# ---- min_sec_timebase ----
### Gate families picked out, min_sec_timebase

(6 px per um)
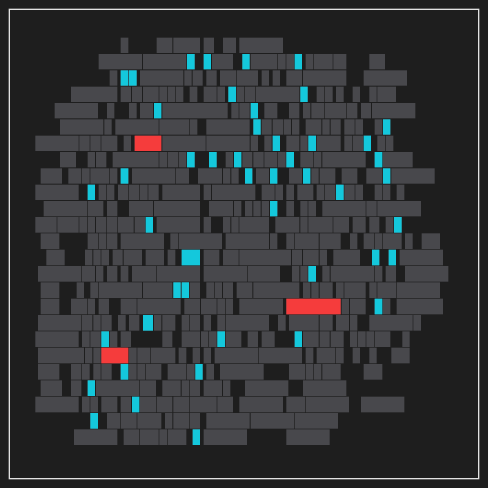
### I/O pins on the die edge, min_sec_timebase

(6 px per um) Pins as bars across the die edge, other pins in gray.
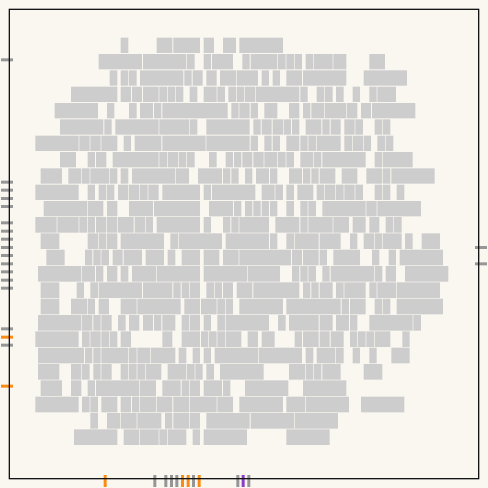
==> src/rtl/min_sec_timebase.sv <==
// Minutes/seconds timebase: a prescaler divides clk down to one-second ticks,
// which drive a 0-59 seconds counter and a 0-59 minutes counter with wrap pulses.
module min_sec_timebase #(
    parameter int TICKS_PER_SEC = 100000000
) (
    input  logic       clk,
    input  logic       rst,
    input  logic       en,
    input  logic       set_load,
    input  logic [5:0] set_min,
    input  logic [5:0] set_sec,
    output logic [5:0] seconds,
    output logic [5:0] minutes,
    output logic       tick_1s,
    output logic       tick_1m,
    output logic       tick_1h,
    output logic       set_err
);

    localparam int PW = $clog2(TICKS_PER_SEC);
    localparam logic [PW-1:0] PRE_LAST = PW'(TICKS_PER_SEC - 1);

    logic [PW-1:0] prescaler;
    logic          load_ok;
    logic          terminal;

    assign load_ok  = set_load && (set_min <= 6'd59) && (set_sec <= 6'd59);
    assign terminal = (prescaler == PRE_LAST);

    // An accepted load overrides any advance on the same edge; a rejected one
    // only raises set_err and lets counting proceed.
    always_ff @(posedge clk) begin
        if (rst) begin
            prescaler <= '0;
            seconds   <= 6'd0;
            minutes   <= 6'd0;
            tick_1s   <= 1'b0;
            tick_1m   <= 1'b0;
            tick_1h   <= 1'b0;
            set_err   <= 1'b0;
        end else begin
            tick_1s <= 1'b0;
            tick_1m <= 1'b0;
            tick_1h <= 1'b0;
            set_err <= 1'b0;
            if (load_ok) begin
                minutes   <= set_min;
                seconds   <= set_sec;
                prescaler <= '0;
            end else begin
                if (set_load) begin
                    set_err <= 1'b1;
                end
                if (en) begin
                    if (terminal) begin
                        prescaler <= '0;
                        tick_1s   <= 1'b1;
                        if (seconds >= 6'd59) begin
                            seconds <= 6'd0;
                            tick_1m <= 1'b1;
                            if (minutes >= 6'd59) begin
                                minutes <= 6'd0;
                                tick_1h <= 1'b1;
                            end else begin
                                minutes <= minutes + 6'd1;
                            end
                        end else begin
                            seconds <= seconds + 6'd1;
                        end
                    end else begin
                        prescaler <= prescaler + PW'(1);
                    end
                end
            end
        end
    end

endmodule

==> config.mk <==
export PLATFORM = sky130hd
export DESIGN_NAME = min_sec_timebase
export DESIGN_NICKNAME = d
export VERILOG_FILES = /design/src/rtl/min_sec_timebase.sv
export SDC_FILE = /design/constraint.sdc
export NUM_CORES = 1
export LEC_CHECK = 0
export ABC_AREA = 1
export CORE_MARGIN = 4
export CORE_UTILIZATION = 49
export DETAILED_ROUTE_END_ITERATION = 7
export MAX_ROUTING_LAYER = met4
export PLACE_DENSITY = 0.79
export SYNTH_ARGS = -nofsm -noshare
export SYNTH_HDL_FRONTEND = slang
export SYNTH_SLANG_ARGS = --single-unit
==> constraint.sdc <==
create_clock -name clk -period 1.8 [get_ports clk]
set_clock_uncertainty 0.2 [all_clocks]
set_input_delay 0.54 -clock clk [delete_from_list [all_inputs] [get_ports clk]]
set_output_delay 0.54 -clock clk [all_outputs]
set_load 0.05 [all_outputs]
==> flow_metrics.tcl <==
# metrics dict for downstream scripts
set metrics [dict create \
    outcome "finished clean" \
    power_frac_clock_pct 35.1 \
    yosys_area_sq_um 2400 \
    common_cells "89 x nand2_1, 62 x nor2_1, 43 x dfxtp_1, 43 x inv_1, 24 x nand3_1" \
    drc 0 \
    synth_area_sq_um 2400 \
    fin_nets 451 \
    drtAntennaViolNets 0 \
    finalCritPeriodShare_pct 99.3 \
    met1_length_mm 2.85 \
    seq_power_w 0.00101 \
    worstSetupPathType "reg -> reg" \
    post_drt_wl_per_cell_um 13.9 \
    dr.pass1.iters 5 \
    maxSlewHeadroom_pct 78.1 \
    arrival_ps 1840 \
    maxCapViolations 0 \
    p_leak_nw 1.49 \
    grt_max_degree 15 \
    diodes 0 \
    gr-total-overflow 0 \
    synthAoiAreaFrac_pct 5.89 \
    vias_per_cell 5.30 \
    flops 43 \
    met2_usage_pct 39.3 \
    clkLatencyLatePin_ps 310 \
    cts.clk_slew.worst_paths_ps 80 \
    yosys.area.top_type_share_pct 35.9 \
    synth_area_leader_cell "dfxtp_1" \
]
Notes on 'Gate families picked out' of min_sec_timebase above:
fa/ha/maj cells: drawn in red, cells 3, most used ha_1. inv cells: drawn in cyan, cells 47, most used inv_1.
fin cells: 500
multi-input combinational area share: 41.5%
Top cell excl fill/tap: nand2_1

Notes on 'I/O pins on the die edge' of min_sec_timebase above:
`tick_1h`: drawn in purple, pins 1, direction output, edge bottom. `minutes`: drawn in orange, pins 6, direction output, edge 4 bottom, 2 left.
All pins by edge: 18 left, 12 bottom, 2 right.
die extent in x: 78.0 um
Port Buf Inserts: 31
die height: 78.0 um

[critical path: cells and delay by family (launching register included)]
kind	cells	cell delay [ps]
adder cells (fa/ha/maj)	1	200
flip-flops	1	370
AND-OR/OR-AND	1	220
AND/OR/NAND/NOR	5	740
[stage by stage]
| step | instances | setup WS [ps] | utilization (%) |
|---|---|---|---|
| after floorplan | 360 | -12.0 | - |
| after global placement | 484 | -504 | 66.8 |
| after detailed placement | 484 | -590 | 66.8 |
| after CTS | 497 | 2.15 | 71.3 |
| after global routing | 500 | -39.7 | 73.5 |
| final | 500 | 13.0 | 73.5 |
[sequential cells by signal, summed over array words and instances (netlist names)]
name and flops:
prescaler 27, minutes 6, set_err 1, tick_1h 1
tick_1s 1, seconds 6, tick_1m 1
[worst paths after layout]
path                            from                 endpoint  slack, ps
min reg2reg  seconds[2]$_SDFFE_PP0P_  seconds[2]$_SDFFE_PP0P_        300
max          seconds[1]$_SDFFE_PP0P_  seconds[2]$_SDFFE_PP0P_         10
min          seconds[2]$_SDFFE_PP0P_  seconds[2]$_SDFFE_PP0P_        300
max reg2reg  seconds[1]$_SDFFE_PP0P_  seconds[2]$_SDFFE_PP0P_         10

# ---- fir_coef_loader ----
$ cat config.mk
export PLATFORM = sky130hd
export DESIGN_NAME = fir_coef_loader
export DESIGN_NICKNAME = d
export VERILOG_FILES = /design/src/rtl/fir_coef_loader.sv
export SDC_FILE = /design/constraint.sdc
export NUM_CORES = 1
export LEC_CHECK = 0
export CORE_MARGIN = 2
export CORE_UTILIZATION = 45
export CTS_CLUSTER_DIAMETER = 150
export DETAILED_ROUTE_END_ITERATION = 7
export GPL_TIMING_DRIVEN = 0
export PLACE_DENSITY = 0.67
export SKIP_LAST_GASP = 1
export SLEW_MARGIN = 20
export SYNTH_ARGS = -nofsm -noshare
export SYNTH_HDL_FRONTEND = slang
export SYNTH_SLANG_ARGS = --single-unit
$ cat constraint.sdc
create_clock -name clk -period 28.2 [get_ports clk]
set_input_delay 4.23 -clock clk [delete_from_list [all_inputs] [get_ports clk]]
set_output_delay 4.23 -clock clk [all_outputs]
set_load 0.005 [all_outputs]
$ cat src/rtl/fir_coef_loader.sv
// Shadow coefficient file plus serial loader for the FIR coefficient shift chain.
// Image is clocked out highest index first so shadow[k] settles in filter tap k.
module fir_coef_loader #(
  parameter int NUM_TAPS = 21,
  parameter int COEF_W   = 16,
  parameter int HALF     = 2
) (
  input  logic              clk,
  input  logic              reset,
  input  logic              wr_en,
  input  logic [4:0]        wr_addr,
  input  logic [COEF_W-1:0] wr_data,
  input  logic [4:0]        rd_addr,
  output logic [COEF_W-1:0] rd_data,
  input  logic              start,
  output logic              busy,
  output logic              done,
  output logic              wr_drop,
  output logic [COEF_W-1:0] coef_out,
  output logic              coef_clk
);

  localparam int              CW       = (HALF > 1) ? $clog2(HALF) : 1;
  localparam logic [5:0]      NT       = 6'(NUM_TAPS);
  localparam logic [CW-1:0]   CNT_LAST = CW'(HALF - 1);
  localparam logic [4:0]      IDX_TOP  = 5'(NUM_TAPS - 1);

  typedef enum logic [1:0] {S_IDLE, S_LOW, S_HIGH} state_t;

  logic [COEF_W-1:0] r_shadow [NUM_TAPS];
  logic [COEF_W-1:0] r_rd_data;
  logic [COEF_W-1:0] r_coef_out;
  logic              r_coef_clk;
  logic              r_busy;
  logic              r_done;
  logic              r_wr_drop;
  logic [4:0]        r_idx;
  logic [CW-1:0]     r_cnt;
  state_t            r_state;

  logic w_wr_ok;
  logic w_rd_ok;

  // Host writes are only safe while the image is not being shifted out.
  assign w_wr_ok = wr_en & ~r_busy & ~start & ({1'b0, wr_addr} < NT);
  assign w_rd_ok = ({1'b0, rd_addr} < NT);

  always_ff @(posedge clk or posedge reset) begin
    if (reset) begin
      for (int i = 0; i < NUM_TAPS; i++) r_shadow[i] <= '0;
    end else if (w_wr_ok) begin
      r_shadow[wr_addr] <= wr_data;
    end
  end

  always_ff @(posedge clk or posedge reset) begin
    if (reset) begin
      r_rd_data <= '0;
      r_wr_drop <= 1'b0;
    end else begin
      r_rd_data <= w_rd_ok ? r_shadow[rd_addr] : '0;
      r_wr_drop <= wr_en & (r_busy | start);
    end
  end

  always_ff @(posedge clk or posedge reset) begin
    if (reset) begin
      r_state    <= S_IDLE;
      r_idx      <= '0;
      r_cnt      <= '0;
      r_busy     <= 1'b0;
      r_done     <= 1'b0;
      r_coef_clk <= 1'b0;
      r_coef_out <= '0;
    end else begin
      r_done <= 1'b0;
      case (r_state)
        S_IDLE: begin
          if (start) begin
            r_state    <= S_LOW;
            r_idx      <= IDX_TOP;
            r_coef_out <= r_shadow[IDX_TOP];
            r_busy     <= 1'b1;
            r_cnt      <= '0;
          end
        end
        S_LOW: begin
          if (r_cnt == CNT_LAST) begin
            r_cnt      <= '0;
            r_coef_clk <= 1'b1;
            r_state    <= S_HIGH;
          end else begin
            r_cnt <= r_cnt + 1'b1;
          end
        end
        S_HIGH: begin
          if (r_cnt == CNT_LAST) begin
            r_cnt      <= '0;
            r_coef_clk <= 1'b0;
            // Data only moves on the falling edge, centred between rising edges.
            if (r_idx != 5'd0) begin
              r_idx      <= r_idx - 5'd1;
              r_coef_out <= r_shadow[r_idx - 5'd1];
              r_state    <= S_LOW;
            end else begin
              r_state <= S_IDLE;
              r_busy  <= 1'b0;
              r_done  <= 1'b1;
            end
          end else begin
            r_cnt <= r_cnt + 1'b1;
          end
        end
        default: r_state <= S_IDLE;
      endcase
    end
  end

  assign rd_data  = r_rd_data;
  assign busy     = r_busy;
  assign done     = r_done;
  assign wr_drop  = r_wr_drop;
  assign coef_out = r_coef_out;
  assign coef_clk = r_coef_clk;

endmodule

### I/O pins on the die edge, fir_coef_loader

(2 px per um) Pins as bars across the die edge, other pins in gray.
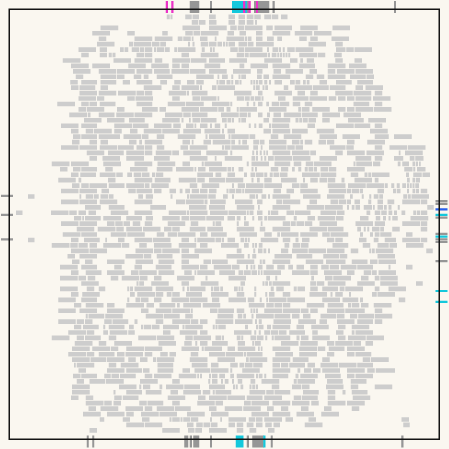
`busy`: drawn in blue, pins 1, direction output, edge right. `coef_out`: drawn in cyan, pins 16, direction output, edge 7 top, 5 bottom, 4 right. `wr_addr`: drawn in magenta, pins 5, direction input, edge top.
die height: 214 um
die extent in x: 214 um
Port Buf Inserts: 60

### Wires at chosen ports, followed through buffers, fir_coef_loader

(1 px per um)
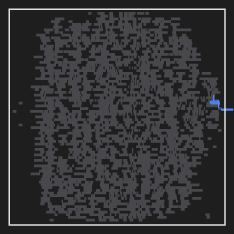
`busy`: drawn in blue, direction output, edge right, end cells 1, buffers 1, wire 27.8 um.
IO Count: 66

### Placed standard cells, fir_coef_loader

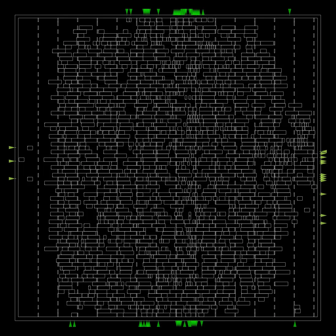
Layout fillers: 3684
Tap Count: 592
fraction of area in registers: 41.8%
Core ar.: 43900 sq um

-- stage by stage --
stage / hold slack [ps] / utilization (%)
floorplan: 471 / -
CTS: 511 / 51.7
finish: 515 / 51.7
detailed placement: 497 / 48.5
global route: 531 / 51.7
global placement: 485 / 48.3
-- layout make-up --
class | instances | area share [%]
antenna | 2 | 0.0220
buffer | 132 | 3.14
clock buffer | 64 | 5.66
clock inverter | 11 | 0.473
inverter | 8 | 0.165
multi-input combinational | 852 | 42.4
sequential | 380 | 41.8
tap | 592 | 3.26
timing repair buffer | 63 | 3.01
-- report_power, final --
part	leakage [nW]	internal, W	total (W)	switching (W)
Clock	0.691	0.000332	0.000558	0.000226
Combinational	4.24	0.000144	0.000367	0.000223
Sequential	5.24	0.000567	0.000586	0.0000193
-- cells by family (layout without fill, tap and decap cells) --
kind of cell / Yosys count / count (layout) / synth area share [%]
buffers and inverters: 140 / 278 / 3.74
muxes: 533 / 533 / 38.6
DFF: 380 / 380 / 47.8
AOI/OAI and AO/OA: 149 / 149 / 5.30
xor gates and xnor gates: 3 / 3 / 0.208
and+or+nand+nor: 162 / 162 / 4.04
other: 0 / 2 / 0
adders and majority gates: 5 / 5 / 0.314
==> flow_metrics.tcl <==
# metrics dict for downstream scripts
set metrics [dict create \
    final_common_cell "dfrtp_1" \
    yosys_cells 1372 \
    synth_area_sq_um 19900 \
    yosys.area.top_type_share_pct 47.8 \
    dieArea_sq_um 45900 \
    outcome "finished clean" \
    min_from "r_shadow[118]$_DFFE_PP0P_" \
    antenna_found_initial 1 \
    post-dp-hpwl_mm 41.0 \
    edf_count 0 \
    hp-class "reg -> reg" \
    crit_slowest_cell "nor2_1" \
    regToRegStartpoint "r_idx[0]$_DFFE_PP0P_" \
    yosys-top-cells-area "dfrtp_1 48%, mux2_2 17%, mux4_2 17%" \
    met2_usage_pct 39.0 \
    p_leak_nw 10.2 \
    rrSetupSlack_ps 24540 \
    endpoint "r_shadow[33]$_DFFE_PP0P_" \
    finalWorstSetupSlack_ps 21670 \
    post_drt_wl_per_cell_um 26.7 \
]

# ---- vga_timing_gen ----
### Gate families picked out, vga_timing_gen

(8 px per um)
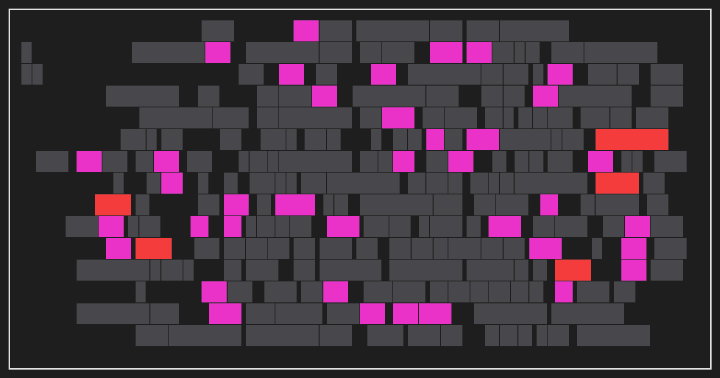
### Placed standard cells, vga_timing_gen

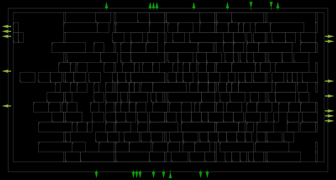
File: config.mk
export PLATFORM = sky130hd
export DESIGN_NAME = vga_timing_gen
export DESIGN_NICKNAME = d
export VERILOG_FILES = /design/src/rtl/vga_timing_gen.sv
export SDC_FILE = /design/constraint.sdc
export NUM_CORES = 1
export LEC_CHECK = 0
export CAP_MARGIN = 30
export CORE_ASPECT_RATIO = 0.5
export CORE_UTILIZATION = 40
export CTS_BUF_LIST = sky130_fd_sc_hd__clkbuf_2
export CTS_CLUSTER_DIAMETER = 120
export DETAILED_ROUTE_END_ITERATION = 8
export PLACE_DENSITY = 0.7
export SYNTH_ARGS = -nofsm -noshare
export SYNTH_HDL_FRONTEND = slang
export SYNTH_SLANG_ARGS = --single-unit
File: constraint.sdc
create_clock -name clk_vga -period 1.8 [get_ports clk_vga]
set_clock_uncertainty 0.05 [all_clocks]
set_input_delay 0.45 -clock clk_vga [delete_from_list [all_inputs] [get_ports clk_vga]]
set_output_delay 0.45 -clock clk_vga [all_outputs]
set_load 0.02 [all_outputs]
File: src/rtl/vga_timing_gen.sv
// rtl/vga_timing_gen.sv - parametrised VGA sync/timing generator with clock enable and sync delay pipeline
module vga_timing_gen #(
  parameter int H_ACTIVE   = 640,
  parameter int H_FP       = 16,
  parameter int H_SYNC     = 96,
  parameter int H_BP       = 48,
  parameter int V_ACTIVE   = 480,
  parameter int V_FP       = 10,
  parameter int V_SYNC     = 2,
  parameter int V_BP       = 33,
  parameter int HS_POL     = 0,
  parameter int VS_POL     = 0,
  parameter int CNT_W      = 11,
  parameter int PIPE_DELAY = 0
) (
  input  logic             clk_vga,
  input  logic             rst_n,
  input  logic             en,
  output logic             hs,
  output logic             vs,
  output logic             de,
  output logic [CNT_W-1:0] hc_visible,
  output logic [CNT_W-1:0] vc_visible,
  output logic             line_start,
  output logic             frame_start
);

  localparam int H_TOTAL = H_ACTIVE + H_FP + H_SYNC + H_BP;
  localparam int V_TOTAL = V_ACTIVE + V_FP + V_SYNC + V_BP;

  localparam logic [CNT_W-1:0] H_LAST = CNT_W'(H_TOTAL - 1);
  localparam logic [CNT_W-1:0] V_LAST = CNT_W'(V_TOTAL - 1);
  localparam logic [CNT_W-1:0] H_ACT  = CNT_W'(H_ACTIVE);
  localparam logic [CNT_W-1:0] V_ACT  = CNT_W'(V_ACTIVE);
  localparam logic [CNT_W-1:0] HS_BEG = CNT_W'(H_ACTIVE + H_FP);
  localparam logic [CNT_W-1:0] HS_END = CNT_W'(H_ACTIVE + H_FP + H_SYNC);
  localparam logic [CNT_W-1:0] VS_BEG = CNT_W'(V_ACTIVE + V_FP);
  localparam logic [CNT_W-1:0] VS_END = CNT_W'(V_ACTIVE + V_FP + V_SYNC);

  localparam logic HS_ON = (HS_POL != 0);
  localparam logic VS_ON = (VS_POL != 0);

  if (H_TOTAL - 1 >= (1 << CNT_W)) begin : g_chk_h
    $fatal(1, "vga_timing_gen: H_TOTAL-1 does not fit CNT_W");
  end
  if (V_TOTAL - 1 >= (1 << CNT_W)) begin : g_chk_v
    $fatal(1, "vga_timing_gen: V_TOTAL-1 does not fit CNT_W");
  end
  if (PIPE_DELAY < 0 || PIPE_DELAY > 7) begin : g_chk_pipe
    $fatal(1, "vga_timing_gen: PIPE_DELAY must be 0..7");
  end

  logic [CNT_W-1:0] r_hc;
  logic [CNT_W-1:0] r_vc;
  logic             w_hs;
  logic             w_vs;
  logic             w_de;

  always_ff @(posedge clk_vga or negedge rst_n) begin
    if (!rst_n) begin
      r_hc <= '0;
      r_vc <= '0;
    end else if (en) begin
      if (r_hc == H_LAST) begin
        r_hc <= '0;
        r_vc <= (r_vc == V_LAST) ? '0 : r_vc + CNT_W'(1);
      end else begin
        r_hc <= r_hc + CNT_W'(1);
      end
    end
  end

  assign w_hs = ((r_hc >= HS_BEG) && (r_hc < HS_END)) ? HS_ON : ~HS_ON;
  assign w_vs = ((r_vc >= VS_BEG) && (r_vc < VS_END)) ? VS_ON : ~VS_ON;
  assign w_de = (r_hc < H_ACT) && (r_vc < V_ACT);

  assign hc_visible  = w_de ? r_hc : '0;
  assign vc_visible  = w_de ? r_vc : '0;
  assign line_start  = (r_hc == '0);
  assign frame_start = (r_hc == '0) && (r_vc == '0);

  if (PIPE_DELAY == 0) begin : g_direct
    assign hs = w_hs;
    assign vs = w_vs;
    assign de = w_de;
  end else begin : g_pipe
    // Reset loads idle syncs so no partial pulse leaks out after release.
    logic [2:0] r_pipe [PIPE_DELAY];

    always_ff @(posedge clk_vga or negedge rst_n) begin
      if (!rst_n) begin
        for (int i = 0; i < PIPE_DELAY; i++) begin
          r_pipe[i] <= {~HS_ON, ~VS_ON, 1'b0};
        end
      end else if (en) begin
        r_pipe[0] <= {w_hs, w_vs, w_de};
        for (int i = 1; i < PIPE_DELAY; i++) begin
          r_pipe[i] <= r_pipe[i-1];
        end
      end
    end

    assign hs = r_pipe[PIPE_DELAY-1][2];
    assign vs = r_pipe[PIPE_DELAY-1][1];
    assign de = r_pipe[PIPE_DELAY-1][0];
  end

endmodule

==> flow_metrics.tcl <==
# metrics dict for downstream scripts
set metrics [dict create \
    endpoint "frame_start" \
    most_common_cell "dfrtp_1" \
    fmax_ghz 0.459 \
    die_h_um 44.8 \
    yosys.area.top_type_share_pct 37.6 \
    setup_viol 25 \
    violations "setup timing" \
    finalWorstSetupSlack_ps -379 \
    grt_pass1_vias 1421 \
    crit_chain "nor4_2 > and4_4 > and4_4 > buf_6" \
    period_minus_slack_ps 2180 \
    vias_per_cell 5.27 \
    mux_area_share_pct 0.684 \
    outcome "complete, but fails checks" \
    rsz0062_at_grt "yes" \
    timing.rr.end "r_vc[8]$_DFFE_PN0P_" \
    grt_first_pass_wirelength_mm 6.71 \
    area_delta_synth_final_pct 61.2 \
    crit_slowest_cell "dfrtp_1" \
    critPathMostFrequentCell "and4_4" \
    warning_count 31 \
    grt_usage_pct 23.0 \
]
## Picture notes: 'Gate families picked out' of vga_timing_gen
and/or cells: drawn in magenta, cells 38, most used and2_4. fa/ha/maj cells: drawn in red, cells 5, most used ha_1.
multi-input combinational area share: 41.9%
Top cell excl fill/tap: buf_4
fin cells: 287

## Picture notes: 'Placed standard cells' of vga_timing_gen
fraction of area in registers: 23.3%
Layout fillers: 262

[cells by family after synthesis]
family / Yosys count
AND/OR/NAND/NOR: 82
AND-OR/OR-AND: 25
flip-flops: 22
buffers and inverters: 16
XOR/XNOR: 10
adder cells (fa/ha/maj): 5
other: 1
multiplexers: 1
[layout make-up]
type                            instances  area, sq um  share of cell area, %
Multi-Input combinational cell        126          988                   41.9
Sequential cell                        22          551                   23.3
Timing Repair Buffer                   79          718                   30.5
Tap cell                               51         63.8                   2.71
Inverter                                6         22.5                  0.955
Clock buffer                            3         15.0                  0.637
[metrics by stage]
step	setup WS, ps	hold WS, ps	cell area (sq um)	std cells
after floorplan	16.8	104	1500	164
after global placement	-472	453	2030	267
after global routing	-462	374	2360	287
after CTS	-397	374	2160	279
final	-379	356	2360	287
after detailed placement	-496	449	2030	267
[layer usage]
layer | vias up | share of wire, % | global-route usage [%]
met1 | 740 | 45 | 29.6
met3 | 12 | 3.9 | 4.39
li1 | 719 | - | -
met2 | 42 | 48 | 39.7
met4 | 0 | 2.2 | 8.20
met5 | - | 0 | 0
[where the power goes]
group          internal, W  switching, W
sequential        0.000558     0.0000477
clock            0.0000453      0.000163
combinational     0.000449      0.000372
total              0.00105      0.000583

# ---- posit_lut_rr_sched ----
### Gate families picked out, posit_lut_rr_sched

(2 px per um)
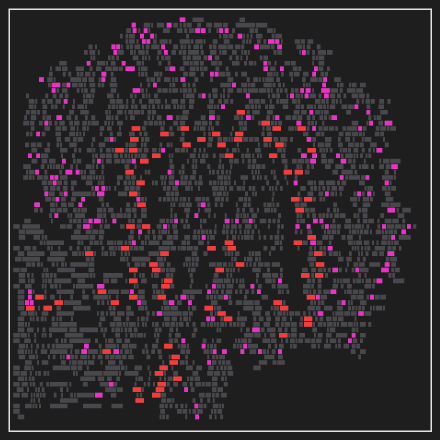
### I/O pins on the die edge, posit_lut_rr_sched

(2 px per um) Pins as bars across the die edge, other pins in gray.
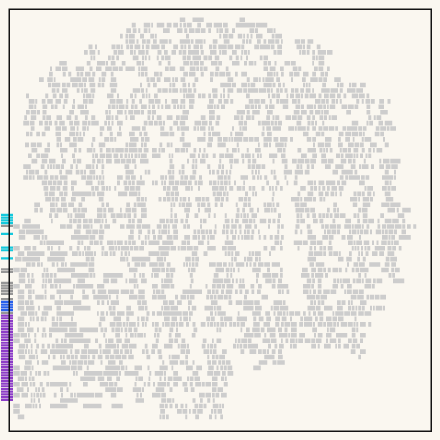
**src/rtl/posit_sched_pkg.sv**
```systemverilog
`default_nettype none
// +------------------------------------------------------------------------+
// | Package  : posit_sched_pkg                                             |
// | Purpose  : Shared types and the round-robin helper for the posit       |
// |            reciprocal table scheduler.                                 |
// | Contents : sched_req_t (operand + requester tag), rr_pick_t and        |
// |            rr_pick(valid, ptr, n).                                     |
// | Revision : 1.0  initial release                                        |
// +------------------------------------------------------------------------+
package posit_sched_pkg;

  localparam int POSIT_W   = 8;   // the shared table is 8-bit ES=1
  localparam int MAX_REQ   = 16;  // largest supported requester count
  localparam int MAX_TAG_W = 4;   // tag width that covers MAX_REQ

  // One in-flight request: posit operand plus the index that issued it.
  typedef struct packed {
    logic [POSIT_W-1:0]   operand;
    logic [MAX_TAG_W-1:0] tag;
  } sched_req_t;

  typedef struct packed {
    logic                 found;
    logic [MAX_TAG_W-1:0] idx;
  } rr_pick_t;

  // First asserted valid bit found scanning upward from ptr, wrapping at n.
  function automatic rr_pick_t rr_pick(input logic [MAX_REQ-1:0]   valid,
                                       input logic [MAX_TAG_W-1:0] ptr,
                                       input int unsigned          n);
    rr_pick_t    pick;
    int unsigned cand;
    pick = '0;
    for (int unsigned i = 0; i < MAX_REQ; i++) begin
      cand = (32'(ptr) + i) % n;
      if (!pick.found && (i < n) && valid[cand[MAX_TAG_W-1:0]]) begin
        pick.found = 1'b1;
        pick.idx   = cand[MAX_TAG_W-1:0];
      end
    end
    return pick;
  endfunction

endpackage
`default_nettype wire

```
**src/rtl/PositPacked.sv**
```systemverilog
`default_nettype none
// +------------------------------------------------------------------------+
// | Interface: PositPacked                                                 |
// | Purpose  : Carries one packed posit word between blocks.               |
// | Ports    : bits - posit encoding; src drives it, sink reads it.        |
// | Revision : 1.0  initial release                                        |
// +------------------------------------------------------------------------+
interface PositPacked #(
  parameter int WIDTH = 8
);
  logic [WIDTH-1:0] bits;
  modport src  (output bits);
  modport sink (input  bits);
endinterface
`default_nettype wire

```
**src/rtl/PositLUT_Inv_8_1.sv**
```systemverilog
`default_nettype none
// +------------------------------------------------------------------------+
// | Module   : PositLUT_Inv_8_1                                            |
// | Purpose  : Combinational reciprocal table for 8-bit ES=1 posits,       |
// |            correctly rounded (nearest, ties to even pattern), never    |
// |            rounding to zero or NaR.  1/0 = NaR, 1/NaR = NaR.           |
// | Ports    : x (sink) - operand posit                                    |
// |            y (src)  - 1/x posit                                        |
// | Revision : 1.0  initial release                                        |
// +------------------------------------------------------------------------+
module PositLUT_Inv_8_1 (
  PositPacked.sink x,
  PositPacked.src  y
);

  function automatic logic [7:0] posit_recip(input logic [7:0] p);
    logic [6:0]  body;
    int          run;
    logic        done;
    logic        e_in;
    logic [3:0]  frac_in;
    int          sc;
    int          kr;
    logic        e_out;
    logic [15:0] frac_out;
    logic        st;
    logic [47:0] v;
    logic        rnd;
    logic [7:0]  res;

    if (p[6:0] == 7'd0) return 8'h80;

    // Work on the magnitude; the sign is reapplied at the end.
    body = 7'(p[7] ? (~p + 8'd1) : p);
    run  = 1;
    done = 1'b0;
    for (int i = 5; i >= 0; i--) begin
      if (!done && (body[i] == body[6])) run = run + 1;
      else                               done = 1'b1;
    end
    // Bits after the regime terminator: one exponent bit, up to 4 fraction bits.
    {e_in, frac_in} = 5'((body << (run + 1)) >> 2);
    sc = body[6] ? (2 * (run - 1)) : (-2 * run);
    sc = sc + (e_in ? 1 : 0);

    if (frac_in == 4'd0) begin
      // Power of two: exact reciprocal.
      sc       = -sc;
      frac_out = '0;
      st       = 1'b0;
    end else begin
      // 1/(1+f) = 2^-1 * 32/m with m = 16+F, 32/m in (1,2).
      frac_out = 16'(22'h200000 / {17'd0, 1'b1, frac_in});
      st       = (22'h200000 % {17'd0, 1'b1, frac_in}) != 22'd0;
      sc       = -sc - 1;
    end
    kr    = sc >>> 1;
    e_out = sc[0];

    // Lay out regime | exponent | fraction left-aligned, then round at 7 bits.
    if (kr >= 0) v = 48'($signed({2'b10, e_out, frac_out, 29'd0}) >>> kr);
    else         v = {2'b01, e_out, frac_out, 29'd0} >> (-kr - 1);
    rnd = v[40] & (v[41] | (|v[39:0]) | st);
    res = {1'b0, v[47:41]} + {7'd0, rnd};

    if ((kr > 6) || res[7]) res = 8'h7F;
    else if (kr < -6)       res = 8'h01;
    return p[7] ? (~res + 8'd1) : res;
  endfunction

  assign y.bits = posit_recip(x.bits);

endmodule
`default_nettype wire

```
**src/rtl/posit_lut_rr_sched.sv**
```systemverilog
`default_nettype none
// +------------------------------------------------------------------------+
// | Module   : posit_lut_rr_sched                                          |
// | Purpose  : Round-robin sharing of one 8-bit ES=1 posit reciprocal      |
// |            table among NUM_REQ requesters; two-stage pipeline with a   |
// |            tagged, back-pressured result stream.                       |
// | Ports    : clock, reset      - clock, async active-high reset          |
// |            req_valid/ready  - per-requester handshake (ready one-hot)  |
// |            req_data         - per-requester posit operand              |
// |            out_valid/ready  - result handshake                         |
// |            out_data/out_tag - 1/x and issuing requester index          |
// | Revision : 1.0  initial release                                        |
// +------------------------------------------------------------------------+
module posit_lut_rr_sched
  import posit_sched_pkg::*;
#(
  parameter int NUM_REQ = 4,
  parameter int WIDTH   = 8,
  parameter int TAG_W   = $clog2(NUM_REQ)
) (
  input  logic                          clock,
  input  logic                          reset,
  input  logic [NUM_REQ-1:0]            req_valid,
  output logic [NUM_REQ-1:0]            req_ready,
  input  logic [NUM_REQ-1:0][WIDTH-1:0] req_data,
  output logic                          out_valid,
  input  logic                          out_ready,
  output logic [WIDTH-1:0]              out_data,
  output logic [TAG_W-1:0]              out_tag
);

  sched_req_t       r_s1;
  sched_req_t       r_s2;
  logic             r_s1_valid;
  logic             r_s2_valid;
  logic [TAG_W-1:0] r_rr_ptr;

  rr_pick_t         w_pick;
  logic [TAG_W-1:0] w_win;
  logic [TAG_W-1:0] w_ptr_inc;
  logic             w_s1_load;
  logic             w_s2_load;
  logic             w_accept;

  PositPacked #(.WIDTH(POSIT_W)) u_lut_in_if ();
  PositPacked #(.WIDTH(POSIT_W)) u_lut_out_if ();

  assign u_lut_in_if.bits = r_s1.operand;

  PositLUT_Inv_8_1 u_lut (
    .x (u_lut_in_if),
    .y (u_lut_out_if)
  );

  assign w_pick    = rr_pick(MAX_REQ'(req_valid), MAX_TAG_W'(r_rr_ptr), NUM_REQ);
  assign w_win     = TAG_W'(w_pick.idx);
  assign w_ptr_inc = (w_win == TAG_W'(NUM_REQ - 1)) ? '0 : w_win + 1'b1;

  // Both stages can move in the cycle the output drains, giving 1/cycle.
  assign w_s2_load = !r_s2_valid || out_ready;
  assign w_s1_load = !r_s1_valid || w_s2_load;
  // Reset gates the grant so no requester sees ready while reset is high.
  assign w_accept  = w_pick.found && w_s1_load && !reset;

  always_comb begin
    req_ready = '0;
    if (w_accept) req_ready[w_win] = 1'b1;
  end

  always_ff @(posedge clock or posedge reset) begin
    if (reset) begin
      r_rr_ptr   <= '0;
      r_s1_valid <= 1'b0;
      r_s1       <= '0;
      r_s2_valid <= 1'b0;
      r_s2       <= '0;
    end else begin
      if (w_accept) r_rr_ptr <= w_ptr_inc;
      if (w_s1_load) begin
        r_s1_valid <= w_accept;
        if (w_accept) begin
          r_s1.operand <= req_data[w_win];
          r_s1.tag     <= MAX_TAG_W'(w_win);
        end
      end
      if (w_s2_load) begin
        r_s2_valid <= r_s1_valid;
        if (r_s1_valid) begin
          r_s2.operand <= u_lut_out_if.bits;
          r_s2.tag     <= r_s1.tag;
        end
      end
    end
  end

  assign out_valid = r_s2_valid;
  assign out_data  = r_s2.operand;
  assign out_tag   = TAG_W'(r_s2.tag);

endmodule
`default_nettype wire

```
**config.mk**
```make
export PLATFORM = sky130hd
export DESIGN_NAME = posit_lut_rr_sched
export DESIGN_NICKNAME = d
export VERILOG_FILES = /design/src/rtl/posit_sched_pkg.sv /design/src/rtl/PositPacked.sv /design/src/rtl/PositLUT_Inv_8_1.sv /design/src/rtl/posit_lut_rr_sched.sv
export SDC_FILE = /design/constraint.sdc
export NUM_CORES = 1
export LEC_CHECK = 0
export CORE_UTILIZATION = 40
export CTS_CLUSTER_DIAMETER = 150
export CTS_CLUSTER_SIZE = 12
export DETAILED_ROUTE_END_ITERATION = 10
export PLACE_DENSITY = 0.63
export SYNTH_ARGS = -nofsm -noshare
export SYNTH_HDL_FRONTEND = slang
export SYNTH_SLANG_ARGS = --single-unit
```
**constraint.sdc**
```tcl
create_clock -name clock -period 54.3 [get_ports clock]
set_clock_uncertainty 0.2 [all_clocks]
set_input_delay 10.86 -clock clock [delete_from_list [all_inputs] [get_ports clock]]
set_output_delay 10.86 -clock clock [all_outputs]
set_load 0.05 [all_outputs]
```
==> flow_metrics.tcl <==
# metrics dict for downstream scripts
set metrics [dict create \
    cts.clk_slew.worst_paths_ps 60 \
    maxCapViolations 0 \
    vias_per_cell 6.60 \
    worstSetupPathType "reg -> reg" \
    drc 0 \
    synth_area_leader_cell "ha_1" \
    finalHoldViolCount 0 \
    outcome "finished clean" \
    ctsResizeCount 0 \
    cts_tree "done" \
    grt_max_degree 59 \
    drive_above_1_share_pct 8.89 \
    rsz0062_at_grt "no" \
    rrSetupSlack_ps 4690 \
    yosys.area.top_type_share_pct 5.99 \
    warning_count 36 \
    rows 75 \
    core_area_sq_um 42300 \
    fin_area_sq_um 18200 \
    cp_num_buf_inv 10 \
    grt_usage_pct 25.2 \
    inverters 57 \
    worst_setup_path_end_kind "flop" \
    h-tree-depth 1 \
    num_vias 20456 \
]
## Picture notes: 'Gate families picked out' of posit_lut_rr_sched
fa/ha/maj cells: drawn in red, cells 83, most used ha_1. and/or cells: drawn in magenta, cells 193, most used or3_1, where spread over the die.
multi-input combinational area share: 87.1%
Top cell excl fill/tap: nand2_1
fin cells: 3098

## Picture notes: 'I/O pins on the die edge' of posit_lut_rr_sched
`out_data`: drawn in cyan, pins 8, direction output, edge left. `req_ready`: drawn in blue, pins 4, direction output, edge left. `req_data`: drawn in purple, pins 32, direction input, edge left.
die extent in x: 210 um
Port Buf Inserts: 53
die height: 210 um

per-layer routing:
metal,vias to the layer above,track usage (%),part of all wire (%),routed length [um]
li1,9829,-,-,-
met1,9682,35.8,46,26900
met2,865,42.0,46,26400
met3,80,1.31,6.5,3750
met4,0,5.11,1.5,886
met5,-,0,0,0
worst paths after layout:
path	cells after the start	from	to
worst min register to register	2	r_s1[1]$_DFFE_PP0P_	r_s1[1]$_DFFE_PP0P_
min in group asynchronous	2	reset	r_s1_valid$_DFFE_PP0P_
worst min-delay path	2	r_s1[1]$_DFFE_PP0P_	r_s1[1]$_DFFE_PP0P_
max in group asynchronous	2	reset	u_lut_in_if.bits[0]$_DFFE_PP0P_
worst max-delay path	205	u_lut_in_if.bits[0]$_DFFE_PP0P_	out_data[6]$_DFFE_PP0P_
worst max register to register	205	u_lut_in_if.bits[0]$_DFFE_PP0P_	out_data[6]$_DFFE_PP0P_
cells by family after synthesis:
kind of cell | synth area share, %
buffers and inverters | 5.76
adder cells (fa/ha/maj) | 5.99
AND/OR/NAND/NOR | 33.3
XOR/XNOR | 6.88
AND-OR/OR-AND | 41.1
other | 0.0433
multiplexers | 3.50
flip-flops | 3.46

# ---- matrix_scan_ctrl ----
### Wires at chosen ports, followed through buffers, matrix_scan_ctrl

(2 px per um)
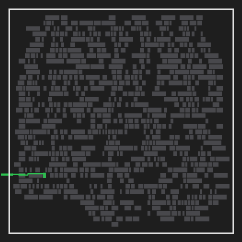
[src/rtl/matrix_scan_ctrl.sv]
// rtl/matrix_scan_ctrl.sv - column-refresh controller for a 5x7 LED matrix
// Double-buffered frame, blanked column stepping, decoder select and active-low rows.

module matrix_scan_ctrl #(
  parameter int CLK_DIV      = 50000,
  parameter int BLANK_CYCLES = 16,
  parameter int NUM_COLS     = 5,
  parameter int NUM_ROWS     = 7
) (
  input  logic                         clk,
  input  logic                         rst_n,
  input  logic                         run,
  input  logic                         frame_load,
  input  logic [NUM_COLS*NUM_ROWS-1:0] frame_data,
  output logic                         frame_ready,
  output logic                         frame_done,
  output logic [2:0]                   col_sel,
  output logic                         col_en,
  output logic [NUM_ROWS-1:0]          row_data
);

  localparam int FW = NUM_COLS * NUM_ROWS;
  localparam int DW = $clog2(CLK_DIV);
  localparam int BW = (BLANK_CYCLES > 1) ? $clog2(BLANK_CYCLES) : 1;

  localparam logic [DW-1:0] DIV_LAST   = DW'(CLK_DIV - 1);
  localparam logic [BW-1:0] BLANK_LAST = BW'(BLANK_CYCLES - 1);
  localparam logic [2:0]    COL_LAST   = 3'(NUM_COLS - 1);

  typedef enum logic [1:0] {
    IDLE  = 2'd0,
    BLANK = 2'd1,
    SCAN  = 2'd2
  } state_e;

  state_e                state_q;
  logic [DW-1:0]         div_cnt_q;
  logic [BW-1:0]         blank_cnt_q;
  logic [2:0]            col_sel_q;
  logic                  col_en_q;
  logic [NUM_ROWS-1:0]   row_data_q;
  logic                  frame_done_q;
  logic [FW-1:0]         active_q;
  logic [FW-1:0]         shadow_q;
  logic                  pending_q;

  logic [2:0]            col_next_d;
  logic [NUM_ROWS-1:0]   col_rows_d;
  logic                  load_ok_d;

  assign col_next_d = (col_sel_q == COL_LAST) ? 3'd0 : col_sel_q + 3'd1;
  assign load_ok_d  = frame_load & ~pending_q;

  always_comb begin
    col_rows_d = '0;
    for (int c = 0; c < NUM_COLS; c++) begin
      if (col_sel_q == 3'(c)) begin
        col_rows_d = active_q[c*NUM_ROWS +: NUM_ROWS];
      end
    end
  end

  always_ff @(posedge clk) begin
    if (!rst_n) begin
      state_q      <= IDLE;
      div_cnt_q    <= '0;
      blank_cnt_q  <= '0;
      col_sel_q    <= '0;
      col_en_q     <= 1'b0;
      row_data_q   <= '1;
      frame_done_q <= 1'b0;
      active_q     <= '0;
      shadow_q     <= '0;
      pending_q    <= 1'b0;
    end else begin
      frame_done_q <= 1'b0;

      // Dropping run wins over every in-progress transition, including a pending swap.
      if (!run) begin
        state_q     <= IDLE;
        div_cnt_q   <= '0;
        blank_cnt_q <= '0;
        col_sel_q   <= '0;
        col_en_q    <= 1'b0;
        row_data_q  <= '1;
      end else begin
        case (state_q)
          IDLE: begin
            state_q     <= BLANK;
            blank_cnt_q <= '0;
            col_en_q    <= 1'b0;
            row_data_q  <= '1;
          end
          BLANK: begin
            if (blank_cnt_q == BLANK_LAST) begin
              state_q     <= SCAN;
              blank_cnt_q <= '0;
              div_cnt_q   <= '0;
              col_en_q    <= 1'b1;
              row_data_q  <= ~col_rows_d;
            end else begin
              blank_cnt_q <= blank_cnt_q + 1'b1;
            end
          end
          SCAN: begin
            if (div_cnt_q == DIV_LAST) begin
              state_q     <= BLANK;
              div_cnt_q   <= '0;
              blank_cnt_q <= '0;
              col_en_q    <= 1'b0;
              row_data_q  <= '1;
              col_sel_q   <= col_next_d;
              if (col_sel_q == COL_LAST && pending_q) begin
                active_q     <= shadow_q;
                pending_q    <= 1'b0;
                frame_done_q <= 1'b1;
              end
            end else begin
              div_cnt_q <= div_cnt_q + 1'b1;
            end
          end
          default: begin
            state_q <= IDLE;
          end
        endcase
      end

      // Loads only happen with pending clear, so they never collide with a swap.
      if (load_ok_d) begin
        if (state_q == IDLE) begin
          active_q     <= frame_data;
          frame_done_q <= 1'b1;
        end else begin
          shadow_q  <= frame_data;
          pending_q <= 1'b1;
        end
      end
    end
  end

  assign frame_ready = ~pending_q;
  assign frame_done  = frame_done_q;
  assign col_sel     = col_sel_q;
  assign col_en      = col_en_q;
  assign row_data    = row_data_q;

endmodule

[config.mk]
export PLATFORM = sky130hd
export DESIGN_NAME = matrix_scan_ctrl
export DESIGN_NICKNAME = d
export VERILOG_FILES = /design/src/rtl/matrix_scan_ctrl.sv
export SDC_FILE = /design/constraint.sdc
export NUM_CORES = 1
export LEC_CHECK = 0
export CORE_UTILIZATION = 45
export CTS_CLUSTER_SIZE = 14
export DETAILED_ROUTE_END_ITERATION = 8
export PLACE_DENSITY = 0.65
export SYNTH_ARGS = -nofsm -noshare
export SYNTH_HDL_FRONTEND = slang
export SYNTH_SLANG_ARGS = --single-unit
[constraint.sdc]
create_clock -name clk -period 3 [get_ports clk]
set_input_delay 0.45 -clock clk [delete_from_list [all_inputs] [get_ports clk]]
set_output_delay 0.45 -clock clk [all_outputs]
set_load 0.02 [all_outputs]
==> flow_metrics.tcl <==
# metrics dict for downstream scripts
set metrics [dict create \
    fmax_ghz 0.447 \
    vdd_drop_max_v 0.000321 \
    rrSetupSlack_ps 760 \
    drc 6 \
    yosys_cells 679 \
    cts_hold_buf 0 \
    fin_util_pct 54.3 \
    grtUsageMet1_pct 32.9 \
    synth-simple-area-share_pct 25.3 \
    rows 39 \
    fin_total_pwr_w 0.00297 \
    rsz0062_at_grt "no" \
    violations "DRC" \
    power.group.top "registers" \
    outcome "complete, but fails checks" \
]
Notes on 'Wires at chosen ports, followed through buffers' of matrix_scan_ctrl above:
`frame_ready`: drawn in green, direction output, edge left, end cells 1, buffers 1, wire 21.1 um.
IO Count: 52
Port Buf Inserts: 51

[cells in the final DEF, fill, tap and decap left out, types with 9 or more instances in the layout]
cell type	Yosys	routed
nor2b_1	14	12
dfxtp_1	105	105
a21boi_0	35	35
o31ai_1	39	39
clkbuf_16	0	9
clkdlybuf4s50_1	0	50
nand2_1	102	101
a31oi_1	47	47
o21ai_0	46	46
buf_4	0	16
nand3_1	51	51
a21oi_1	23	23
and3_1	38	38
[cells in the mapped netlist, types with 2 or more instances]
cell,n
nand2_1,102
a41oi_1,2
nor2b_1,14
clkbuf_1,54
o211ai_1,2
o22ai_1,8
xor2_1,2
inv_1,8
buf_1,3
and3_1,38
nand3_1,51
ha_1,7
buf_2,13
nor4_1,4
nor2_1,7
nor3b_1,7
o311ai_1,2
a211oi_1,2
or3_1,4
nand3b_1,7
nand2b_1,3
a21oi_1,23
and2_1,2
o31ai_1,39
dfxtp_1,105
a22o_1,2
o21a_1,2
o21ai_0,46
a221oi_1,7
and4bb_1,2
a31oi_1,47
nor3_1,4
or4_1,3
and4_1,2
a21boi_0,35
a211o_1,7
nand4_1,2

# ---- reg_file ----
### Wires at chosen ports, followed through buffers, reg_file

(1 px per um)
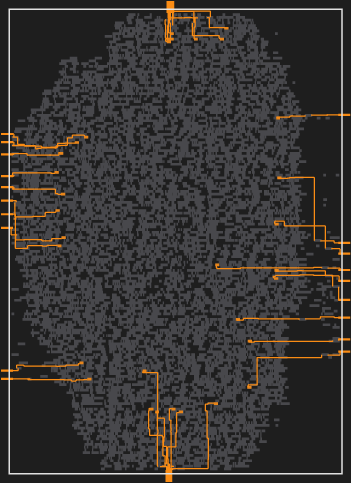
### Placed standard cells, reg_file

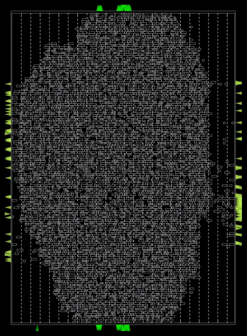
## src/rtl/rv_pkg.sv

```systemverilog
// ---------------------------------------------------------------------------
// rv_pkg
//   Architecture-wide constants for the single-cycle RV32 datapath.
//   The decoder, control unit, ALU-source mux and the register file all use
//   these constants so that their widths stay consistent.
// ---------------------------------------------------------------------------
package rv_pkg;
    localparam int XLEN       = 32;   // data path width
    localparam int REG_COUNT  = 32;   // architectural registers
    localparam int REG_ADDR_W = 5;    // log2(REG_COUNT)

    // x0 is hardwired to zero.
    localparam logic [REG_ADDR_W-1:0] ZERO_REG = 5'd0;
endpackage

```

## src/rtl/reg_read_port.sv

```systemverilog
// ---------------------------------------------------------------------------
// reg_read_port
//   One combinational read port of the register file: indexes the array,
//   forces x0 and the reset cycle to zero, and optionally forwards the
//   write port value when it targets the register being read (write-first).
// Ports
//   i_reset  in   reset is asserted; the output is forced to 0
//   i_regs   in   flattened storage array (entry 0 is unused)
//   i_we     in   write enable of the write port
//   i_waddr  in   write destination
//   i_wdata  in   write data
//   i_raddr  in   read index
//   o_rdata  out  read value
// ---------------------------------------------------------------------------
module reg_read_port import rv_pkg::*; #(
    parameter int DATA_WIDTH = XLEN,
    parameter int NUM_REGS   = REG_COUNT,
    parameter int ADDR_WIDTH = REG_ADDR_W,
    parameter int BYPASS     = 1
) (
    input  logic                                 i_reset,
    input  logic [NUM_REGS-1:0][DATA_WIDTH-1:0]  i_regs,
    input  logic                                 i_we,
    input  logic [ADDR_WIDTH-1:0]                i_waddr,
    input  logic [DATA_WIDTH-1:0]                i_wdata,
    input  logic [ADDR_WIDTH-1:0]                i_raddr,
    output logic [DATA_WIDTH-1:0]                o_rdata
);
    logic w_hit;

    // A hit on x0 cannot forward: the x0 test below takes precedence, so
    // comparing the addresses alone is enough here.
    assign w_hit = (BYPASS != 0) && i_we && (i_waddr == i_raddr);

    always_comb begin
        o_rdata = '0;
        if (!i_reset && (i_raddr != ADDR_WIDTH'(ZERO_REG))) begin
            if (w_hit) o_rdata = i_wdata;
            else       o_rdata = i_regs[i_raddr];
        end
    end
endmodule

```

## src/rtl/reg_file.sv

```systemverilog
// ---------------------------------------------------------------------------
// reg_file
//   Architectural register file: NUM_REGS x DATA_WIDTH, two read ports with
//   optional same-cycle write forwarding, one write port, and a debug read
//   port that shows only committed state. x0 always reads as zero.
// Ports
//   clk       in   rising-edge clock
//   reset     in   synchronous active-high clear; outputs read 0 while high
//   we        in   write enable (RegWrite)
//   waddr     in   destination register rd
//   wdata     in   write-back value
//   raddr1    in   rs1 index      -> rdata1 (ALU operand A)
//   raddr2    in   rs2 index      -> rdata2 (ALU-source mux in1)
//   dbg_addr  in   debug index    -> dbg_data (never forwarded)
// ---------------------------------------------------------------------------
module reg_file import rv_pkg::*; #(
    parameter int DATA_WIDTH = XLEN,
    parameter int NUM_REGS   = REG_COUNT,
    parameter int ADDR_WIDTH = REG_ADDR_W,
    parameter int BYPASS     = 1
) (
    input  logic                  clk,
    input  logic                  reset,
    input  logic                  we,
    input  logic [ADDR_WIDTH-1:0] waddr,
    input  logic [DATA_WIDTH-1:0] wdata,
    input  logic [ADDR_WIDTH-1:0] raddr1,
    output logic [DATA_WIDTH-1:0] rdata1,
    input  logic [ADDR_WIDTH-1:0] raddr2,
    output logic [DATA_WIDTH-1:0] rdata2,
    input  logic [ADDR_WIDTH-1:0] dbg_addr,
    output logic [DATA_WIDTH-1:0] dbg_data
);
    localparam int NPORTS = 3;   // rs1, rs2, debug

    logic [NUM_REGS-1:0][DATA_WIDTH-1:0] r_regs;
    logic [NPORTS-1:0][ADDR_WIDTH-1:0]   w_raddr;
    logic [NPORTS-1:0][DATA_WIDTH-1:0]   w_rdata;

    // Reset wins over a write in the same cycle; entry 0 is never written.
    always_ff @(posedge clk) begin
        if (reset)
            r_regs <= '0;
        else if (we && (waddr != ADDR_WIDTH'(ZERO_REG)))
            r_regs[waddr] <= wdata;
    end

    assign w_raddr = {dbg_addr, raddr2, raddr1};

    // Port 2 is the debug port: forwarding is tied off so it shows only
    // what has actually been committed.
    for (genvar p = 0; p < NPORTS; p++) begin : g_port
        reg_read_port #(
            .DATA_WIDTH (DATA_WIDTH),
            .NUM_REGS   (NUM_REGS),
            .ADDR_WIDTH (ADDR_WIDTH),
            .BYPASS     ((p == NPORTS - 1) ? 0 : BYPASS)
        ) u_port (
            .i_reset (reset),
            .i_regs  (r_regs),
            .i_we    (we),
            .i_waddr (waddr),
            .i_wdata (wdata),
            .i_raddr (w_raddr[p]),
            .o_rdata (w_rdata[p])
        );
    end

    assign rdata1   = w_rdata[0];
    assign rdata2   = w_rdata[1];
    assign dbg_data = w_rdata[2];
endmodule

```

## config.mk

```make
export PLATFORM = sky130hd
export DESIGN_NAME = reg_file
export DESIGN_NICKNAME = d
export VERILOG_FILES = /design/src/rtl/rv_pkg.sv /design/src/rtl/reg_read_port.sv /design/src/rtl/reg_file.sv
export SDC_FILE = /design/constraint.sdc
export NUM_CORES = 2
export LEC_CHECK = 0
export ABC_AREA = 0
export CAP_MARGIN = 20
export CORE_ASPECT_RATIO = 1.4
export CORE_UTILIZATION = 40
export DETAILED_ROUTE_END_ITERATION = 7
export RECOVER_POWER = 100
export SLEW_MARGIN = 0
export SYNTH_ARGS = -nofsm -noshare
export SYNTH_HDL_FRONTEND = slang
export SYNTH_SLANG_ARGS = --single-unit
export TNS_END_PERCENT = 30
```

## constraint.sdc

```tcl
create_clock -name clk -period 3.3 [get_ports clk]
set_input_delay 0.66 -clock clk [delete_from_list [all_inputs] [get_ports clk]]
set_output_delay 0.66 -clock clk [all_outputs]
set_load 0.05 [all_outputs]
```

==> flow_metrics.tcl <==
# metrics dict for downstream scripts
set metrics [dict create \
    outcome "complete, but fails checks" \
    violations "capacitance limit, slew limit, setup timing" \
    dieArea_sq_um 153000 \
    maxCapViolations 6 \
    root_buffer "clkbuf_16" \
    grt_max_degree 198 \
    required_ps 2640 \
    setup_viol 73 \
    power_density_nw_per_um2 403 \
    finalWorstSetupSlack_ps -99.2 \
    holdWs_ps 466 \
    yosys_area_sq_um 60700 \
    largest_reg_flops 1024 \
    drv_slew 415 \
    clock-sinks 1024 \
]
Notes on 'Wires at chosen ports, followed through buffers' of reg_file above:
`rdata2`: drawn in orange, direction output, edge 10 left, 9 right, 7 top, 6 bottom, end cells 32, buffers 32, wire 2500 um.
IO Count: 151
Port Buf Inserts: 150

Notes on 'Placed standard cells' of reg_file above:
floorplan row count: 168
Layout fillers: 13845
Tap Count: 1955
fin cells: 9092
fraction of area in registers: 27.7%

==> cell families (layout without fill, tap and decap cells) <==
logic type / count (synthesis) / in the layout / share of synthesized area [%]
and+or+nand+nor: 2292 / 2292 / 14.9
AOI/OAI and AO/OA: 1729 / 1729 / 17.3
muxes: 1057 / 1057 / 28.0
DFF: 1024 / 1024 / 33.8
buffers and inverters: 774 / 1013 / 5.95
xor gates and xnor gates: 10 / 10 / 0.144
other: 0 / 12 / 0
==> worst max path at each step <==
| stage | from | to |
|---|---|---|
| after floorplan | dbg_addr[0] | dbg_data[10] |
| after global placement | waddr[4] | rdata2[27] |
| after detailed placement | waddr[4] | rdata2[27] |
| after CTS | raddr1[2] | rdata1[8] |
| after global routing | dbg_addr[4] | dbg_data[23] |
| final | we | rdata1[11] |
==> metal layers <==
layer | share of wire [%] | vias up | GRT usage (%)
met5 | 0.040 | - | 0
met4 | 10 | 18 | 31.4
met3 | 14 | 1577 | 12.9
met2 | 42 | 4834 | 55.0
met1 | 34 | 29615 | 44.6
li1 | - | 25276 | -
==> what timing repair did <==
action,CTS,global route
pin swaps,35,25
resized,173,136
endpoints found under the setup margin,93,92
gates cloned,5,9
setup buffers,19,32

# ---- multi_zone_light_ctrl ----
`src/rtl/light_ctrl_pkg.sv`:
```
// Shared types and helpers for the multi-zone lighting controller.
// Optional warning blink is enabled by defining LIGHT_CTRL_WARN_EN.
package light_ctrl_pkg;

    typedef enum logic [2:0] {OFF, ON, HOLD, WARN, MANUAL, LOCK} zone_state_e;

    function automatic int cnt_w(input int timeout_ticks);
        return $clog2(timeout_ticks + 1);
    endfunction

endpackage

```
`src/rtl/light_zone_fsm.sv`:
```
// One lighting zone: state, hold countdown, warning blink (LIGHT_CTRL_WARN_EN), lamp decode.
// Outputs follow the state register with no extra stage; no backpressure.
module light_zone_fsm
    import light_ctrl_pkg::*;
#(
    parameter int TIMEOUT_TICKS = 300
`ifdef LIGHT_CTRL_WARN_EN
    , parameter int WARN_TICKS = 30
`endif
) (
    input  logic clk,
    input  logic rstn,
    input  logic msync,
    input  logic force_on,
    input  logic force_off,
    input  logic tick,
    output logic light_on,
    output logic timeout_evt
);

    localparam int CW = cnt_w(TIMEOUT_TICKS);
    localparam logic [CW-1:0] LOAD = CW'(TIMEOUT_TICKS);

    zone_state_e   state;
    logic [CW-1:0] cnt;
    logic [CW-1:0] cnt_dec;
`ifdef LIGHT_CTRL_WARN_EN
    logic          blink;
`endif

    assign cnt_dec = cnt - CW'(1);

    always_ff @(posedge clk or negedge rstn) begin
        if (!rstn) begin
            state       <= OFF;
            cnt         <= '0;
            timeout_evt <= 1'b0;
`ifdef LIGHT_CTRL_WARN_EN
            blink       <= 1'b0;
`endif
        end else begin
            timeout_evt <= 1'b0;
            if (force_off) begin
                state <= LOCK;
            end else if (force_on && state != MANUAL) begin
                state <= MANUAL;
            end else begin
                case (state)
                    OFF:  if (msync) state <= ON;
                    ON: begin
                        if (!msync) begin
                            state <= HOLD;
                            cnt   <= LOAD;
                        end
                    end
                    HOLD: begin
                        if (msync) begin
                            state <= ON;
                        end else if (tick) begin
                            cnt <= cnt_dec;
                            if (cnt_dec == '0) begin
                                state       <= OFF;
                                timeout_evt <= 1'b1;
                            end
`ifdef LIGHT_CTRL_WARN_EN
                            else if (cnt_dec == CW'(WARN_TICKS)) begin
                                state <= WARN;
                                blink <= 1'b0;
                            end
`endif
                        end
                    end
`ifdef LIGHT_CTRL_WARN_EN
                    WARN: begin
                        if (msync) begin
                            state <= ON;
                        end else if (tick) begin
                            cnt   <= cnt_dec;
                            blink <= ~blink;
                            if (cnt_dec == '0) begin
                                state       <= OFF;
                                timeout_evt <= 1'b1;
                            end
                        end
                    end
`endif
                    // Count is frozen while forced on; release always starts a fresh hold.
                    MANUAL: begin
                        if (!force_on) begin
                            if (msync) begin
                                state <= ON;
                            end else begin
                                state <= HOLD;
                                cnt   <= LOAD;
                            end
                        end
                    end
                    LOCK:    if (!msync) state <= OFF;
                    default: state <= OFF;
                endcase
            end
        end
    end

    always_comb begin
        light_on = 1'b0;
        case (state)
            ON, HOLD, MANUAL: light_on = 1'b1;
`ifdef LIGHT_CTRL_WARN_EN
            WARN:             light_on = blink;
`endif
            default:          light_on = 1'b0;
        endcase
    end

endmodule

```
`src/rtl/multi_zone_light_ctrl.sv`:
```
// N-zone lighting controller: motion synchronisers, shared tick prescaler, per-zone FSMs (LIGHT_CTRL_WARN_EN adds blink warning).
// Motion to lamp: 3 clk edges; force controls: 1 edge; no backpressure.
module multi_zone_light_ctrl
    import light_ctrl_pkg::*;
#(
    parameter int N_ZONES       = 4,
    parameter int TICK_CYCLES   = 10_000_000,
    parameter int TIMEOUT_TICKS = 300,
    parameter int WARN_TICKS    = 30
) (
    input  logic               clk,
    input  logic               rstn,
    input  logic [N_ZONES-1:0] motion_detect,
    input  logic [N_ZONES-1:0] force_on,
    input  logic [N_ZONES-1:0] force_off,
    output logic [N_ZONES-1:0] light_on,
    output logic [N_ZONES-1:0] timeout_evt,
    output logic               any_on
);

    localparam int PW = $clog2(TICK_CYCLES);

    if (TIMEOUT_TICKS < 2) begin : g_bad_timeout
        $error("TIMEOUT_TICKS must be at least 2");
    end
    if (TICK_CYCLES < 2) begin : g_bad_tick
        $error("TICK_CYCLES must be at least 2");
    end
    if (WARN_TICKS >= TIMEOUT_TICKS) begin : g_bad_warn
        $error("WARN_TICKS must be below TIMEOUT_TICKS");
    end

    logic [N_ZONES-1:0] msync_meta;
    logic [N_ZONES-1:0] msync;
    logic [PW-1:0]      pcnt;
    logic               tick;

    always_ff @(posedge clk or negedge rstn) begin
        if (!rstn) begin
            msync_meta <= '0;
            msync      <= '0;
        end else begin
            msync_meta <= motion_detect;
            msync      <= msync_meta;
        end
    end

    assign tick = (pcnt == PW'(TICK_CYCLES - 1));

    always_ff @(posedge clk or negedge rstn) begin
        if (!rstn)     pcnt <= '0;
        else if (tick) pcnt <= '0;
        else           pcnt <= pcnt + PW'(1);
    end

    for (genvar z = 0; z < N_ZONES; z++) begin : g_zone
        light_zone_fsm #(
            .TIMEOUT_TICKS(TIMEOUT_TICKS)
`ifdef LIGHT_CTRL_WARN_EN
            , .WARN_TICKS(WARN_TICKS)
`endif
        ) u_zone (
            .clk         (clk),
            .rstn        (rstn),
            .msync       (msync[z]),
            .force_on    (force_on[z]),
            .force_off   (force_off[z]),
            .tick        (tick),
            .light_on    (light_on[z]),
            .timeout_evt (timeout_evt[z])
        );
    end

    assign any_on = |light_on;

endmodule
```
`config.mk`:
```
export PLATFORM = sky130hd
export DESIGN_NAME = multi_zone_light_ctrl
export DESIGN_NICKNAME = d
export VERILOG_FILES = /design/src/rtl/light_ctrl_pkg.sv /design/src/rtl/light_zone_fsm.sv /design/src/rtl/multi_zone_light_ctrl.sv
export SDC_FILE = /design/constraint.sdc
export NUM_CORES = 1
export LEC_CHECK = 0
export CORE_UTILIZATION = 66
export DETAILED_ROUTE_END_ITERATION = 10
export PLACE_DENSITY = 0.86
export SETUP_SLACK_MARGIN = 0.02
export SKIP_CTS_REPAIR_TIMING = 1
export SLEW_MARGIN = 15
export SYNTH_ARGS = -nofsm -noshare
export SYNTH_HDL_FRONTEND = slang
export SYNTH_HIERARCHICAL = 1
export SYNTH_SLANG_ARGS = --single-unit
```
`constraint.sdc`:
```
create_clock -name clk -period 5.7 [get_ports clk]
set_input_delay 1.14 -clock clk [delete_from_list [all_inputs] [get_ports clk]]
set_output_delay 1.14 -clock clk [all_outputs]
set_load 0.03 [all_outputs]
```
### Cells by drive strength, multi_zone_light_ctrl

(6 px per um)
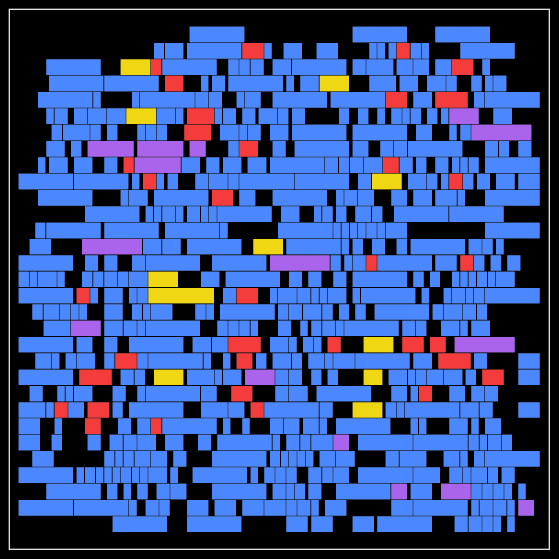
x3 and x4: drawn in purple, cells 15, share 2.6%. x1 and smaller: drawn in blue, cells 509, share 89%. x2: drawn in red, cells 35, share 6.1%. x6 and larger: drawn in yellow, cells 11, share 1.9%.
area grow syn2layout: 8.76%
Buffers excl. clock: 24
worst setup margin: 2220 ps
post-route cell area: 5530 sq um

### Wires at chosen ports, followed through buffers, multi_zone_light_ctrl

(3 px per um)
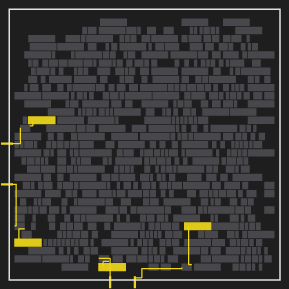
`motion_detect`: drawn in yellow, direction input, edge 2 left, 2 bottom, end cells 4, buffers 4, wire 78.9 um.
Port Buf Inserts: 22
IO Count: 23

==> flow_metrics.tcl <==
# metrics dict for downstream scripts
set metrics [dict create \
    power.switching_w 0.000419 \
    drtAntennaViolNets 0 \
    min_from "msync_meta[2]$_DFF_PN0_" \
    finalHoldViolCount 0 \
    synth.distinct_cells 49 \
    antenna_found_initial 0 \
    ys.flop_type "dfrtp_1" \
    outcome "finished clean" \
    synth-simple-area-share_pct 28.4 \
    required_ps 4560 \
    cp_num_buf_inv 1 \
    rrSetupSlack_ps 3100 \
    min_to "msync[2]$_DFF_PN0_" \
    cts_buffer_depth 2 \
    rows 31 \
    fp_util_pct 69.4 \
    met2_usage_pct 48.5 \
    tns_ps 0 \
    grt_max_degree 64 \
    crit_chain "xnor2_1 > o22ai_1 > or4_1 > clkdlybuf4s50_1" \
    worst_setup_path_end_kind "primary output" \
    root_buffer "clkbuf_8" \
    fin_total_pwr_w 0.00135 \
    drc 0 \
]
### I/O pins on the die edge, multi_zone_light_ctrl

(6 px per um) Pins as bars across the die edge, other pins in gray.
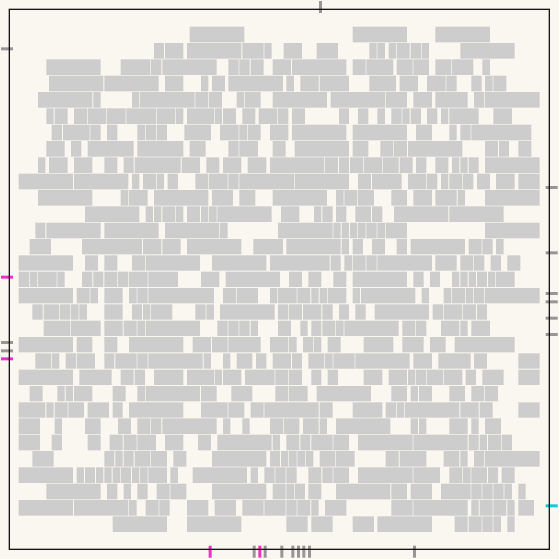
`rstn`: drawn in cyan, pins 1, direction input, edge right. `motion_detect`: drawn in magenta, pins 4, direction input, edge 2 left, 2 bottom.
All pins by edge: 10 bottom, 7 right, 5 left, 1 top.
die extent in x: 89.8 um
die height: 89.8 um

-- layer usage --
metal  vias to the layer above  share of wire (%)
met4                         0                1.5
met1                      2051                 43
met3                        19                4.5
li1                       2061                  -
met2                       127                 51
met5                         -                  0
-- power by group through the flow --
stage	combinational (W)	sequential [W]	clock, W
global route	0.000260	0.000704	0.000451
floorplan	0.000190	0.000681	0
global placement	0.000222	0.000702	0
detailed placement	0.000232	0.000706	0
finish	0.000234	0.000697	0.000416
CTS	0.000234	0.000695	0.000427
-- metrics by stage --
stage / util (%) / std cells
after floorplan: - / 548
after global placement: 72.8 / 653
after detailed placement: 72.8 / 653
after CTS: 75.4 / 669
after global routing: 75.4 / 669
final: 75.4 / 669
-- state kept, by name (all words and copies together) (netlist names) --
signal	cells
g_zone.u_zone/cnt	36
pcnt	24
g_zone.u_zone/state	12
g_zone.u_zone/timeout_evt	4
msync	4
msync_meta	4
-- layout make-up --
| cell class | instances | share of cell area (%) |
|---|---|---|
| Multi-Input combinational cell | 422 | 50.5 |
| Sequential cell | 84 | 38.0 |
| Timing Repair Buffer | 24 | 4.21 |
| Clock buffer | 9 | 2.24 |
| Tap cell | 99 | 2.24 |
| Inverter | 24 | 1.63 |
| Clock inverter | 7 | 1.20 |

# ---- fetch_sequencer ----
### Placed standard cells, fetch_sequencer

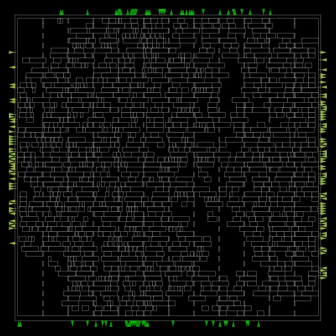
### I/O pins on the die edge, fetch_sequencer

(3 px per um) Pins as bars across the die edge, other pins in gray.
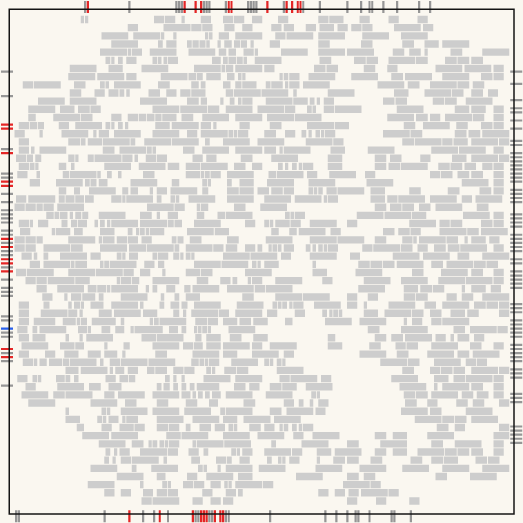
$ cat config.mk
export PLATFORM = sky130hd
export DESIGN_NAME = fetch_sequencer
export DESIGN_NICKNAME = d
export VERILOG_FILES = /design/src/rtl/fetch_sequencer.sv
export SDC_FILE = /design/constraint.sdc
export NUM_CORES = 1
export LEC_CHECK = 0
export CAP_MARGIN = 5
export CORE_UTILIZATION = 45
export CTS_BUF_LIST = sky130_fd_sc_hd__clkbuf_8
export DETAILED_ROUTE_END_ITERATION = 10
export PLACE_DENSITY = 0.68
export RECOVER_POWER = 50
export REMOVE_ABC_BUFFERS = 1
export SKIP_CTS_REPAIR_TIMING = 1
export SYNTH_ARGS = -nofsm -noshare
export SYNTH_HDL_FRONTEND = slang
export SYNTH_SLANG_ARGS = --single-unit
$ cat constraint.sdc
create_clock -name clock -period 8.2 [get_ports clock]
set_clock_uncertainty 0.1 [all_clocks]
set_input_delay 0.82 -clock clock [delete_from_list [all_inputs] [get_ports clock]]
set_output_delay 0.82 -clock clock [all_outputs]
set_load 0.02 [all_outputs]
$ cat src/rtl/fetch_sequencer.sv
// fetch_sequencer: holds the PC, issues in-order fetch requests to instruction
// memory, buffers returned words with their PCs in a small fetch queue and
// hands them to decode over valid/ready. A redirect reloads the PC, flushes
// the queues and turns every in-flight request into a drop.
// Build option: FETCH_MISALIGN_TRAP_EN -- when defined, a misaligned redirect
// target stalls fetch and presents one trap entry flagged on if_misalign;
// when undefined, target bits [1:0] are silently cleared.
module fetch_sequencer #(
    parameter int           n        = 32,
    parameter logic [n-1:0] RESET_PC = 32'h0000_0000,
    parameter int           FQ_DEPTH = 2
) (
    input  logic         clock,
    input  logic         nReset,
    output logic         imem_req,
    output logic [n-1:0] imem_addr,
    input  logic         imem_gnt,
    input  logic         imem_rvalid,
    input  logic [n-1:0] imem_rdata,
    input  logic         redir_valid,
    input  logic [n-1:0] redir_target,
    output logic         if_valid,
    output logic [n-1:0] if_instr,
    output logic [n-1:0] if_pc,
    input  logic         if_ready
`ifdef FETCH_MISALIGN_TRAP_EN
    ,
    output logic         if_misalign
`endif
);

    localparam int AW = (FQ_DEPTH > 1) ? $clog2(FQ_DEPTH) : 1;
    localparam int CW = $clog2(FQ_DEPTH + 1);
    localparam int SW = CW + 2;

    localparam logic [AW-1:0] PTR_ZERO   = AW'(1'b0);
    localparam logic [AW-1:0] PTR_ONE    = AW'(1'b1);
    localparam logic [CW-1:0] CNT_ZERO   = CW'(1'b0);
    localparam logic [CW-1:0] CNT_ONE    = CW'(1'b1);
    localparam logic [n-1:0]  PC_STEP    = n'(3'd4);
    localparam logic [n-1:0]  WORD_ZERO  = n'(1'b0);
    localparam logic [n-1:0]  ALIGN_MASK = ~(n'(2'b11));

    // architectural state
    logic [n-1:0]  pc_r;
    logic [CW-1:0] out_r, drop_r, cnt_r;
    logic [AW-1:0] fq_rd_r, fq_wr_r, ip_rd_r, ip_wr_r;
    logic [n-1:0]  fq_pc_r    [FQ_DEPTH];
    logic [n-1:0]  fq_instr_r [FQ_DEPTH];
    logic [n-1:0]  ip_pc_r    [FQ_DEPTH];

    // registered outputs
    logic          imem_req_r, if_valid_r;
    logic [n-1:0]  if_instr_r, if_pc_r;

    // next-state and handshake decode
    logic          gnt_fire_s, pop_s, resp_drop_s, resp_take_s, push_s;
    logic [CW-1:0] out_after_s, drop_after_s, cnt_after_pop_s;
    logic [CW-1:0] out_nxt_s, drop_nxt_s, cnt_nxt_s;
    logic [AW-1:0] fq_rd_adv_s, fq_rd_nxt_s, fq_wr_nxt_s, ip_rd_nxt_s, ip_wr_nxt_s;
    logic [n-1:0]  pc_nxt_s, head_pc_s, head_instr_s;
    logic [SW-1:0] credit_s;
    logic          req_nxt_s, valid_nxt_s;
    logic [n-1:0]  if_pc_nxt_s, if_instr_nxt_s;

`ifdef FETCH_MISALIGN_TRAP_EN
    logic          trap_r, stall_r;
    logic [n-1:0]  trap_pc_r;
    logic          trap_nxt_s, stall_nxt_s;
    logic [n-1:0]  trap_pc_nxt_s;
`endif

    // Decode this cycle's handshakes and compute every counter/pointer update.
    always_comb begin
        gnt_fire_s      = imem_req_r & imem_gnt;
        pop_s           = if_valid_r & if_ready & (cnt_r != CNT_ZERO);
        resp_drop_s     = imem_rvalid & (drop_r != CNT_ZERO);
        // a response with nothing outstanding is a protocol error and is ignored
        resp_take_s     = imem_rvalid & (drop_r == CNT_ZERO) & (out_r != CNT_ZERO);
        push_s          = resp_take_s & ~redir_valid;
        out_after_s     = out_r + (gnt_fire_s ? CNT_ONE : CNT_ZERO)
                                - (resp_take_s ? CNT_ONE : CNT_ZERO);
        drop_after_s    = drop_r - (resp_drop_s ? CNT_ONE : CNT_ZERO);
        cnt_after_pop_s = cnt_r - (pop_s ? CNT_ONE : CNT_ZERO);
        fq_rd_adv_s     = fq_rd_r + (pop_s ? PTR_ONE : PTR_ZERO);
        if (redir_valid) begin
            // everything still in flight, including a request granted now, becomes a drop
            pc_nxt_s    = redir_target & ALIGN_MASK;
            out_nxt_s   = CNT_ZERO;
            drop_nxt_s  = drop_after_s + out_after_s;
            cnt_nxt_s   = CNT_ZERO;
            fq_rd_nxt_s = PTR_ZERO;
            fq_wr_nxt_s = PTR_ZERO;
            ip_rd_nxt_s = PTR_ZERO;
            ip_wr_nxt_s = PTR_ZERO;
        end else begin
            pc_nxt_s    = gnt_fire_s ? (pc_r + PC_STEP) : pc_r;
            out_nxt_s   = out_after_s;
            drop_nxt_s  = drop_after_s;
            cnt_nxt_s   = cnt_after_pop_s + (push_s ? CNT_ONE : CNT_ZERO);
            fq_rd_nxt_s = fq_rd_adv_s;
            fq_wr_nxt_s = fq_wr_r + (push_s ? PTR_ONE : PTR_ZERO);
            ip_rd_nxt_s = ip_rd_r + (resp_take_s ? PTR_ONE : PTR_ZERO);
            ip_wr_nxt_s = ip_wr_r + (gnt_fire_s ? PTR_ONE : PTR_ZERO);
        end
    end

`ifdef FETCH_MISALIGN_TRAP_EN
    // Trap entry lifetime: raised by a misaligned redirect, retired by a decode pop.
    always_comb begin
        if (redir_valid) begin
            trap_nxt_s    = (redir_target[1:0] != 2'b00);
            stall_nxt_s   = (redir_target[1:0] != 2'b00);
            trap_pc_nxt_s = redir_target;
        end else begin
            trap_nxt_s    = trap_r & ~(if_valid_r & if_ready);
            stall_nxt_s   = stall_r;
            trap_pc_nxt_s = trap_pc_r;
        end
    end
`endif

    // Next values of the registered outputs: credit-based request and queue head.
    always_comb begin
        credit_s = SW'(out_nxt_s) + SW'(drop_nxt_s) + SW'(cnt_nxt_s);
        req_nxt_s = (credit_s < SW'(FQ_DEPTH));
        // an empty queue receiving a push exposes the pushed entry directly
        if (push_s && (cnt_after_pop_s == CNT_ZERO)) begin
            head_pc_s    = ip_pc_r[ip_rd_r];
            head_instr_s = imem_rdata;
        end else begin
            head_pc_s    = fq_pc_r[fq_rd_adv_s];
            head_instr_s = fq_instr_r[fq_rd_adv_s];
        end
        valid_nxt_s    = (cnt_nxt_s != CNT_ZERO);
        if_pc_nxt_s    = head_pc_s;
        if_instr_nxt_s = head_instr_s;
`ifdef FETCH_MISALIGN_TRAP_EN
        if (stall_nxt_s) begin
            req_nxt_s = 1'b0;
        end else begin
            req_nxt_s = req_nxt_s;
        end
        if (trap_nxt_s) begin
            valid_nxt_s    = 1'b1;
            if_pc_nxt_s    = trap_pc_nxt_s;
            if_instr_nxt_s = WORD_ZERO;
        end else begin
            valid_nxt_s    = valid_nxt_s;
        end
`endif
    end

    // PC, counters, both FIFOs and the registered outputs.
    always_ff @(posedge clock or negedge nReset) begin
        if (!nReset) begin
            pc_r       <= RESET_PC;
            out_r      <= CNT_ZERO;
            drop_r     <= CNT_ZERO;
            cnt_r      <= CNT_ZERO;
            fq_rd_r    <= PTR_ZERO;
            fq_wr_r    <= PTR_ZERO;
            ip_rd_r    <= PTR_ZERO;
            ip_wr_r    <= PTR_ZERO;
            for (int i = 0; i < FQ_DEPTH; i++) begin
                fq_pc_r[i]    <= WORD_ZERO;
                fq_instr_r[i] <= WORD_ZERO;
                ip_pc_r[i]    <= WORD_ZERO;
            end
            imem_req_r <= 1'b0;
            if_valid_r <= 1'b0;
            if_instr_r <= WORD_ZERO;
            if_pc_r    <= WORD_ZERO;
        end else begin
            pc_r       <= pc_nxt_s;
            out_r      <= out_nxt_s;
            drop_r     <= drop_nxt_s;
            cnt_r      <= cnt_nxt_s;
            fq_rd_r    <= fq_rd_nxt_s;
            fq_wr_r    <= fq_wr_nxt_s;
            ip_rd_r    <= ip_rd_nxt_s;
            ip_wr_r    <= ip_wr_nxt_s;
            if (gnt_fire_s && !redir_valid) begin
                ip_pc_r[ip_wr_r] <= pc_r;
            end
            if (push_s) begin
                fq_pc_r[fq_wr_r]    <= ip_pc_r[ip_rd_r];
                fq_instr_r[fq_wr_r] <= imem_rdata;
            end
            imem_req_r <= req_nxt_s;
            if_valid_r <= valid_nxt_s;
            if_instr_r <= if_instr_nxt_s;
            if_pc_r    <= if_pc_nxt_s;
        end
    end

`ifdef FETCH_MISALIGN_TRAP_EN
    // Trap and stall state; the trap register drives if_misalign directly.
    always_ff @(posedge clock or negedge nReset) begin
        if (!nReset) begin
            trap_r    <= 1'b0;
            stall_r   <= 1'b0;
            trap_pc_r <= WORD_ZERO;
        end else begin
            trap_r    <= trap_nxt_s;
            stall_r   <= stall_nxt_s;
            trap_pc_r <= trap_pc_nxt_s;
        end
    end

    assign if_misalign = trap_r;
`endif

    // the address output is the PC register itself
    assign imem_req  = imem_req_r;
    assign imem_addr = pc_r;
    assign if_valid  = if_valid_r;
    assign if_instr  = if_instr_r;
    assign if_pc     = if_pc_r;

endmodule
==> flow_metrics.tcl <==
# metrics dict for downstream scripts
set metrics [dict create \
    final_cells 1505 \
    synth_area_per_cell_sq_um 12.9 \
    arrival_ps 5410 \
    synth.distinct_cells 42 \
    common_cells "288 x dfrtp_1, 183 x mux2_2, 91 x mux2i_1" \
    tns_ps 0 \
    h-tree-depth 2 \
    cts_buffer_depth 3 \
    drc 0 \
    rrSetupSlack_ps 4780 \
    cts.clk_slew.worst_paths_ps 60 \
    met3_length_mm 1.32 \
    sh_comb_area_pct 32.1 \
    maxCapViolations 1 \
    post-dp-hpwl_mm 16.0 \
    grtUsageMet1_pct 26.9 \
    drv_slew 48 \
    area_delta_synth_final_pct 23.4 \
    fp_util_pct 45.9 \
    synth_area_sq_um 12400 \
    place_ws_ps 4070 \
    warning_count 30 \
    crit_fanout 47 \
    outcome "complete, but fails checks" \
    fin_total_pwr_w 0.00476 \
    rsz0062_at_grt "no" \
    synth-simple-area-share_pct 7.03 \
    violations "capacitance limit, slew limit" \
]
Notes on 'Placed standard cells' of fetch_sequencer above:
fin util: 56.6%
Core ar.: 27000 sq um
Tap Count: 341
fraction of area in registers: 47.3%

Notes on 'I/O pins on the die edge' of fetch_sequencer above:
`imem_addr`: drawn in red, pins 32, direction output, edge 12 left, 11 top, 9 bottom. `imem_gnt`: drawn in blue, pins 1, direction input, edge left.
die extent in x: 168 um
Port Buf Inserts: 161

critical path: cells and delay by family:
family	cells	cell delay, ps
simple gates	2	1380
buf+inv	3	2730
mux	1	410
power breakdown:
part | leakage (nW) | internal [W] | total [W] | switching, W
Clock | 0.582 | 0.000702 | 0.00126 | 0.000553
Combinational | 3.02 | 0.000728 | 0.00139 | 0.000662
Sequential | 3.67 | 0.00188 | 0.00212 | 0.000235
Total | 7.28 | 0.00331 | 0.00476 | 0.00145
worst paths after layout:
kind | from | endpoint | depth (start not counted)
max in group asynchronous | nReset | imem_addr[31]$_DFFE_PN0N_ | 2
worst max register to register | cnt_r[0]$_DFF_PN0_ | if_pc[23]$_DFF_PN0_ | 6
worst min register to register | ip_pc_r[16]$_DFFE_PN0P_ | ip_pc_r[16]$_DFFE_PN0P_ | 2
worst max-delay path | redir_valid | if_instr[22]$_DFF_PN0_ | 6
min in group clock | ip_pc_r[16]$_DFFE_PN0P_ | ip_pc_r[16]$_DFFE_PN0P_ | 2
worst min-delay path | nReset | if_instr[4]$_DFF_PN0_ | 1

# ---- audio_sample_frontend ----
### Wires at chosen ports, followed through buffers, audio_sample_frontend

(1.5 px per um)
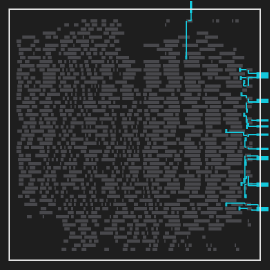
### Cells by drive strength, audio_sample_frontend

(3 px per um)
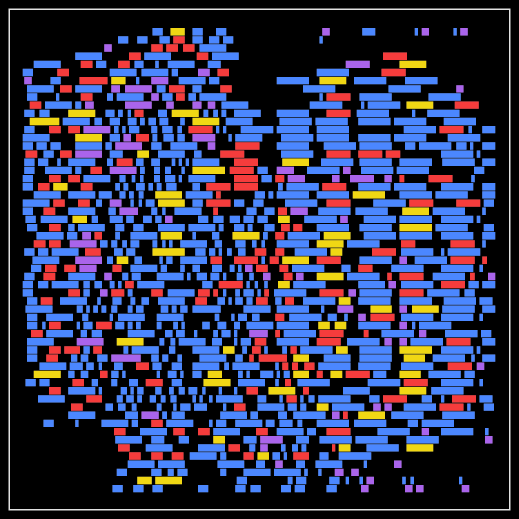
`config.mk`:
```
export PLATFORM = sky130hd
export DESIGN_NAME = audio_sample_frontend
export DESIGN_NICKNAME = d
export VERILOG_FILES = /design/src/rtl/audio_sample_frontend.sv
export SDC_FILE = /design/constraint.sdc
export NUM_CORES = 1
export LEC_CHECK = 0
export ABC_CLOCK_PERIOD_IN_PS = 2870
export CELL_PAD_IN_SITES_DETAIL_PLACEMENT = 1
export CELL_PAD_IN_SITES_GLOBAL_PLACEMENT = 1
export CORE_MARGIN = 4
export CORE_UTILIZATION = 44
export DETAILED_ROUTE_END_ITERATION = 7
export GPL_TIMING_DRIVEN = 0
export PLACE_DENSITY = 0.84
export SETUP_SLACK_MARGIN = 0.5
export SKIP_CTS_REPAIR_TIMING = 1
export SYNTH_ARGS = -nofsm -noshare
export SYNTH_HDL_FRONTEND = slang
export SYNTH_HIERARCHICAL = 1
export SYNTH_SLANG_ARGS = --single-unit
```
`constraint.sdc`:
```
create_clock -name clk -period 2.87 [get_ports clk]
set_input_delay 0.287 -clock clk [delete_from_list [all_inputs] [get_ports clk]]
set_output_delay 0.287 -clock clk [all_outputs]
set_load 0.01 [all_outputs]
```
`src/rtl/audio_sample_frontend.sv`:
```
// Codec capture front-end: paced pop FSM, channel down-mix, gain with saturation, FWFT output FIFO.
// Define METER_EN to build the peak-hold level meter; without it, level is tied to 0.

// Generic first-word-fall-through FIFO.
// Latency: a push is visible at the head on the cycle after the write.
// Backpressure: pop only takes effect while head_vld_o; a push while full is illegal.
module asf_fifo #(
    parameter int W     = 16,
    parameter int DEPTH = 8
) (
    input  logic                       clk,
    input  logic                       arst_ni,
    input  logic                       push_vld_i,
    input  logic [W-1:0]               push_dat_i,
    input  logic                       pop_i,
    output logic                       head_vld_o,
    output logic [W-1:0]               head_dat_o,
    output logic [$clog2(DEPTH):0]     count_o
);
    localparam int AW = $clog2(DEPTH);
    localparam int CW = AW + 1;

    logic [W-1:0]  mem_q [DEPTH];
    logic [AW-1:0] wr_ptr_q, rd_ptr_q;
    logic [CW-1:0] count_q;
    logic          pop;

    assign pop        = pop_i && head_vld_o;
    assign head_vld_o = (count_q != '0);
    assign head_dat_o = head_vld_o ? mem_q[rd_ptr_q] : '0;
    assign count_o    = count_q;

    always_ff @(posedge clk or negedge arst_ni) begin
        if (!arst_ni) begin
            wr_ptr_q <= '0;
            rd_ptr_q <= '0;
            count_q  <= '0;
        end else begin
            if (push_vld_i) wr_ptr_q <= wr_ptr_q + AW'(1);
            if (pop)        rd_ptr_q <= rd_ptr_q + AW'(1);
            case ({push_vld_i, pop})
                2'b10:   count_q <= count_q + CW'(1);
                2'b01:   count_q <= count_q - CW'(1);
                default: count_q <= count_q;
            endcase
        end
    end

    always_ff @(posedge clk) begin
        if (push_vld_i) mem_q[wr_ptr_q] <= push_dat_i;
    end

`ifndef SYNTHESIS
    always_ff @(posedge clk) begin
        if (arst_ni) assert (!(push_vld_i && count_q == CW'(DEPTH)));
    end
`endif
endmodule

// Pops one codec sample per handshake, mixes masked channels, scales and clamps into the FIFO.
// Latency: READ in cycle T -> FIFO write in T+2 -> head valid at T+3 (empty FIFO).
// Backpressure: no pop strobe is issued unless FIFO plus in-flight samples leave a free slot.
module audio_sample_frontend #(
    parameter int NUM_CH       = 2,
    parameter int IN_W         = 24,
    parameter int OUT_W        = 16,
    parameter int FIFO_DEPTH   = 8,
    parameter int METER_W      = 10,
    parameter int DECAY_PERIOD = 4096
) (
    input  logic                     clk,
    input  logic                     rst,
    input  logic                     src_ready,
    output logic                     src_read,
    input  logic [NUM_CH*IN_W-1:0]   src_data,
    input  logic [NUM_CH-1:0]        ch_mask,
    input  logic [2:0]               gain_shift,
    output logic [OUT_W-1:0]         out_data,
    output logic                     out_valid,
    input  logic                     out_ready,
    output logic                     sat_flag,
    input  logic                     sat_clr,
    output logic [METER_W-1:0]       level
);
    localparam int SUM_W  = IN_W + $clog2(NUM_CH) + 1;
    localparam int WIDE_W = SUM_W + 7;
    localparam int CW     = $clog2(FIFO_DEPTH) + 1;
    localparam int OW     = CW + 1;
    localparam logic signed [WIDE_W-1:0] SAT_HI = {{(WIDE_W-OUT_W+1){1'b0}}, {(OUT_W-1){1'b1}}};
    localparam logic signed [WIDE_W-1:0] SAT_LO = ~SAT_HI;

    if (NUM_CH < 1 || NUM_CH > 8 || OUT_W >= IN_W || FIFO_DEPTH < 4 ||
        (FIFO_DEPTH & (FIFO_DEPTH - 1)) != 0 || METER_W > OUT_W - 1 || DECAY_PERIOD < 1) begin : g_bad_cfg
        $error("audio_sample_frontend: illegal parameter set");
    end

    typedef enum logic [1:0] {IDLE, READ, HOLD} state_t;
    state_t state_q, state_d;

    logic [NUM_CH*IN_W-1:0]    s1_dat_q;
    logic [NUM_CH-1:0]         s1_mask_q;
    logic [2:0]                s1_gain_q, s2_gain_q;
    logic                      s1_vld_q, s2_vld_q;
    logic signed [SUM_W-1:0]   sum, s2_sum_q;
    logic signed [WIDE_W-1:0]  wide, shifted, scaled;
    logic signed [OUT_W-1:0]   sample;
    logic                      clamp;
    logic                      sat_flag_q, sat_flag_d;
    logic [CW-1:0]             fifo_count;
    logic [OW-1:0]             occupancy;

    assign occupancy = OW'(fifo_count) + OW'(s1_vld_q) + OW'(s2_vld_q);

    always_comb begin
        state_d  = state_q;
        src_read = 1'b0;
        unique case (state_q)
            IDLE: if (src_ready && occupancy < OW'(FIFO_DEPTH)) state_d = READ;
            READ: begin
                src_read = 1'b1;
                state_d  = HOLD;
            end
            HOLD:    state_d = IDLE;
            default: state_d = IDLE;
        endcase
    end

    always_comb begin
        sum = '0;
        for (int c = 0; c < NUM_CH; c++) begin
            if (s1_mask_q[c])
                sum = sum + {{(SUM_W-IN_W){s1_dat_q[c*IN_W+IN_W-1]}}, s1_dat_q[c*IN_W +: IN_W]};
        end
    end

    // Shift up in a wide enough word that no gain can wrap before the clamp.
    always_comb begin
        wide    = {{7{s2_sum_q[SUM_W-1]}}, s2_sum_q};
        shifted = wide <<< s2_gain_q;
        scaled  = shifted >>> (IN_W - OUT_W);
        clamp   = 1'b1;
        if (scaled > SAT_HI)      sample = {1'b0, {(OUT_W-1){1'b1}}};
        else if (scaled < SAT_LO) sample = {1'b1, {(OUT_W-1){1'b0}}};
        else begin
            sample = scaled[OUT_W-1:0];
            clamp  = 1'b0;
        end
    end

    assign sat_flag_d = (s2_vld_q && clamp) ? 1'b1 : (sat_clr ? 1'b0 : sat_flag_q);
    assign sat_flag   = sat_flag_q;

    always_ff @(posedge clk or negedge rst) begin
        if (!rst) begin
            state_q    <= IDLE;
            s1_vld_q   <= 1'b0;
            s2_vld_q   <= 1'b0;
            s1_dat_q   <= '0;
            s1_mask_q  <= '0;
            s1_gain_q  <= '0;
            s2_sum_q   <= '0;
            s2_gain_q  <= '0;
            sat_flag_q <= 1'b0;
        end else begin
            state_q    <= state_d;
            s1_vld_q   <= src_read;
            s2_vld_q   <= s1_vld_q;
            sat_flag_q <= sat_flag_d;
            if (src_read) begin
                s1_dat_q  <= src_data;
                s1_mask_q <= ch_mask;
                s1_gain_q <= gain_shift;
            end
            if (s1_vld_q) begin
                s2_sum_q  <= sum;
                s2_gain_q <= s1_gain_q;
            end
        end
    end

    asf_fifo #(.W(OUT_W), .DEPTH(FIFO_DEPTH)) u_fifo (
        .clk        (clk),
        .arst_ni    (rst),
        .push_vld_i (s2_vld_q),
        .push_dat_i (sample),
        .pop_i      (out_ready),
        .head_vld_o (out_valid),
        .head_dat_o (out_data),
        .count_o    (fifo_count)
    );

`ifdef METER_EN
    localparam int DW = $clog2(DECAY_PERIOD + 1);
    localparam logic [OUT_W-2:0] ONE = 1;

    logic [OUT_W-2:0]   mag;
    logic [METER_W-1:0] m, level_q, level_d;
    logic [DW-1:0]      dcnt_q, dcnt_d;

    // The most negative sample has no positive twin; pin it to full scale.
    always_comb begin
        if (sample == {1'b1, {(OUT_W-1){1'b0}}}) mag = '1;
        else if (sample[OUT_W-1])                mag = ~sample[OUT_W-2:0] + ONE;
        else                                     mag = sample[OUT_W-2:0];
        m = METER_W'(mag >> (OUT_W - 1 - METER_W));
    end

    always_comb begin
        level_d = level_q;
        dcnt_d  = dcnt_q + DW'(1);
        if (s2_vld_q && m > level_q) begin
            level_d = m;
            dcnt_d  = '0;
        end else if (dcnt_q == DW'(DECAY_PERIOD - 1)) begin
            dcnt_d = '0;
            if (level_q != '0) level_d = level_q - METER_W'(1);
        end
    end

    always_ff @(posedge clk or negedge rst) begin
        if (!rst) begin
            level_q <= '0;
            dcnt_q  <= '0;
        end else begin
            level_q <= level_d;
            dcnt_q  <= dcnt_d;
        end
    end

    assign level = level_q;
`else
    assign level = '0;
`endif
endmodule
```
==> flow_metrics.tcl <==
# metrics dict for downstream scripts
set metrics [dict create \
    maxSlewHeadroom_pct 31.3 \
    crit_chain "buf_6 > buf_12 > mux4_2 > mux2i_2 > nor2_1 > clkdlybuf4s50_1" \
    seq_power_share_pct 30.1 \
    critPathTopFamily "buffers and inverters" \
    r2r_cells 9 \
    power_frac_clock_pct 18.8 \
    skew_ps 17.7 \
    cp-start-kind "flop" \
    gp_congestion 0.833 \
    yosys_cells 784 \
    buffer_area_share_pct 11.0 \
    drive_above_1_share_pct 30.9 \
    cts.clk_slew.worst_paths_ps 60 \
    regToRegStartpoint "s1_mask_q[0]$_DFFE_PN0P_" \
    clock_area_share_pct 6.44 \
    buffers 168 \
    warning_count 29 \
    clock_power_w 0.00346 \
    dieArea_sq_um 27700 \
    p_comb_share_pct 51.1 \
    power.group.top "combinational cells" \
    cts_made_buffers 25 \
    finalCritPeriodShare_pct 96.3 \
    outcome "finished clean" \
    rows 57 \
    final_common_cell "edfxtp_1" \
    grt_first_pass_wirelength_mm 43.4 \
    cp_num_buf_inv 3 \
    post_drt_wl_per_cell_um 22.1 \
]
## Picture notes: 'Wires at chosen ports, followed through buffers' of audio_sample_frontend
`out_data`: drawn in cyan, direction output, edge 15 right, 1 top, end cells 16, buffers 16, wire 272 um.
IO Count: 87
Port Buf Inserts: 76

## Picture notes: 'Cells by drive strength' of audio_sample_frontend
x6 and larger: drawn in yellow, cells 58, share 6.1%. x1 and smaller: drawn in blue, cells 659, share 69%. x3 and x4: drawn in purple, cells 76, share 8.0%. x2: drawn in red, cells 161, share 17%.
area grow syn2layout: 27.1%
worst setup margin: 106 ps

## logic make-up after synthesis
logic type | synth area share (%)
multiplexers | 19.3
adder cells (fa/ha/maj) | 3.47
AND/OR/NAND/NOR | 6.94
flip-flops | 56.6
buffers and inverters | 2.96
AND-OR/OR-AND | 8.35
other | 0.0340
XOR/XNOR | 2.30
## metrics by stage
step / utilization (%) / total power, W
final: 57.3 / 0.0184
after global routing: 57.3 / 0.0195
after detailed placement: 51.2 / 0.0138
after CTS: 54.9 / 0.0174
after floorplan: - / 0.0112
after global placement: 50.6 / 0.0133
## flip-flops by register name (all words and copies together) (netlist names)
name,cells
s2_sum_q,25
state_q,2
s2_gain_q,3
s2_vld_q,1
s1_dat_q,48
u_fifo/rd_ptr_q,3
u_fifo/wr_ptr_q,3
u_fifo/mem_q,128
sat_flag,1
u_fifo/count_o,4
s1_gain_q,3
s1_vld_q,1
s1_mask_q,2
## metal layers
| layer | vias up | global-route usage (%) |
|---|---|---|
| met2 | 144 | 35.3 |
| li1 | 3271 | - |
| met5 | - | 0 |
| met4 | 0 | 5.05 |
| met1 | 3723 | 24.4 |
| met3 | 34 | 2.83 |

# ---- rc4_prga_decrypt ----
### Cells by drive strength, rc4_prga_decrypt

(4 px per um)
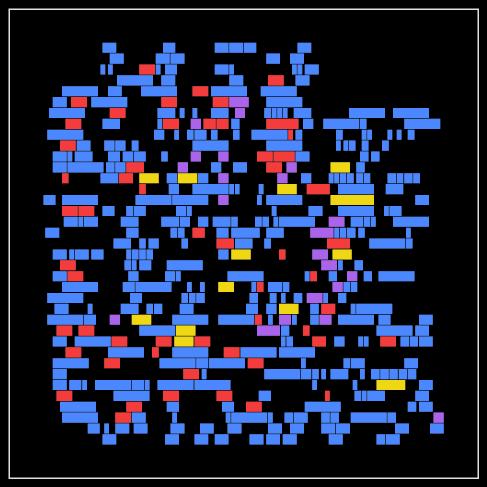
### Placed standard cells, rc4_prga_decrypt

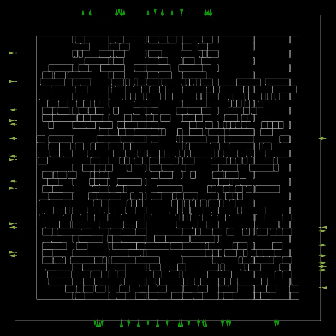
**src/rtl/rc4_pkg.sv**
```systemverilog
`default_nettype none
// +----------------------------------------------------------------------------+
// | rc4_pkg: shared constants and state encoding for the RC4 PRGA decrypter    |
// | Rev 1.0                                                                    |
// +----------------------------------------------------------------------------+
package rc4_pkg;

   localparam int MSG_LEN_DEFAULT = 32;

   localparam logic [7:0] ASCII_LO    = 8'h61;
   localparam logic [7:0] ASCII_HI    = 8'h7A;
   localparam logic [7:0] ASCII_SPACE = 8'h20;

   typedef logic [3:0] state_t;

   localparam state_t ST_IDLE  = 4'd0;
   localparam state_t ST_INC_I = 4'd1;
   localparam state_t ST_RD_I  = 4'd2;
   localparam state_t ST_WT_I  = 4'd3;
   localparam state_t ST_GET_I = 4'd4;
   localparam state_t ST_RD_J  = 4'd5;
   localparam state_t ST_WT_J  = 4'd6;
   localparam state_t ST_GET_J = 4'd7;
   localparam state_t ST_WR_I  = 4'd8;
   localparam state_t ST_WR_J  = 4'd9;
   localparam state_t ST_RD_F  = 4'd10;
   localparam state_t ST_WT_F  = 4'd11;
   localparam state_t ST_GET_F = 4'd12;
   localparam state_t ST_WR_D  = 4'd13;
   localparam state_t ST_NEXT  = 4'd14;
   localparam state_t ST_DONE  = 4'd15;

endpackage
`default_nettype wire

```
**src/rtl/rc4_char_check.sv**
```systemverilog
`default_nettype none
// +----------------------------------------------------------------------------+
// | rc4_char_check: flags a byte as plausible plaintext (lowercase or space)   |
// | Rev 1.0                                                                    |
// +----------------------------------------------------------------------------+
module rc4_char_check
   import rc4_pkg::*;
(
   input  logic [7:0] char_in,
   output logic       char_ok
);

   assign char_ok = ((char_in >= ASCII_LO) && (char_in <= ASCII_HI)) ||
                    (char_in == ASCII_SPACE);

endmodule
`default_nettype wire

```
**src/rtl/rc4_prga_decrypt.sv**
```systemverilog
`default_nettype none
// +----------------------------------------------------------------------------+
// | rc4_prga_decrypt: RC4 PRGA over S RAM, XORs keystream with message ROM     |
// | Optional plaintext check enabled by RC4_PRGA_ASCII_CHECK_EN. Rev 1.0       |
// +----------------------------------------------------------------------------+
module rc4_prga_decrypt
   import rc4_pkg::*;
#(
   parameter int MSG_LEN = MSG_LEN_DEFAULT
)
(
   input  logic       clk,
   input  logic       rst,
   input  logic       Start,
   input  logic       Finish_ack,
   input  logic [7:0] s_q,
   output logic [7:0] s_addr,
   output logic [7:0] s_data,
   output logic       s_wren,
   input  logic [7:0] rom_q,
   output logic [4:0] rom_addr,
   output logic [4:0] d_addr,
   output logic [7:0] d_data,
   output logic       d_wren,
   output logic       Done,
   output logic       Key_Valid
);

   localparam logic [4:0] K_LAST = 5'(MSG_LEN - 1);

   state_t     state_q, state_d;
   logic [7:0] i_q, i_d, j_q, j_d;
   logic [7:0] si_q, si_d, sj_q, sj_d;
   logic [7:0] f_q, f_d, e_q, e_d;
   logic [4:0] k_q, k_d;
   logic       kv_q, kv_d;
   logic [7:0] plain;
   logic       char_ok;

   assign plain = f_q ^ e_q;

`ifdef RC4_PRGA_ASCII_CHECK_EN
   rc4_char_check u_char_check (
      .char_in (plain),
      .char_ok (char_ok)
   );
`else
   assign char_ok = 1'b1;
`endif

   always_ff @(posedge clk or negedge rst) begin
      if (!rst) begin
         state_q <= ST_IDLE;
         i_q     <= 8'd0;
         j_q     <= 8'd0;
         si_q    <= 8'd0;
         sj_q    <= 8'd0;
         f_q     <= 8'd0;
         e_q     <= 8'd0;
         k_q     <= 5'd0;
         kv_q    <= 1'b0;
      end else begin
         state_q <= state_d;
         i_q     <= i_d;
         j_q     <= j_d;
         si_q    <= si_d;
         sj_q    <= sj_d;
         f_q     <= f_d;
         e_q     <= e_d;
         k_q     <= k_d;
         kv_q    <= kv_d;
      end
   end

   always_comb begin
      state_d  = state_q;
      i_d      = i_q;
      j_d      = j_q;
      si_d     = si_q;
      sj_d     = sj_q;
      f_d      = f_q;
      e_d      = e_q;
      k_d      = k_q;
      kv_d     = kv_q;
      s_addr   = 8'd0;
      s_data   = 8'd0;
      s_wren   = 1'b0;
      rom_addr = 5'd0;
      d_addr   = 5'd0;
      d_data   = 8'd0;
      d_wren   = 1'b0;
      Done     = 1'b0;
      case (state_q)
         ST_IDLE: begin
            i_d = 8'd0;
            j_d = 8'd0;
            k_d = 5'd0;
            if (Start) begin
               kv_d    = 1'b1;
               state_d = ST_INC_I;
            end
         end
         ST_INC_I: begin
            i_d     = i_q + 8'd1;
            state_d = ST_RD_I;
         end
         ST_RD_I: begin
            s_addr  = i_q;
            state_d = ST_WT_I;
         end
         ST_WT_I:  state_d = ST_GET_I;
         ST_GET_I: begin
            si_d    = s_q;
            j_d     = j_q + s_q;
            state_d = ST_RD_J;
         end
         ST_RD_J: begin
            s_addr  = j_q;
            state_d = ST_WT_J;
         end
         ST_WT_J:  state_d = ST_GET_J;
         ST_GET_J: begin
            sj_d    = s_q;
            state_d = ST_WR_I;
         end
         // When i==j both writes land on one address; the second (si) wins.
         ST_WR_I: begin
            s_addr  = i_q;
            s_data  = sj_q;
            s_wren  = 1'b1;
            state_d = ST_WR_J;
         end
         ST_WR_J: begin
            s_addr  = j_q;
            s_data  = si_q;
            s_wren  = 1'b1;
            state_d = ST_RD_F;
         end
         ST_RD_F: begin
            s_addr   = si_q + sj_q;
            rom_addr = k_q;
            state_d  = ST_WT_F;
         end
         ST_WT_F:  state_d = ST_GET_F;
         ST_GET_F: begin
            f_d     = s_q;
            e_d     = rom_q;
            state_d = ST_WR_D;
         end
         ST_WR_D: begin
            d_addr = k_q;
            d_data = plain;
            if (char_ok) begin
               d_wren  = 1'b1;
               state_d = ST_NEXT;
            end else begin
               kv_d    = 1'b0;
               state_d = ST_DONE;
            end
         end
         ST_NEXT: begin
            if (k_q == K_LAST) begin
               state_d = ST_DONE;
            end else begin
               k_d     = k_q + 5'd1;
               state_d = ST_INC_I;
            end
         end
         ST_DONE: begin
            Done = 1'b1;
            if (Finish_ack) begin
               state_d = ST_IDLE;
            end
         end
         default: state_d = ST_IDLE;
      endcase
   end

   assign Key_Valid = (state_q == ST_DONE) && kv_q;

endmodule
`default_nettype wire

```
**config.mk**
```make
export PLATFORM = sky130hd
export DESIGN_NAME = rc4_prga_decrypt
export DESIGN_NICKNAME = d
export VERILOG_FILES = /design/src/rtl/rc4_pkg.sv /design/src/rtl/rc4_char_check.sv /design/src/rtl/rc4_prga_decrypt.sv
export SDC_FILE = /design/constraint.sdc
export NUM_CORES = 1
export LEC_CHECK = 0
export CAP_MARGIN = 20
export CELL_PAD_IN_SITES_DETAIL_PLACEMENT = 0
export CELL_PAD_IN_SITES_GLOBAL_PLACEMENT = 2
export CORE_MARGIN = 8
export CORE_UTILIZATION = 34
export CTS_CLUSTER_SIZE = 30
export DETAILED_ROUTE_END_ITERATION = 7
export GPL_TIMING_DRIVEN = 0
export PLACE_DENSITY_LB_ADDON = 0.15
export SLEW_MARGIN = 20
export SYNTH_ARGS = -nofsm -noshare
export SYNTH_HDL_FRONTEND = slang
export SYNTH_SLANG_ARGS = --single-unit
```
**constraint.sdc**
```tcl
create_clock -name clk -period 2.65 [get_ports clk]
set_input_delay 0.265 -clock clk [delete_from_list [all_inputs] [get_ports clk]]
set_output_delay 0.265 -clock clk [all_outputs]
set_load 0.005 [all_outputs]
```
==> flow_metrics.tcl <==
# metrics dict for downstream scripts
set metrics [dict create \
    clock-sinks 58 \
    final.fill_count 1018 \
    most_common_cell "dfrtp_1" \
    warning_count 28 \
    yosys-top-cells-area "dfrtp_1 42%, mux2_2 10%, ha_1 6.1%" \
    grt_busiest_layer "met2" \
    gr-total-overflow 0 \
    fp_util_pct 34.3 \
    cts_hold_buf 1 \
    diodes 0 \
    crit_path_start "sj_q[0]$_DFFE_PN0N_" \
    final_common_cell "dfrtp_1" \
    fin_nets 456 \
    hp-class "in -> async" \
    p_int_w 0.00309 \
    critPathTopFamily "AND-OR/OR-AND gates" \
    syn_inst 344 \
    outcome "finished clean" \
    ctsResizeCount 19 \
    buffers 77 \
    post-dp-hpwl_mm 6.87 \
    async_reset_ff_share_pct 100 \
    grt.met3_usage_pct 4.21 \
    maxSlewHeadroom_pct 49.8 \
    rows 37 \
]
Notes on 'Cells by drive strength' of rc4_prga_decrypt above:
x3 and x4: drawn in purple, cells 22, share 5.2%. x2: drawn in red, cells 55, share 13%. x1 and smaller: drawn in blue, cells 332, share 79%. x6 and larger: drawn in yellow, cells 13, share 3.1%.
post-route cell area: 4540 sq um
worst setup margin: 69.4 ps

Notes on 'Placed standard cells' of rc4_prga_decrypt above:
fraction of area in registers: 32.0%
Tap Count: 136
flop count: 58

## cell families after synthesis
family                     after synthesis  synth area share (%)
buffers and inverters                   26                  3.40
xor gates and xnor gates                20                  5.06
muxes                                   41                  13.0
and+or+nand+nor                        105                  15.1
DFF                                     58                  42.0
AOI/OAI and AO/OA                       75                  14.1
adders and majority gates               19                  7.31
## metrics by stage
| step | hold WS, ps | power (W) | utilization, % | TNS (ps) |
|---|---|---|---|---|
| after floorplan | -30.6 | 0.00327 | - | 0 |
| after global placement | 443 | 0.00404 | 41.6 | -43390 |
| after detailed placement | 213 | 0.00406 | 41.8 | -194 |
| after CTS | 382 | 0.00497 | 44.1 | -39.5 |
| after global routing | 414 | 0.00554 | 45.0 | -106 |
| final | 380 | 0.00510 | 45.0 | 0 |
## power by group through the flow
stage	sequential (W)	clock (W)	combinational [W]
6_report	0.00157	0.000843	0.00268
5_1_grt	0.00163	0.000909	0.00300
4_1_cts	0.00157	0.000865	0.00253
3_5_place_dp	0.00159	0	0.00247
3_3_place_gp	0.00158	0	0.00246
2_1_floorplan	0.00150	0	0.00177

# ---- div_share_ctrl ----
### Cells by drive strength, div_share_ctrl

(4 px per um)
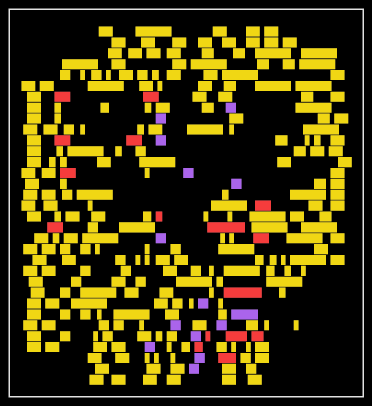
### Gate families picked out, div_share_ctrl

(4 px per um)
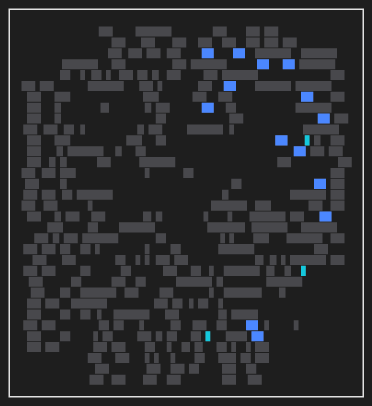
File: config.mk
export PLATFORM = sky130hd
export DESIGN_NAME = div_share_ctrl
export DESIGN_NICKNAME = d
export VERILOG_FILES = /design/src/rtl/div_share_ctrl.sv
export SDC_FILE = /design/constraint.sdc
export NUM_CORES = 1
export LEC_CHECK = 0
export ABC_CLOCK_PERIOD_IN_PS = 3200
export CELL_PAD_IN_SITES_DETAIL_PLACEMENT = 1
export CELL_PAD_IN_SITES_GLOBAL_PLACEMENT = 2
export CORE_ASPECT_RATIO = 1.1
export CORE_MARGIN = 2
export CORE_UTILIZATION = 23
export CTS_BUF_LIST = sky130_fd_sc_hd__clkbuf_4
export DETAILED_ROUTE_END_ITERATION = 6
export GPL_ROUTABILITY_DRIVEN = 0
export GPL_TIMING_DRIVEN = 1
export HOLD_SLACK_MARGIN = 0.02
export PLACE_DENSITY = 0.84
export RECOVER_POWER = 25
export SLEW_MARGIN = 10
export SYNTH_ARGS = -nofsm -noshare
export SYNTH_HDL_FRONTEND = slang
export SYNTH_SLANG_ARGS = --single-unit
export TNS_END_PERCENT = 1
File: constraint.sdc
create_clock -name clk -period 3.2 [get_ports clk]
set_input_delay 0.64 -clock clk [delete_from_list [all_inputs] [get_ports clk]]
set_output_delay 0.64 -clock clk [all_outputs]
set_load 0.01 [all_outputs]
File: src/rtl/div_share_ctrl.sv
// rtl/div_share_ctrl.sv - round-robin sequencer sharing one external signed 8/4 divider
// Requests are granted one at a time; results return on a single tagged response channel.
module div_share_ctrl #(
    parameter int NREQ = 4
) (
    input  logic                 clk,
    input  logic                 rst_n,
    input  logic [NREQ-1:0]      req_valid,
    input  logic [8*NREQ-1:0]    req_dividend,
    input  logic [4*NREQ-1:0]    req_divisor,
    output logic [NREQ-1:0]      req_ready,
    output logic                 rsp_valid,
    input  logic                 rsp_ready,
    output logic [1:0]           rsp_id,
    output logic [7:0]           rsp_quotient,
    output logic [3:0]           rsp_remainder,
    output logic                 rsp_dbz,
    output logic [7:0]           div_dividend,
    output logic [3:0]           div_divisor,
    input  logic [7:0]           div_quotient,
    input  logic [3:0]           div_remainder
);

    typedef enum logic [1:0] {
        IDLE  = 2'd0,
        ISSUE = 2'd1,
        RESP  = 2'd2
    } state_t;

    state_t      state;
    state_t      state_next;
    logic [1:0]  last_grant;
    logic [1:0]  grant_id;
    logic        grant_found;
    logic [2:0]  cand_sum;
    logic [1:0]  cand;
    logic        accept;
    logic [7:0]  sel_dividend;
    logic [3:0]  sel_divisor;
    logic [1:0]  op_id;
    logic [7:0]  op_dividend;
    logic [3:0]  op_divisor;

    // Search starts just past the last winner so every requester gets a turn.
    always_comb begin
        grant_found = 1'b0;
        grant_id    = '0;
        cand_sum    = '0;
        cand        = '0;
        for (int k = 1; k <= NREQ; k++) begin
            cand_sum = {1'b0, last_grant} + 3'(k);
            if (cand_sum >= 3'(NREQ)) begin
                cand_sum = cand_sum - 3'(NREQ);
            end
            cand = cand_sum[1:0];
            if (!grant_found && req_valid[cand]) begin
                grant_found = 1'b1;
                grant_id    = cand;
            end
        end
    end

    always_comb begin
        sel_dividend = '0;
        sel_divisor  = '0;
        for (int i = 0; i < NREQ; i++) begin
            if (grant_id == 2'(i)) begin
                sel_dividend = req_dividend[8*i +: 8];
                sel_divisor  = req_divisor[4*i +: 4];
            end
        end
    end

    // rst_n gates the ready so nothing looks accepted while reset is held.
    always_comb begin
        req_ready = '0;
        if (rst_n && state == IDLE && grant_found) begin
            req_ready[grant_id] = 1'b1;
        end
    end

    assign accept = (state == IDLE) && grant_found;

    always_ff @(posedge clk or negedge rst_n) begin
        if (!rst_n) begin
            state <= IDLE;
        end else begin
            state <= state_next;
        end
    end

    always_comb begin
        state_next = state;
        case (state)
            IDLE:    if (accept) state_next = ISSUE;
            ISSUE:   state_next = RESP;
            RESP:    if (rsp_ready) state_next = IDLE;
            default: state_next = IDLE;
        endcase
    end

    always_ff @(posedge clk or negedge rst_n) begin
        if (!rst_n) begin
            last_grant    <= 2'(NREQ - 1);
            op_id         <= '0;
            op_dividend   <= '0;
            op_divisor    <= '0;
            rsp_valid     <= 1'b0;
            rsp_id        <= '0;
            rsp_quotient  <= '0;
            rsp_remainder <= '0;
            rsp_dbz       <= 1'b0;
        end else begin
            if (accept) begin
                op_id       <= grant_id;
                op_dividend <= sel_dividend;
                op_divisor  <= sel_divisor;
                last_grant  <= grant_id;
            end
            if (state == ISSUE) begin
                rsp_valid <= 1'b1;
                rsp_id    <= op_id;
                // A zero divisor never lets the divider's output reach the response.
                if (op_divisor == 4'd0) begin
                    rsp_quotient  <= '0;
                    rsp_remainder <= '0;
                    rsp_dbz       <= 1'b1;
                end else begin
                    rsp_quotient  <= div_quotient;
                    rsp_remainder <= div_remainder;
                    rsp_dbz       <= 1'b0;
                end
            end else if (state == RESP && rsp_ready) begin
                rsp_valid <= 1'b0;
            end
        end
    end

    assign div_dividend = op_dividend;
    assign div_divisor  = op_divisor;

endmodule

==> flow_metrics.tcl <==
# metrics dict for downstream scripts
set metrics [dict create \
    outcome "complete, but fails checks" \
    violations "capacitance limit, slew limit" \
    power_density_nw_per_um2 827 \
    crit_fanout 4 \
    synth.distinct_cells 31 \
    ys_top_logic_family "AND-OR/OR-AND gates" \
    vias_per_cell 4.58 \
    crit_slowest_cell "clkdlybuf4s50_1" \
    worst_setup_path_end_kind "primary output" \
    synth_area_leader_cell "dfrtp_1" \
    maxCapViolations 1 \
    warning_count 26 \
    drt-initial-drc-count 26 \
    required_ps 2560 \
    power.switching_w 0.000952 \
    n_clock_buffer 5 \
    cts_hold_buf 0 \
    drv_slew 35 \
    met1_length_mm 2.45 \
]
About 'Cells by drive strength' of div_share_ctrl:
x3 and x4: drawn in purple, cells 14, share 5.2%. x1 and smaller: drawn in yellow, cells 241, share 89%. x2: drawn in red, cells 16, share 5.9%.
post-route cell area: 2920 sq um
Buffers excl. clock: 106

About 'Gate families picked out' of div_share_ctrl:
inv cells: drawn in cyan, cells 3, most used inv_1. non-inverting ao/oa cells: drawn in blue, cells 14, most used a22o_1.
fin cells: 376
Top cell excl fill/tap: clkdlybuf4s50_1

## power groups by stage
| stage | clock network (W) | registers [W] | logic [W] |
|---|---|---|---|
| final | 0.000237 | 0.000800 | 0.00138 |
| after global routing | 0.000265 | 0.000831 | 0.00151 |
| after CTS | 0.000249 | 0.000806 | 0.00141 |
| after global placement | 0 | 0.000802 | 0.00138 |
| after floorplan | 0 | 0.000866 | 0.000706 |
| after detailed placement | 0 | 0.000815 | 0.00141 |
## flip-flops by register name (all words and copies together), names as in the netlist
signal / flops
rsp_dbz: 1
div_dividend: 8
state: 2
rsp_valid: 1
rsp_quotient: 8
rsp_id: 2
last_grant: 2
rsp_remainder: 4
op_id: 2
div_divisor: 4
## through the flow
stage	utilization, %	power, W	hold WS [ps]	std cells
finish	38.9	0.00242	485	376
global route	38.9	0.00261	529	376
CTS	39.0	0.00247	387	376
detailed placement	38.3	0.00222	466	368
global placement	38.3	0.00218	464	368
floorplan	-	0.00157	344	167
## synthesized netlist by cell type, drive strengths merged (4+ instances only)
cell type and count:
a22o 12, mux2i 13, mux2 8, dfrtp 32
nand2 13, nand3 13, nor2 16, a21oi 5
a21boi 7, nand2b 4, o211ai 6, buf 7
a211oi 12

# ---- mem_arbiter ----
### Wires at chosen ports, followed through buffers, mem_arbiter

(2 px per um)
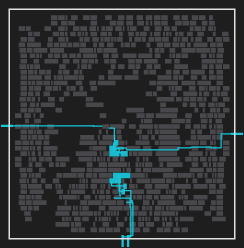
### Cells by drive strength, mem_arbiter

(4 px per um)
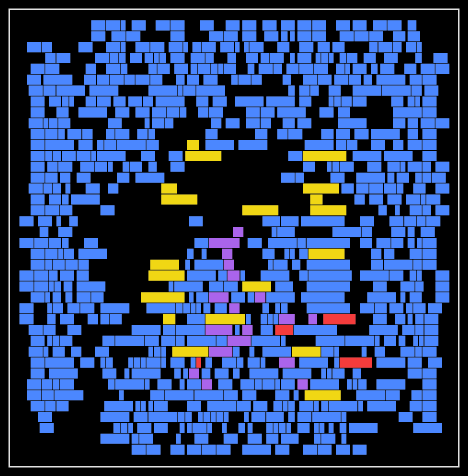
[config.mk]
export PLATFORM = sky130hd
export DESIGN_NAME = mem_arbiter
export DESIGN_NICKNAME = d
export VERILOG_FILES = /design/src/rtl/mem_arb_pkg.sv /design/src/rtl/mem_arb_tag_fifo.sv /design/src/rtl/mem_arbiter.sv
export SDC_FILE = /design/constraint.sdc
export NUM_CORES = 1
export LEC_CHECK = 0
export CORE_AREA = 2 2 110 112
export DETAILED_ROUTE_END_ITERATION = 10
export DIE_AREA = 0 0 112 114
export PLACE_DENSITY = 0.79
export SETUP_SLACK_MARGIN = 0.4
export SLEW_MARGIN = 20
export SYNTH_ARGS = -nofsm -noshare
export SYNTH_HDL_FRONTEND = slang
export SYNTH_SLANG_ARGS = --single-unit
[constraint.sdc]
create_clock -name clkSYS -period 3.52 [get_ports clkSYS]
set_clock_uncertainty 0.05 [all_clocks]
set_input_delay 0.88 -clock clkSYS [delete_from_list [all_inputs] [get_ports clkSYS]]
set_output_delay 0.88 -clock clkSYS [all_outputs]
set_load 0.02 [all_outputs]
[src/rtl/mem_arb_pkg.sv]
// Shared types and defaults for the system-memory arbiter.
// Holds the FSM state type and the grant-index width helper.
package mem_arb_pkg;

  localparam int N_DEF  = 4;
  localparam int AN_DEF = 24;
  localparam int DN_DEF = 16;
  localparam int RD_DEF = 4;

  typedef enum logic {
    IDLE  = 1'b0,
    GRANT = 1'b1
  } state_t;

  function automatic int gw(input int n);
    return (n > 1) ? $clog2(n) : 1;
  endfunction

endpackage

[src/rtl/mem_arb_tag_fifo.sv]
// In-order tag FIFO recording which requester owns each outstanding read.
// Push and pop in one cycle are both honoured, so occupancy holds.
module mem_arb_tag_fifo #(
  parameter int TW = 2,
  parameter int RD = 4
) (
  input  logic          clk,
  input  logic          reset,
  input  logic          push,
  input  logic          pop,
  input  logic [TW-1:0] din,
  output logic [TW-1:0] dout,
  output logic          full,
  output logic          empty
);

  localparam int PW = (RD > 1) ? $clog2(RD) : 1;
  localparam int CW = $clog2(RD) + 1;

  logic [TW-1:0] mem [RD];
  logic [PW-1:0] wp;
  logic [PW-1:0] rp;
  logic [CW-1:0] cnt;
  logic          do_push;
  logic          do_pop;

  assign full    = (cnt == CW'(RD));
  assign empty   = (cnt == '0);
  assign do_pop  = pop && !empty;
  assign do_push = push && (!full || do_pop);
  assign dout    = mem[rp];

  always_ff @(posedge clk) begin
    if (do_push) mem[wp] <= din;
  end

  always_ff @(posedge clk) begin
    if (reset) begin
      wp  <= '0;
      rp  <= '0;
      cnt <= '0;
    end else begin
      if (do_push) wp <= wp + PW'(1);
      if (do_pop)  rp <= rp + PW'(1);
      unique case ({do_push, do_pop})
        2'b10:   cnt <= cnt + CW'(1);
        2'b01:   cnt <= cnt - CW'(1);
        default: cnt <= cnt;
      endcase
    end
  end

endmodule

[src/rtl/mem_arbiter.sv]
// Shares one memory port among N requesters; reads return via a tag FIFO.
// Define ARB_ROUND_ROBIN_EN for round-robin, else fixed priority (0 highest).
module mem_arbiter
  import mem_arb_pkg::*;
#(
  parameter int N  = N_DEF,
  parameter int AN = AN_DEF,
  parameter int DN = DN_DEF,
  parameter int RD = RD_DEF
) (
  input  logic          clkSYS,
  input  logic          reset,
  input  logic [N-1:0]  req_i,
  input  logic [N*AN-1:0] addr_i,
  input  logic [N*DN-1:0] data_i,
  input  logic [N-1:0]  wr_i,
  output logic [N-1:0]  ack_o,
  output logic [N-1:0]  rvalid_o,
  output logic [DN-1:0] rdata_o,
  output logic          mem_req,
  output logic [AN-1:0] mem_addr,
  output logic [DN-1:0] mem_data,
  output logic          mem_wr,
  input  logic          mem_ack,
  input  logic          mem_rvalid,
  input  logic [DN-1:0] mem_rdata,
  output logic          err
);

  localparam int GW = gw(N);

  state_t        state;
  logic [GW-1:0] g;
  logic [GW-1:0] sel;
  logic          any;
  logic [N-1:0]  elig;
  logic          full;
  logic          empty;
  logic          push;
  logic [GW-1:0] tag;
  logic [N-1:0]  rv_next;
  logic          done;

  // A read may only start if its tag has somewhere to go
  assign elig = req_i & (wr_i | {N{~full}});
  assign done = (state == GRANT) && mem_ack;
  assign push = done && !mem_wr;
  assign mem_req = (state == GRANT);

`ifdef ARB_ROUND_ROBIN_EN
  logic [GW-1:0] ptr;

  always_comb begin
    int k;
    sel = '0;
    any = 1'b0;
    for (int i = 0; i < N; i++) begin
      k = (int'(ptr) + i) % N;
      if (!any && elig[k]) begin
        sel = GW'(k);
        any = 1'b1;
      end
    end
  end

  always_ff @(posedge clkSYS) begin
    if (reset) begin
      ptr <= '0;
    end else if (done) begin
      ptr <= (g == GW'(N - 1)) ? '0 : g + GW'(1);
    end
  end
`else
  always_comb begin
    sel = '0;
    any = 1'b0;
    for (int i = N - 1; i >= 0; i--) begin
      if (elig[i]) begin
        sel = GW'(i);
        any = 1'b1;
      end
    end
  end
`endif

  always_ff @(posedge clkSYS) begin
    if (reset) begin
      state    <= IDLE;
      g        <= '0;
      mem_addr <= '0;
      mem_data <= '0;
      mem_wr   <= 1'b0;
    end else begin
      unique case (state)
        IDLE: begin
          if (any) begin
            state    <= GRANT;
            g        <= sel;
            mem_addr <= addr_i[sel*AN +: AN];
            mem_data <= data_i[sel*DN +: DN];
            mem_wr   <= wr_i[sel];
          end
        end
        GRANT: begin
          if (mem_ack) state <= IDLE;
        end
        default: state <= IDLE;
      endcase
    end
  end

  always_comb begin
    ack_o = '0;
    if (done) ack_o[g] = 1'b1;
  end

  mem_arb_tag_fifo #(
    .TW (GW),
    .RD (RD)
  ) u_fifo (
    .clk   (clkSYS),
    .reset (reset),
    .push  (push),
    .pop   (mem_rvalid),
    .din   (g),
    .dout  (tag),
    .full  (full),
    .empty (empty)
  );

  always_comb begin
    rv_next = '0;
    if (mem_rvalid && !empty) rv_next[tag] = 1'b1;
  end

  // Stray return data is discarded; only the sticky flag records it
  always_ff @(posedge clkSYS) begin
    if (reset) begin
      rvalid_o <= '0;
      rdata_o  <= '0;
      err      <= 1'b0;
    end else begin
      rvalid_o <= rv_next;
      if (mem_rvalid) begin
        if (empty) err <= 1'b1;
        else rdata_o <= mem_rdata;
      end
    end
  end

endmodule

==> flow_metrics.tcl <==
# metrics dict for downstream scripts
set metrics [dict create \
    fin_nets 931 \
    edf_count 8 \
    outcome "finished clean" \
    grt_usage_pct 23.9 \
    grt.met3_usage_pct 5.37 \
    grtUsageMet1_pct 27.0 \
    cts_hold_buf 0 \
    setup_viol 0 \
    maxCapViolations 0 \
    most_common_cell "dfxtp_1" \
    pg_comb_w 0.00115 \
    post-dp-hpwl_mm 11.4 \
    yosys_area_sq_um 4450 \
    clock_power_w 0.00103 \
    die_width_um 112 \
    arrival_ps 1970 \
    drv_slew 0 \
    min_to "rdata_o[10]$_SDFFE_PP0P_" \
    clock-sinks 82 \
    p_int_w 0.00228 \
    warning_count 29 \
    syn-num-nets 702 \
    crit_chain "clkdlybuf4s50_1 > nand2_1 > nor3_1 > dlygate4sd2_1" \
]
Notes on 'Wires at chosen ports, followed through buffers' of mem_arbiter above:
`wr_i`: drawn in cyan, direction input, edge 2 bottom, 1 right, 1 left, end cells 9, buffers 4, wire 227 um.
IO Count: 255
Port Buf Inserts: 254

Notes on 'Cells by drive strength' of mem_arbiter above:
x1 and smaller: drawn in blue, cells 701, share 94%. x3 and x4: drawn in purple, cells 18, share 2.4%. x6 and larger: drawn in yellow, cells 19, share 2.6%. x2: drawn in red, cells 4, share 0.54%.
worst setup margin: 617 ps
area grow syn2layout: 65.9%
post-route cell area: 7380 sq um

-- cell type report --
class	count	area, sq um	share of cell area [%]
clock inverters	7	104	1.41
inverters	10	37.5	0.509
well taps	147	184	2.49
repair buffers	267	2700	36.6
clock buffers	9	225	3.05
multi-input cells	367	2400	32.6
flip-flops and latches	82	1720	23.3
-- flip-flops by register name, summed over array words and instances, names as in the netlist, named ones only --
signal / cells
u_fifo.cnt: 3
rdata_o: 16
mem_data: 16
g: 2
err: 1
mem_wr: 1
mem_req: 1
mem_addr: 24
u_fifo.rp: 2
rvalid_o: 4
u_fifo.mem: 8
u_fifo.wp: 2
-- worst register-to-register path, delay by kind of cell (launching register included) --
family,cells,cell delay (ps)
AOI/OAI and AO/OA,1,150
xor gates and xnor gates,1,160
buffers and inverters,2,130
and+or+nand+nor,4,1050
DFF,1,390
adders and majority gates,2,550
-- kinds of logic after synthesis --
logic type      share of synthesized area (%)
compound gates                           32.3
simple gates                             17.0
flops                                    38.7
buf+inv                                  7.71
fa+ha+maj                                1.86
xor+xnor                                0.985
mux                                      1.46
-- what timing repair did --
item                                    4_1_cts  5_1_grt
buffers inserted                              0        0
resized                                       2        2
endpoints found under the setup margin        2        2


==> notes/layouts.md <==
Pictures saved along the way, in no particular order.

Placed standard cells.
shot_01.png
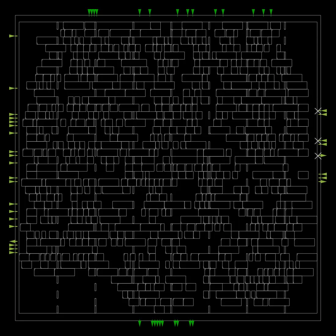
shot_02.png
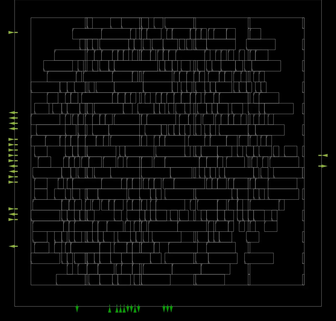
shot_03.png
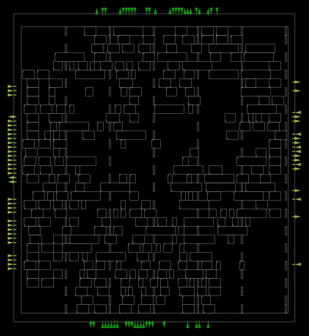
shot_04.png
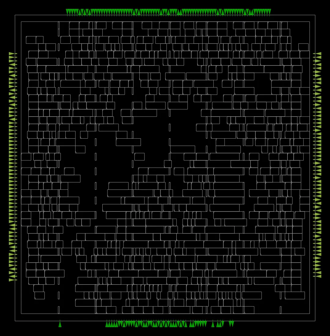
shot_05.png
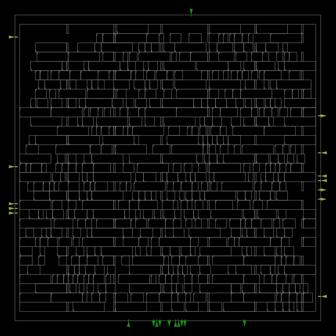
shot_06.png
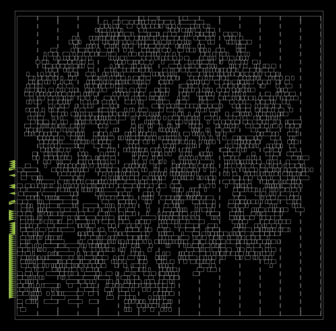
Of these, most sequential cells: shot_01.png
Of these, most cells: shot_06.png
- div_share_ctrl = shot_03.png
- posit_lut_rr_sched = shot_06.png
- multi_zone_light_ctrl = shot_05.png
- matrix_scan_ctrl = shot_01.png
- min_sec_timebase = shot_02.png
- mem_arbiter = shot_04.png


## Gallery

Cells by drive strength.
Plate I
(2 px per um)
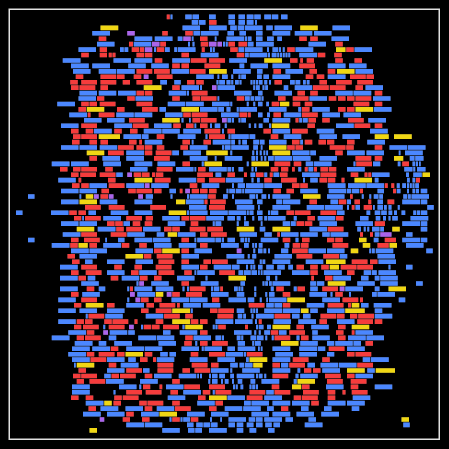
Plate II
(2 px per um)
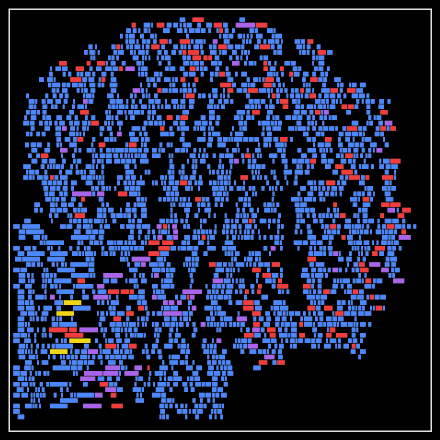
Plate III
(4 px per um)
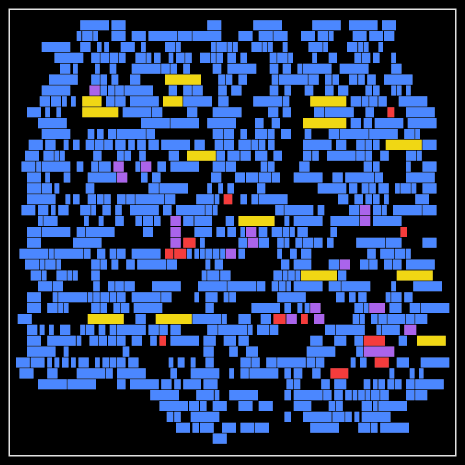
Plate IV
(3 px per um)
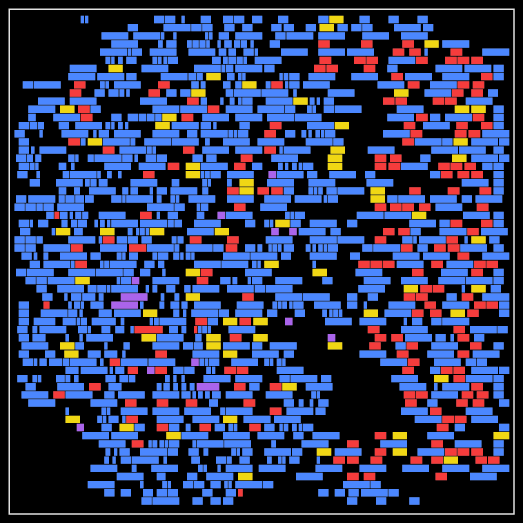
Plate V
(8 px per um)
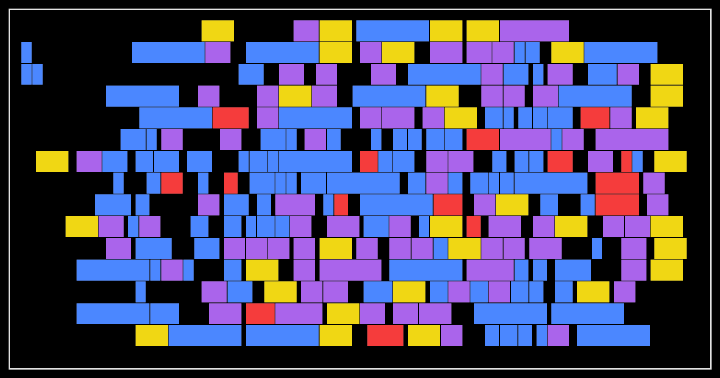
Plate VI
(6 px per um)
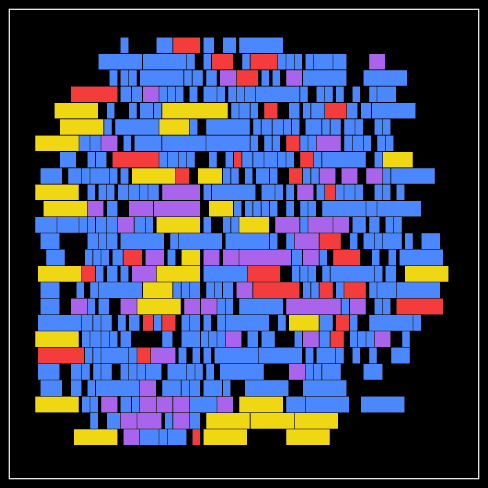
- smallest die: Plate V
- fewest cells: Plate V
- fir_coef_loader = Plate I
- matrix_scan_ctrl = Plate III
- posit_lut_rr_sched = Plate II
- fetch_sequencer = Plate IV
- min_sec_timebase = Plate VI
- vga_timing_gen = Plate V

Power and IR drop assume default switching activity.
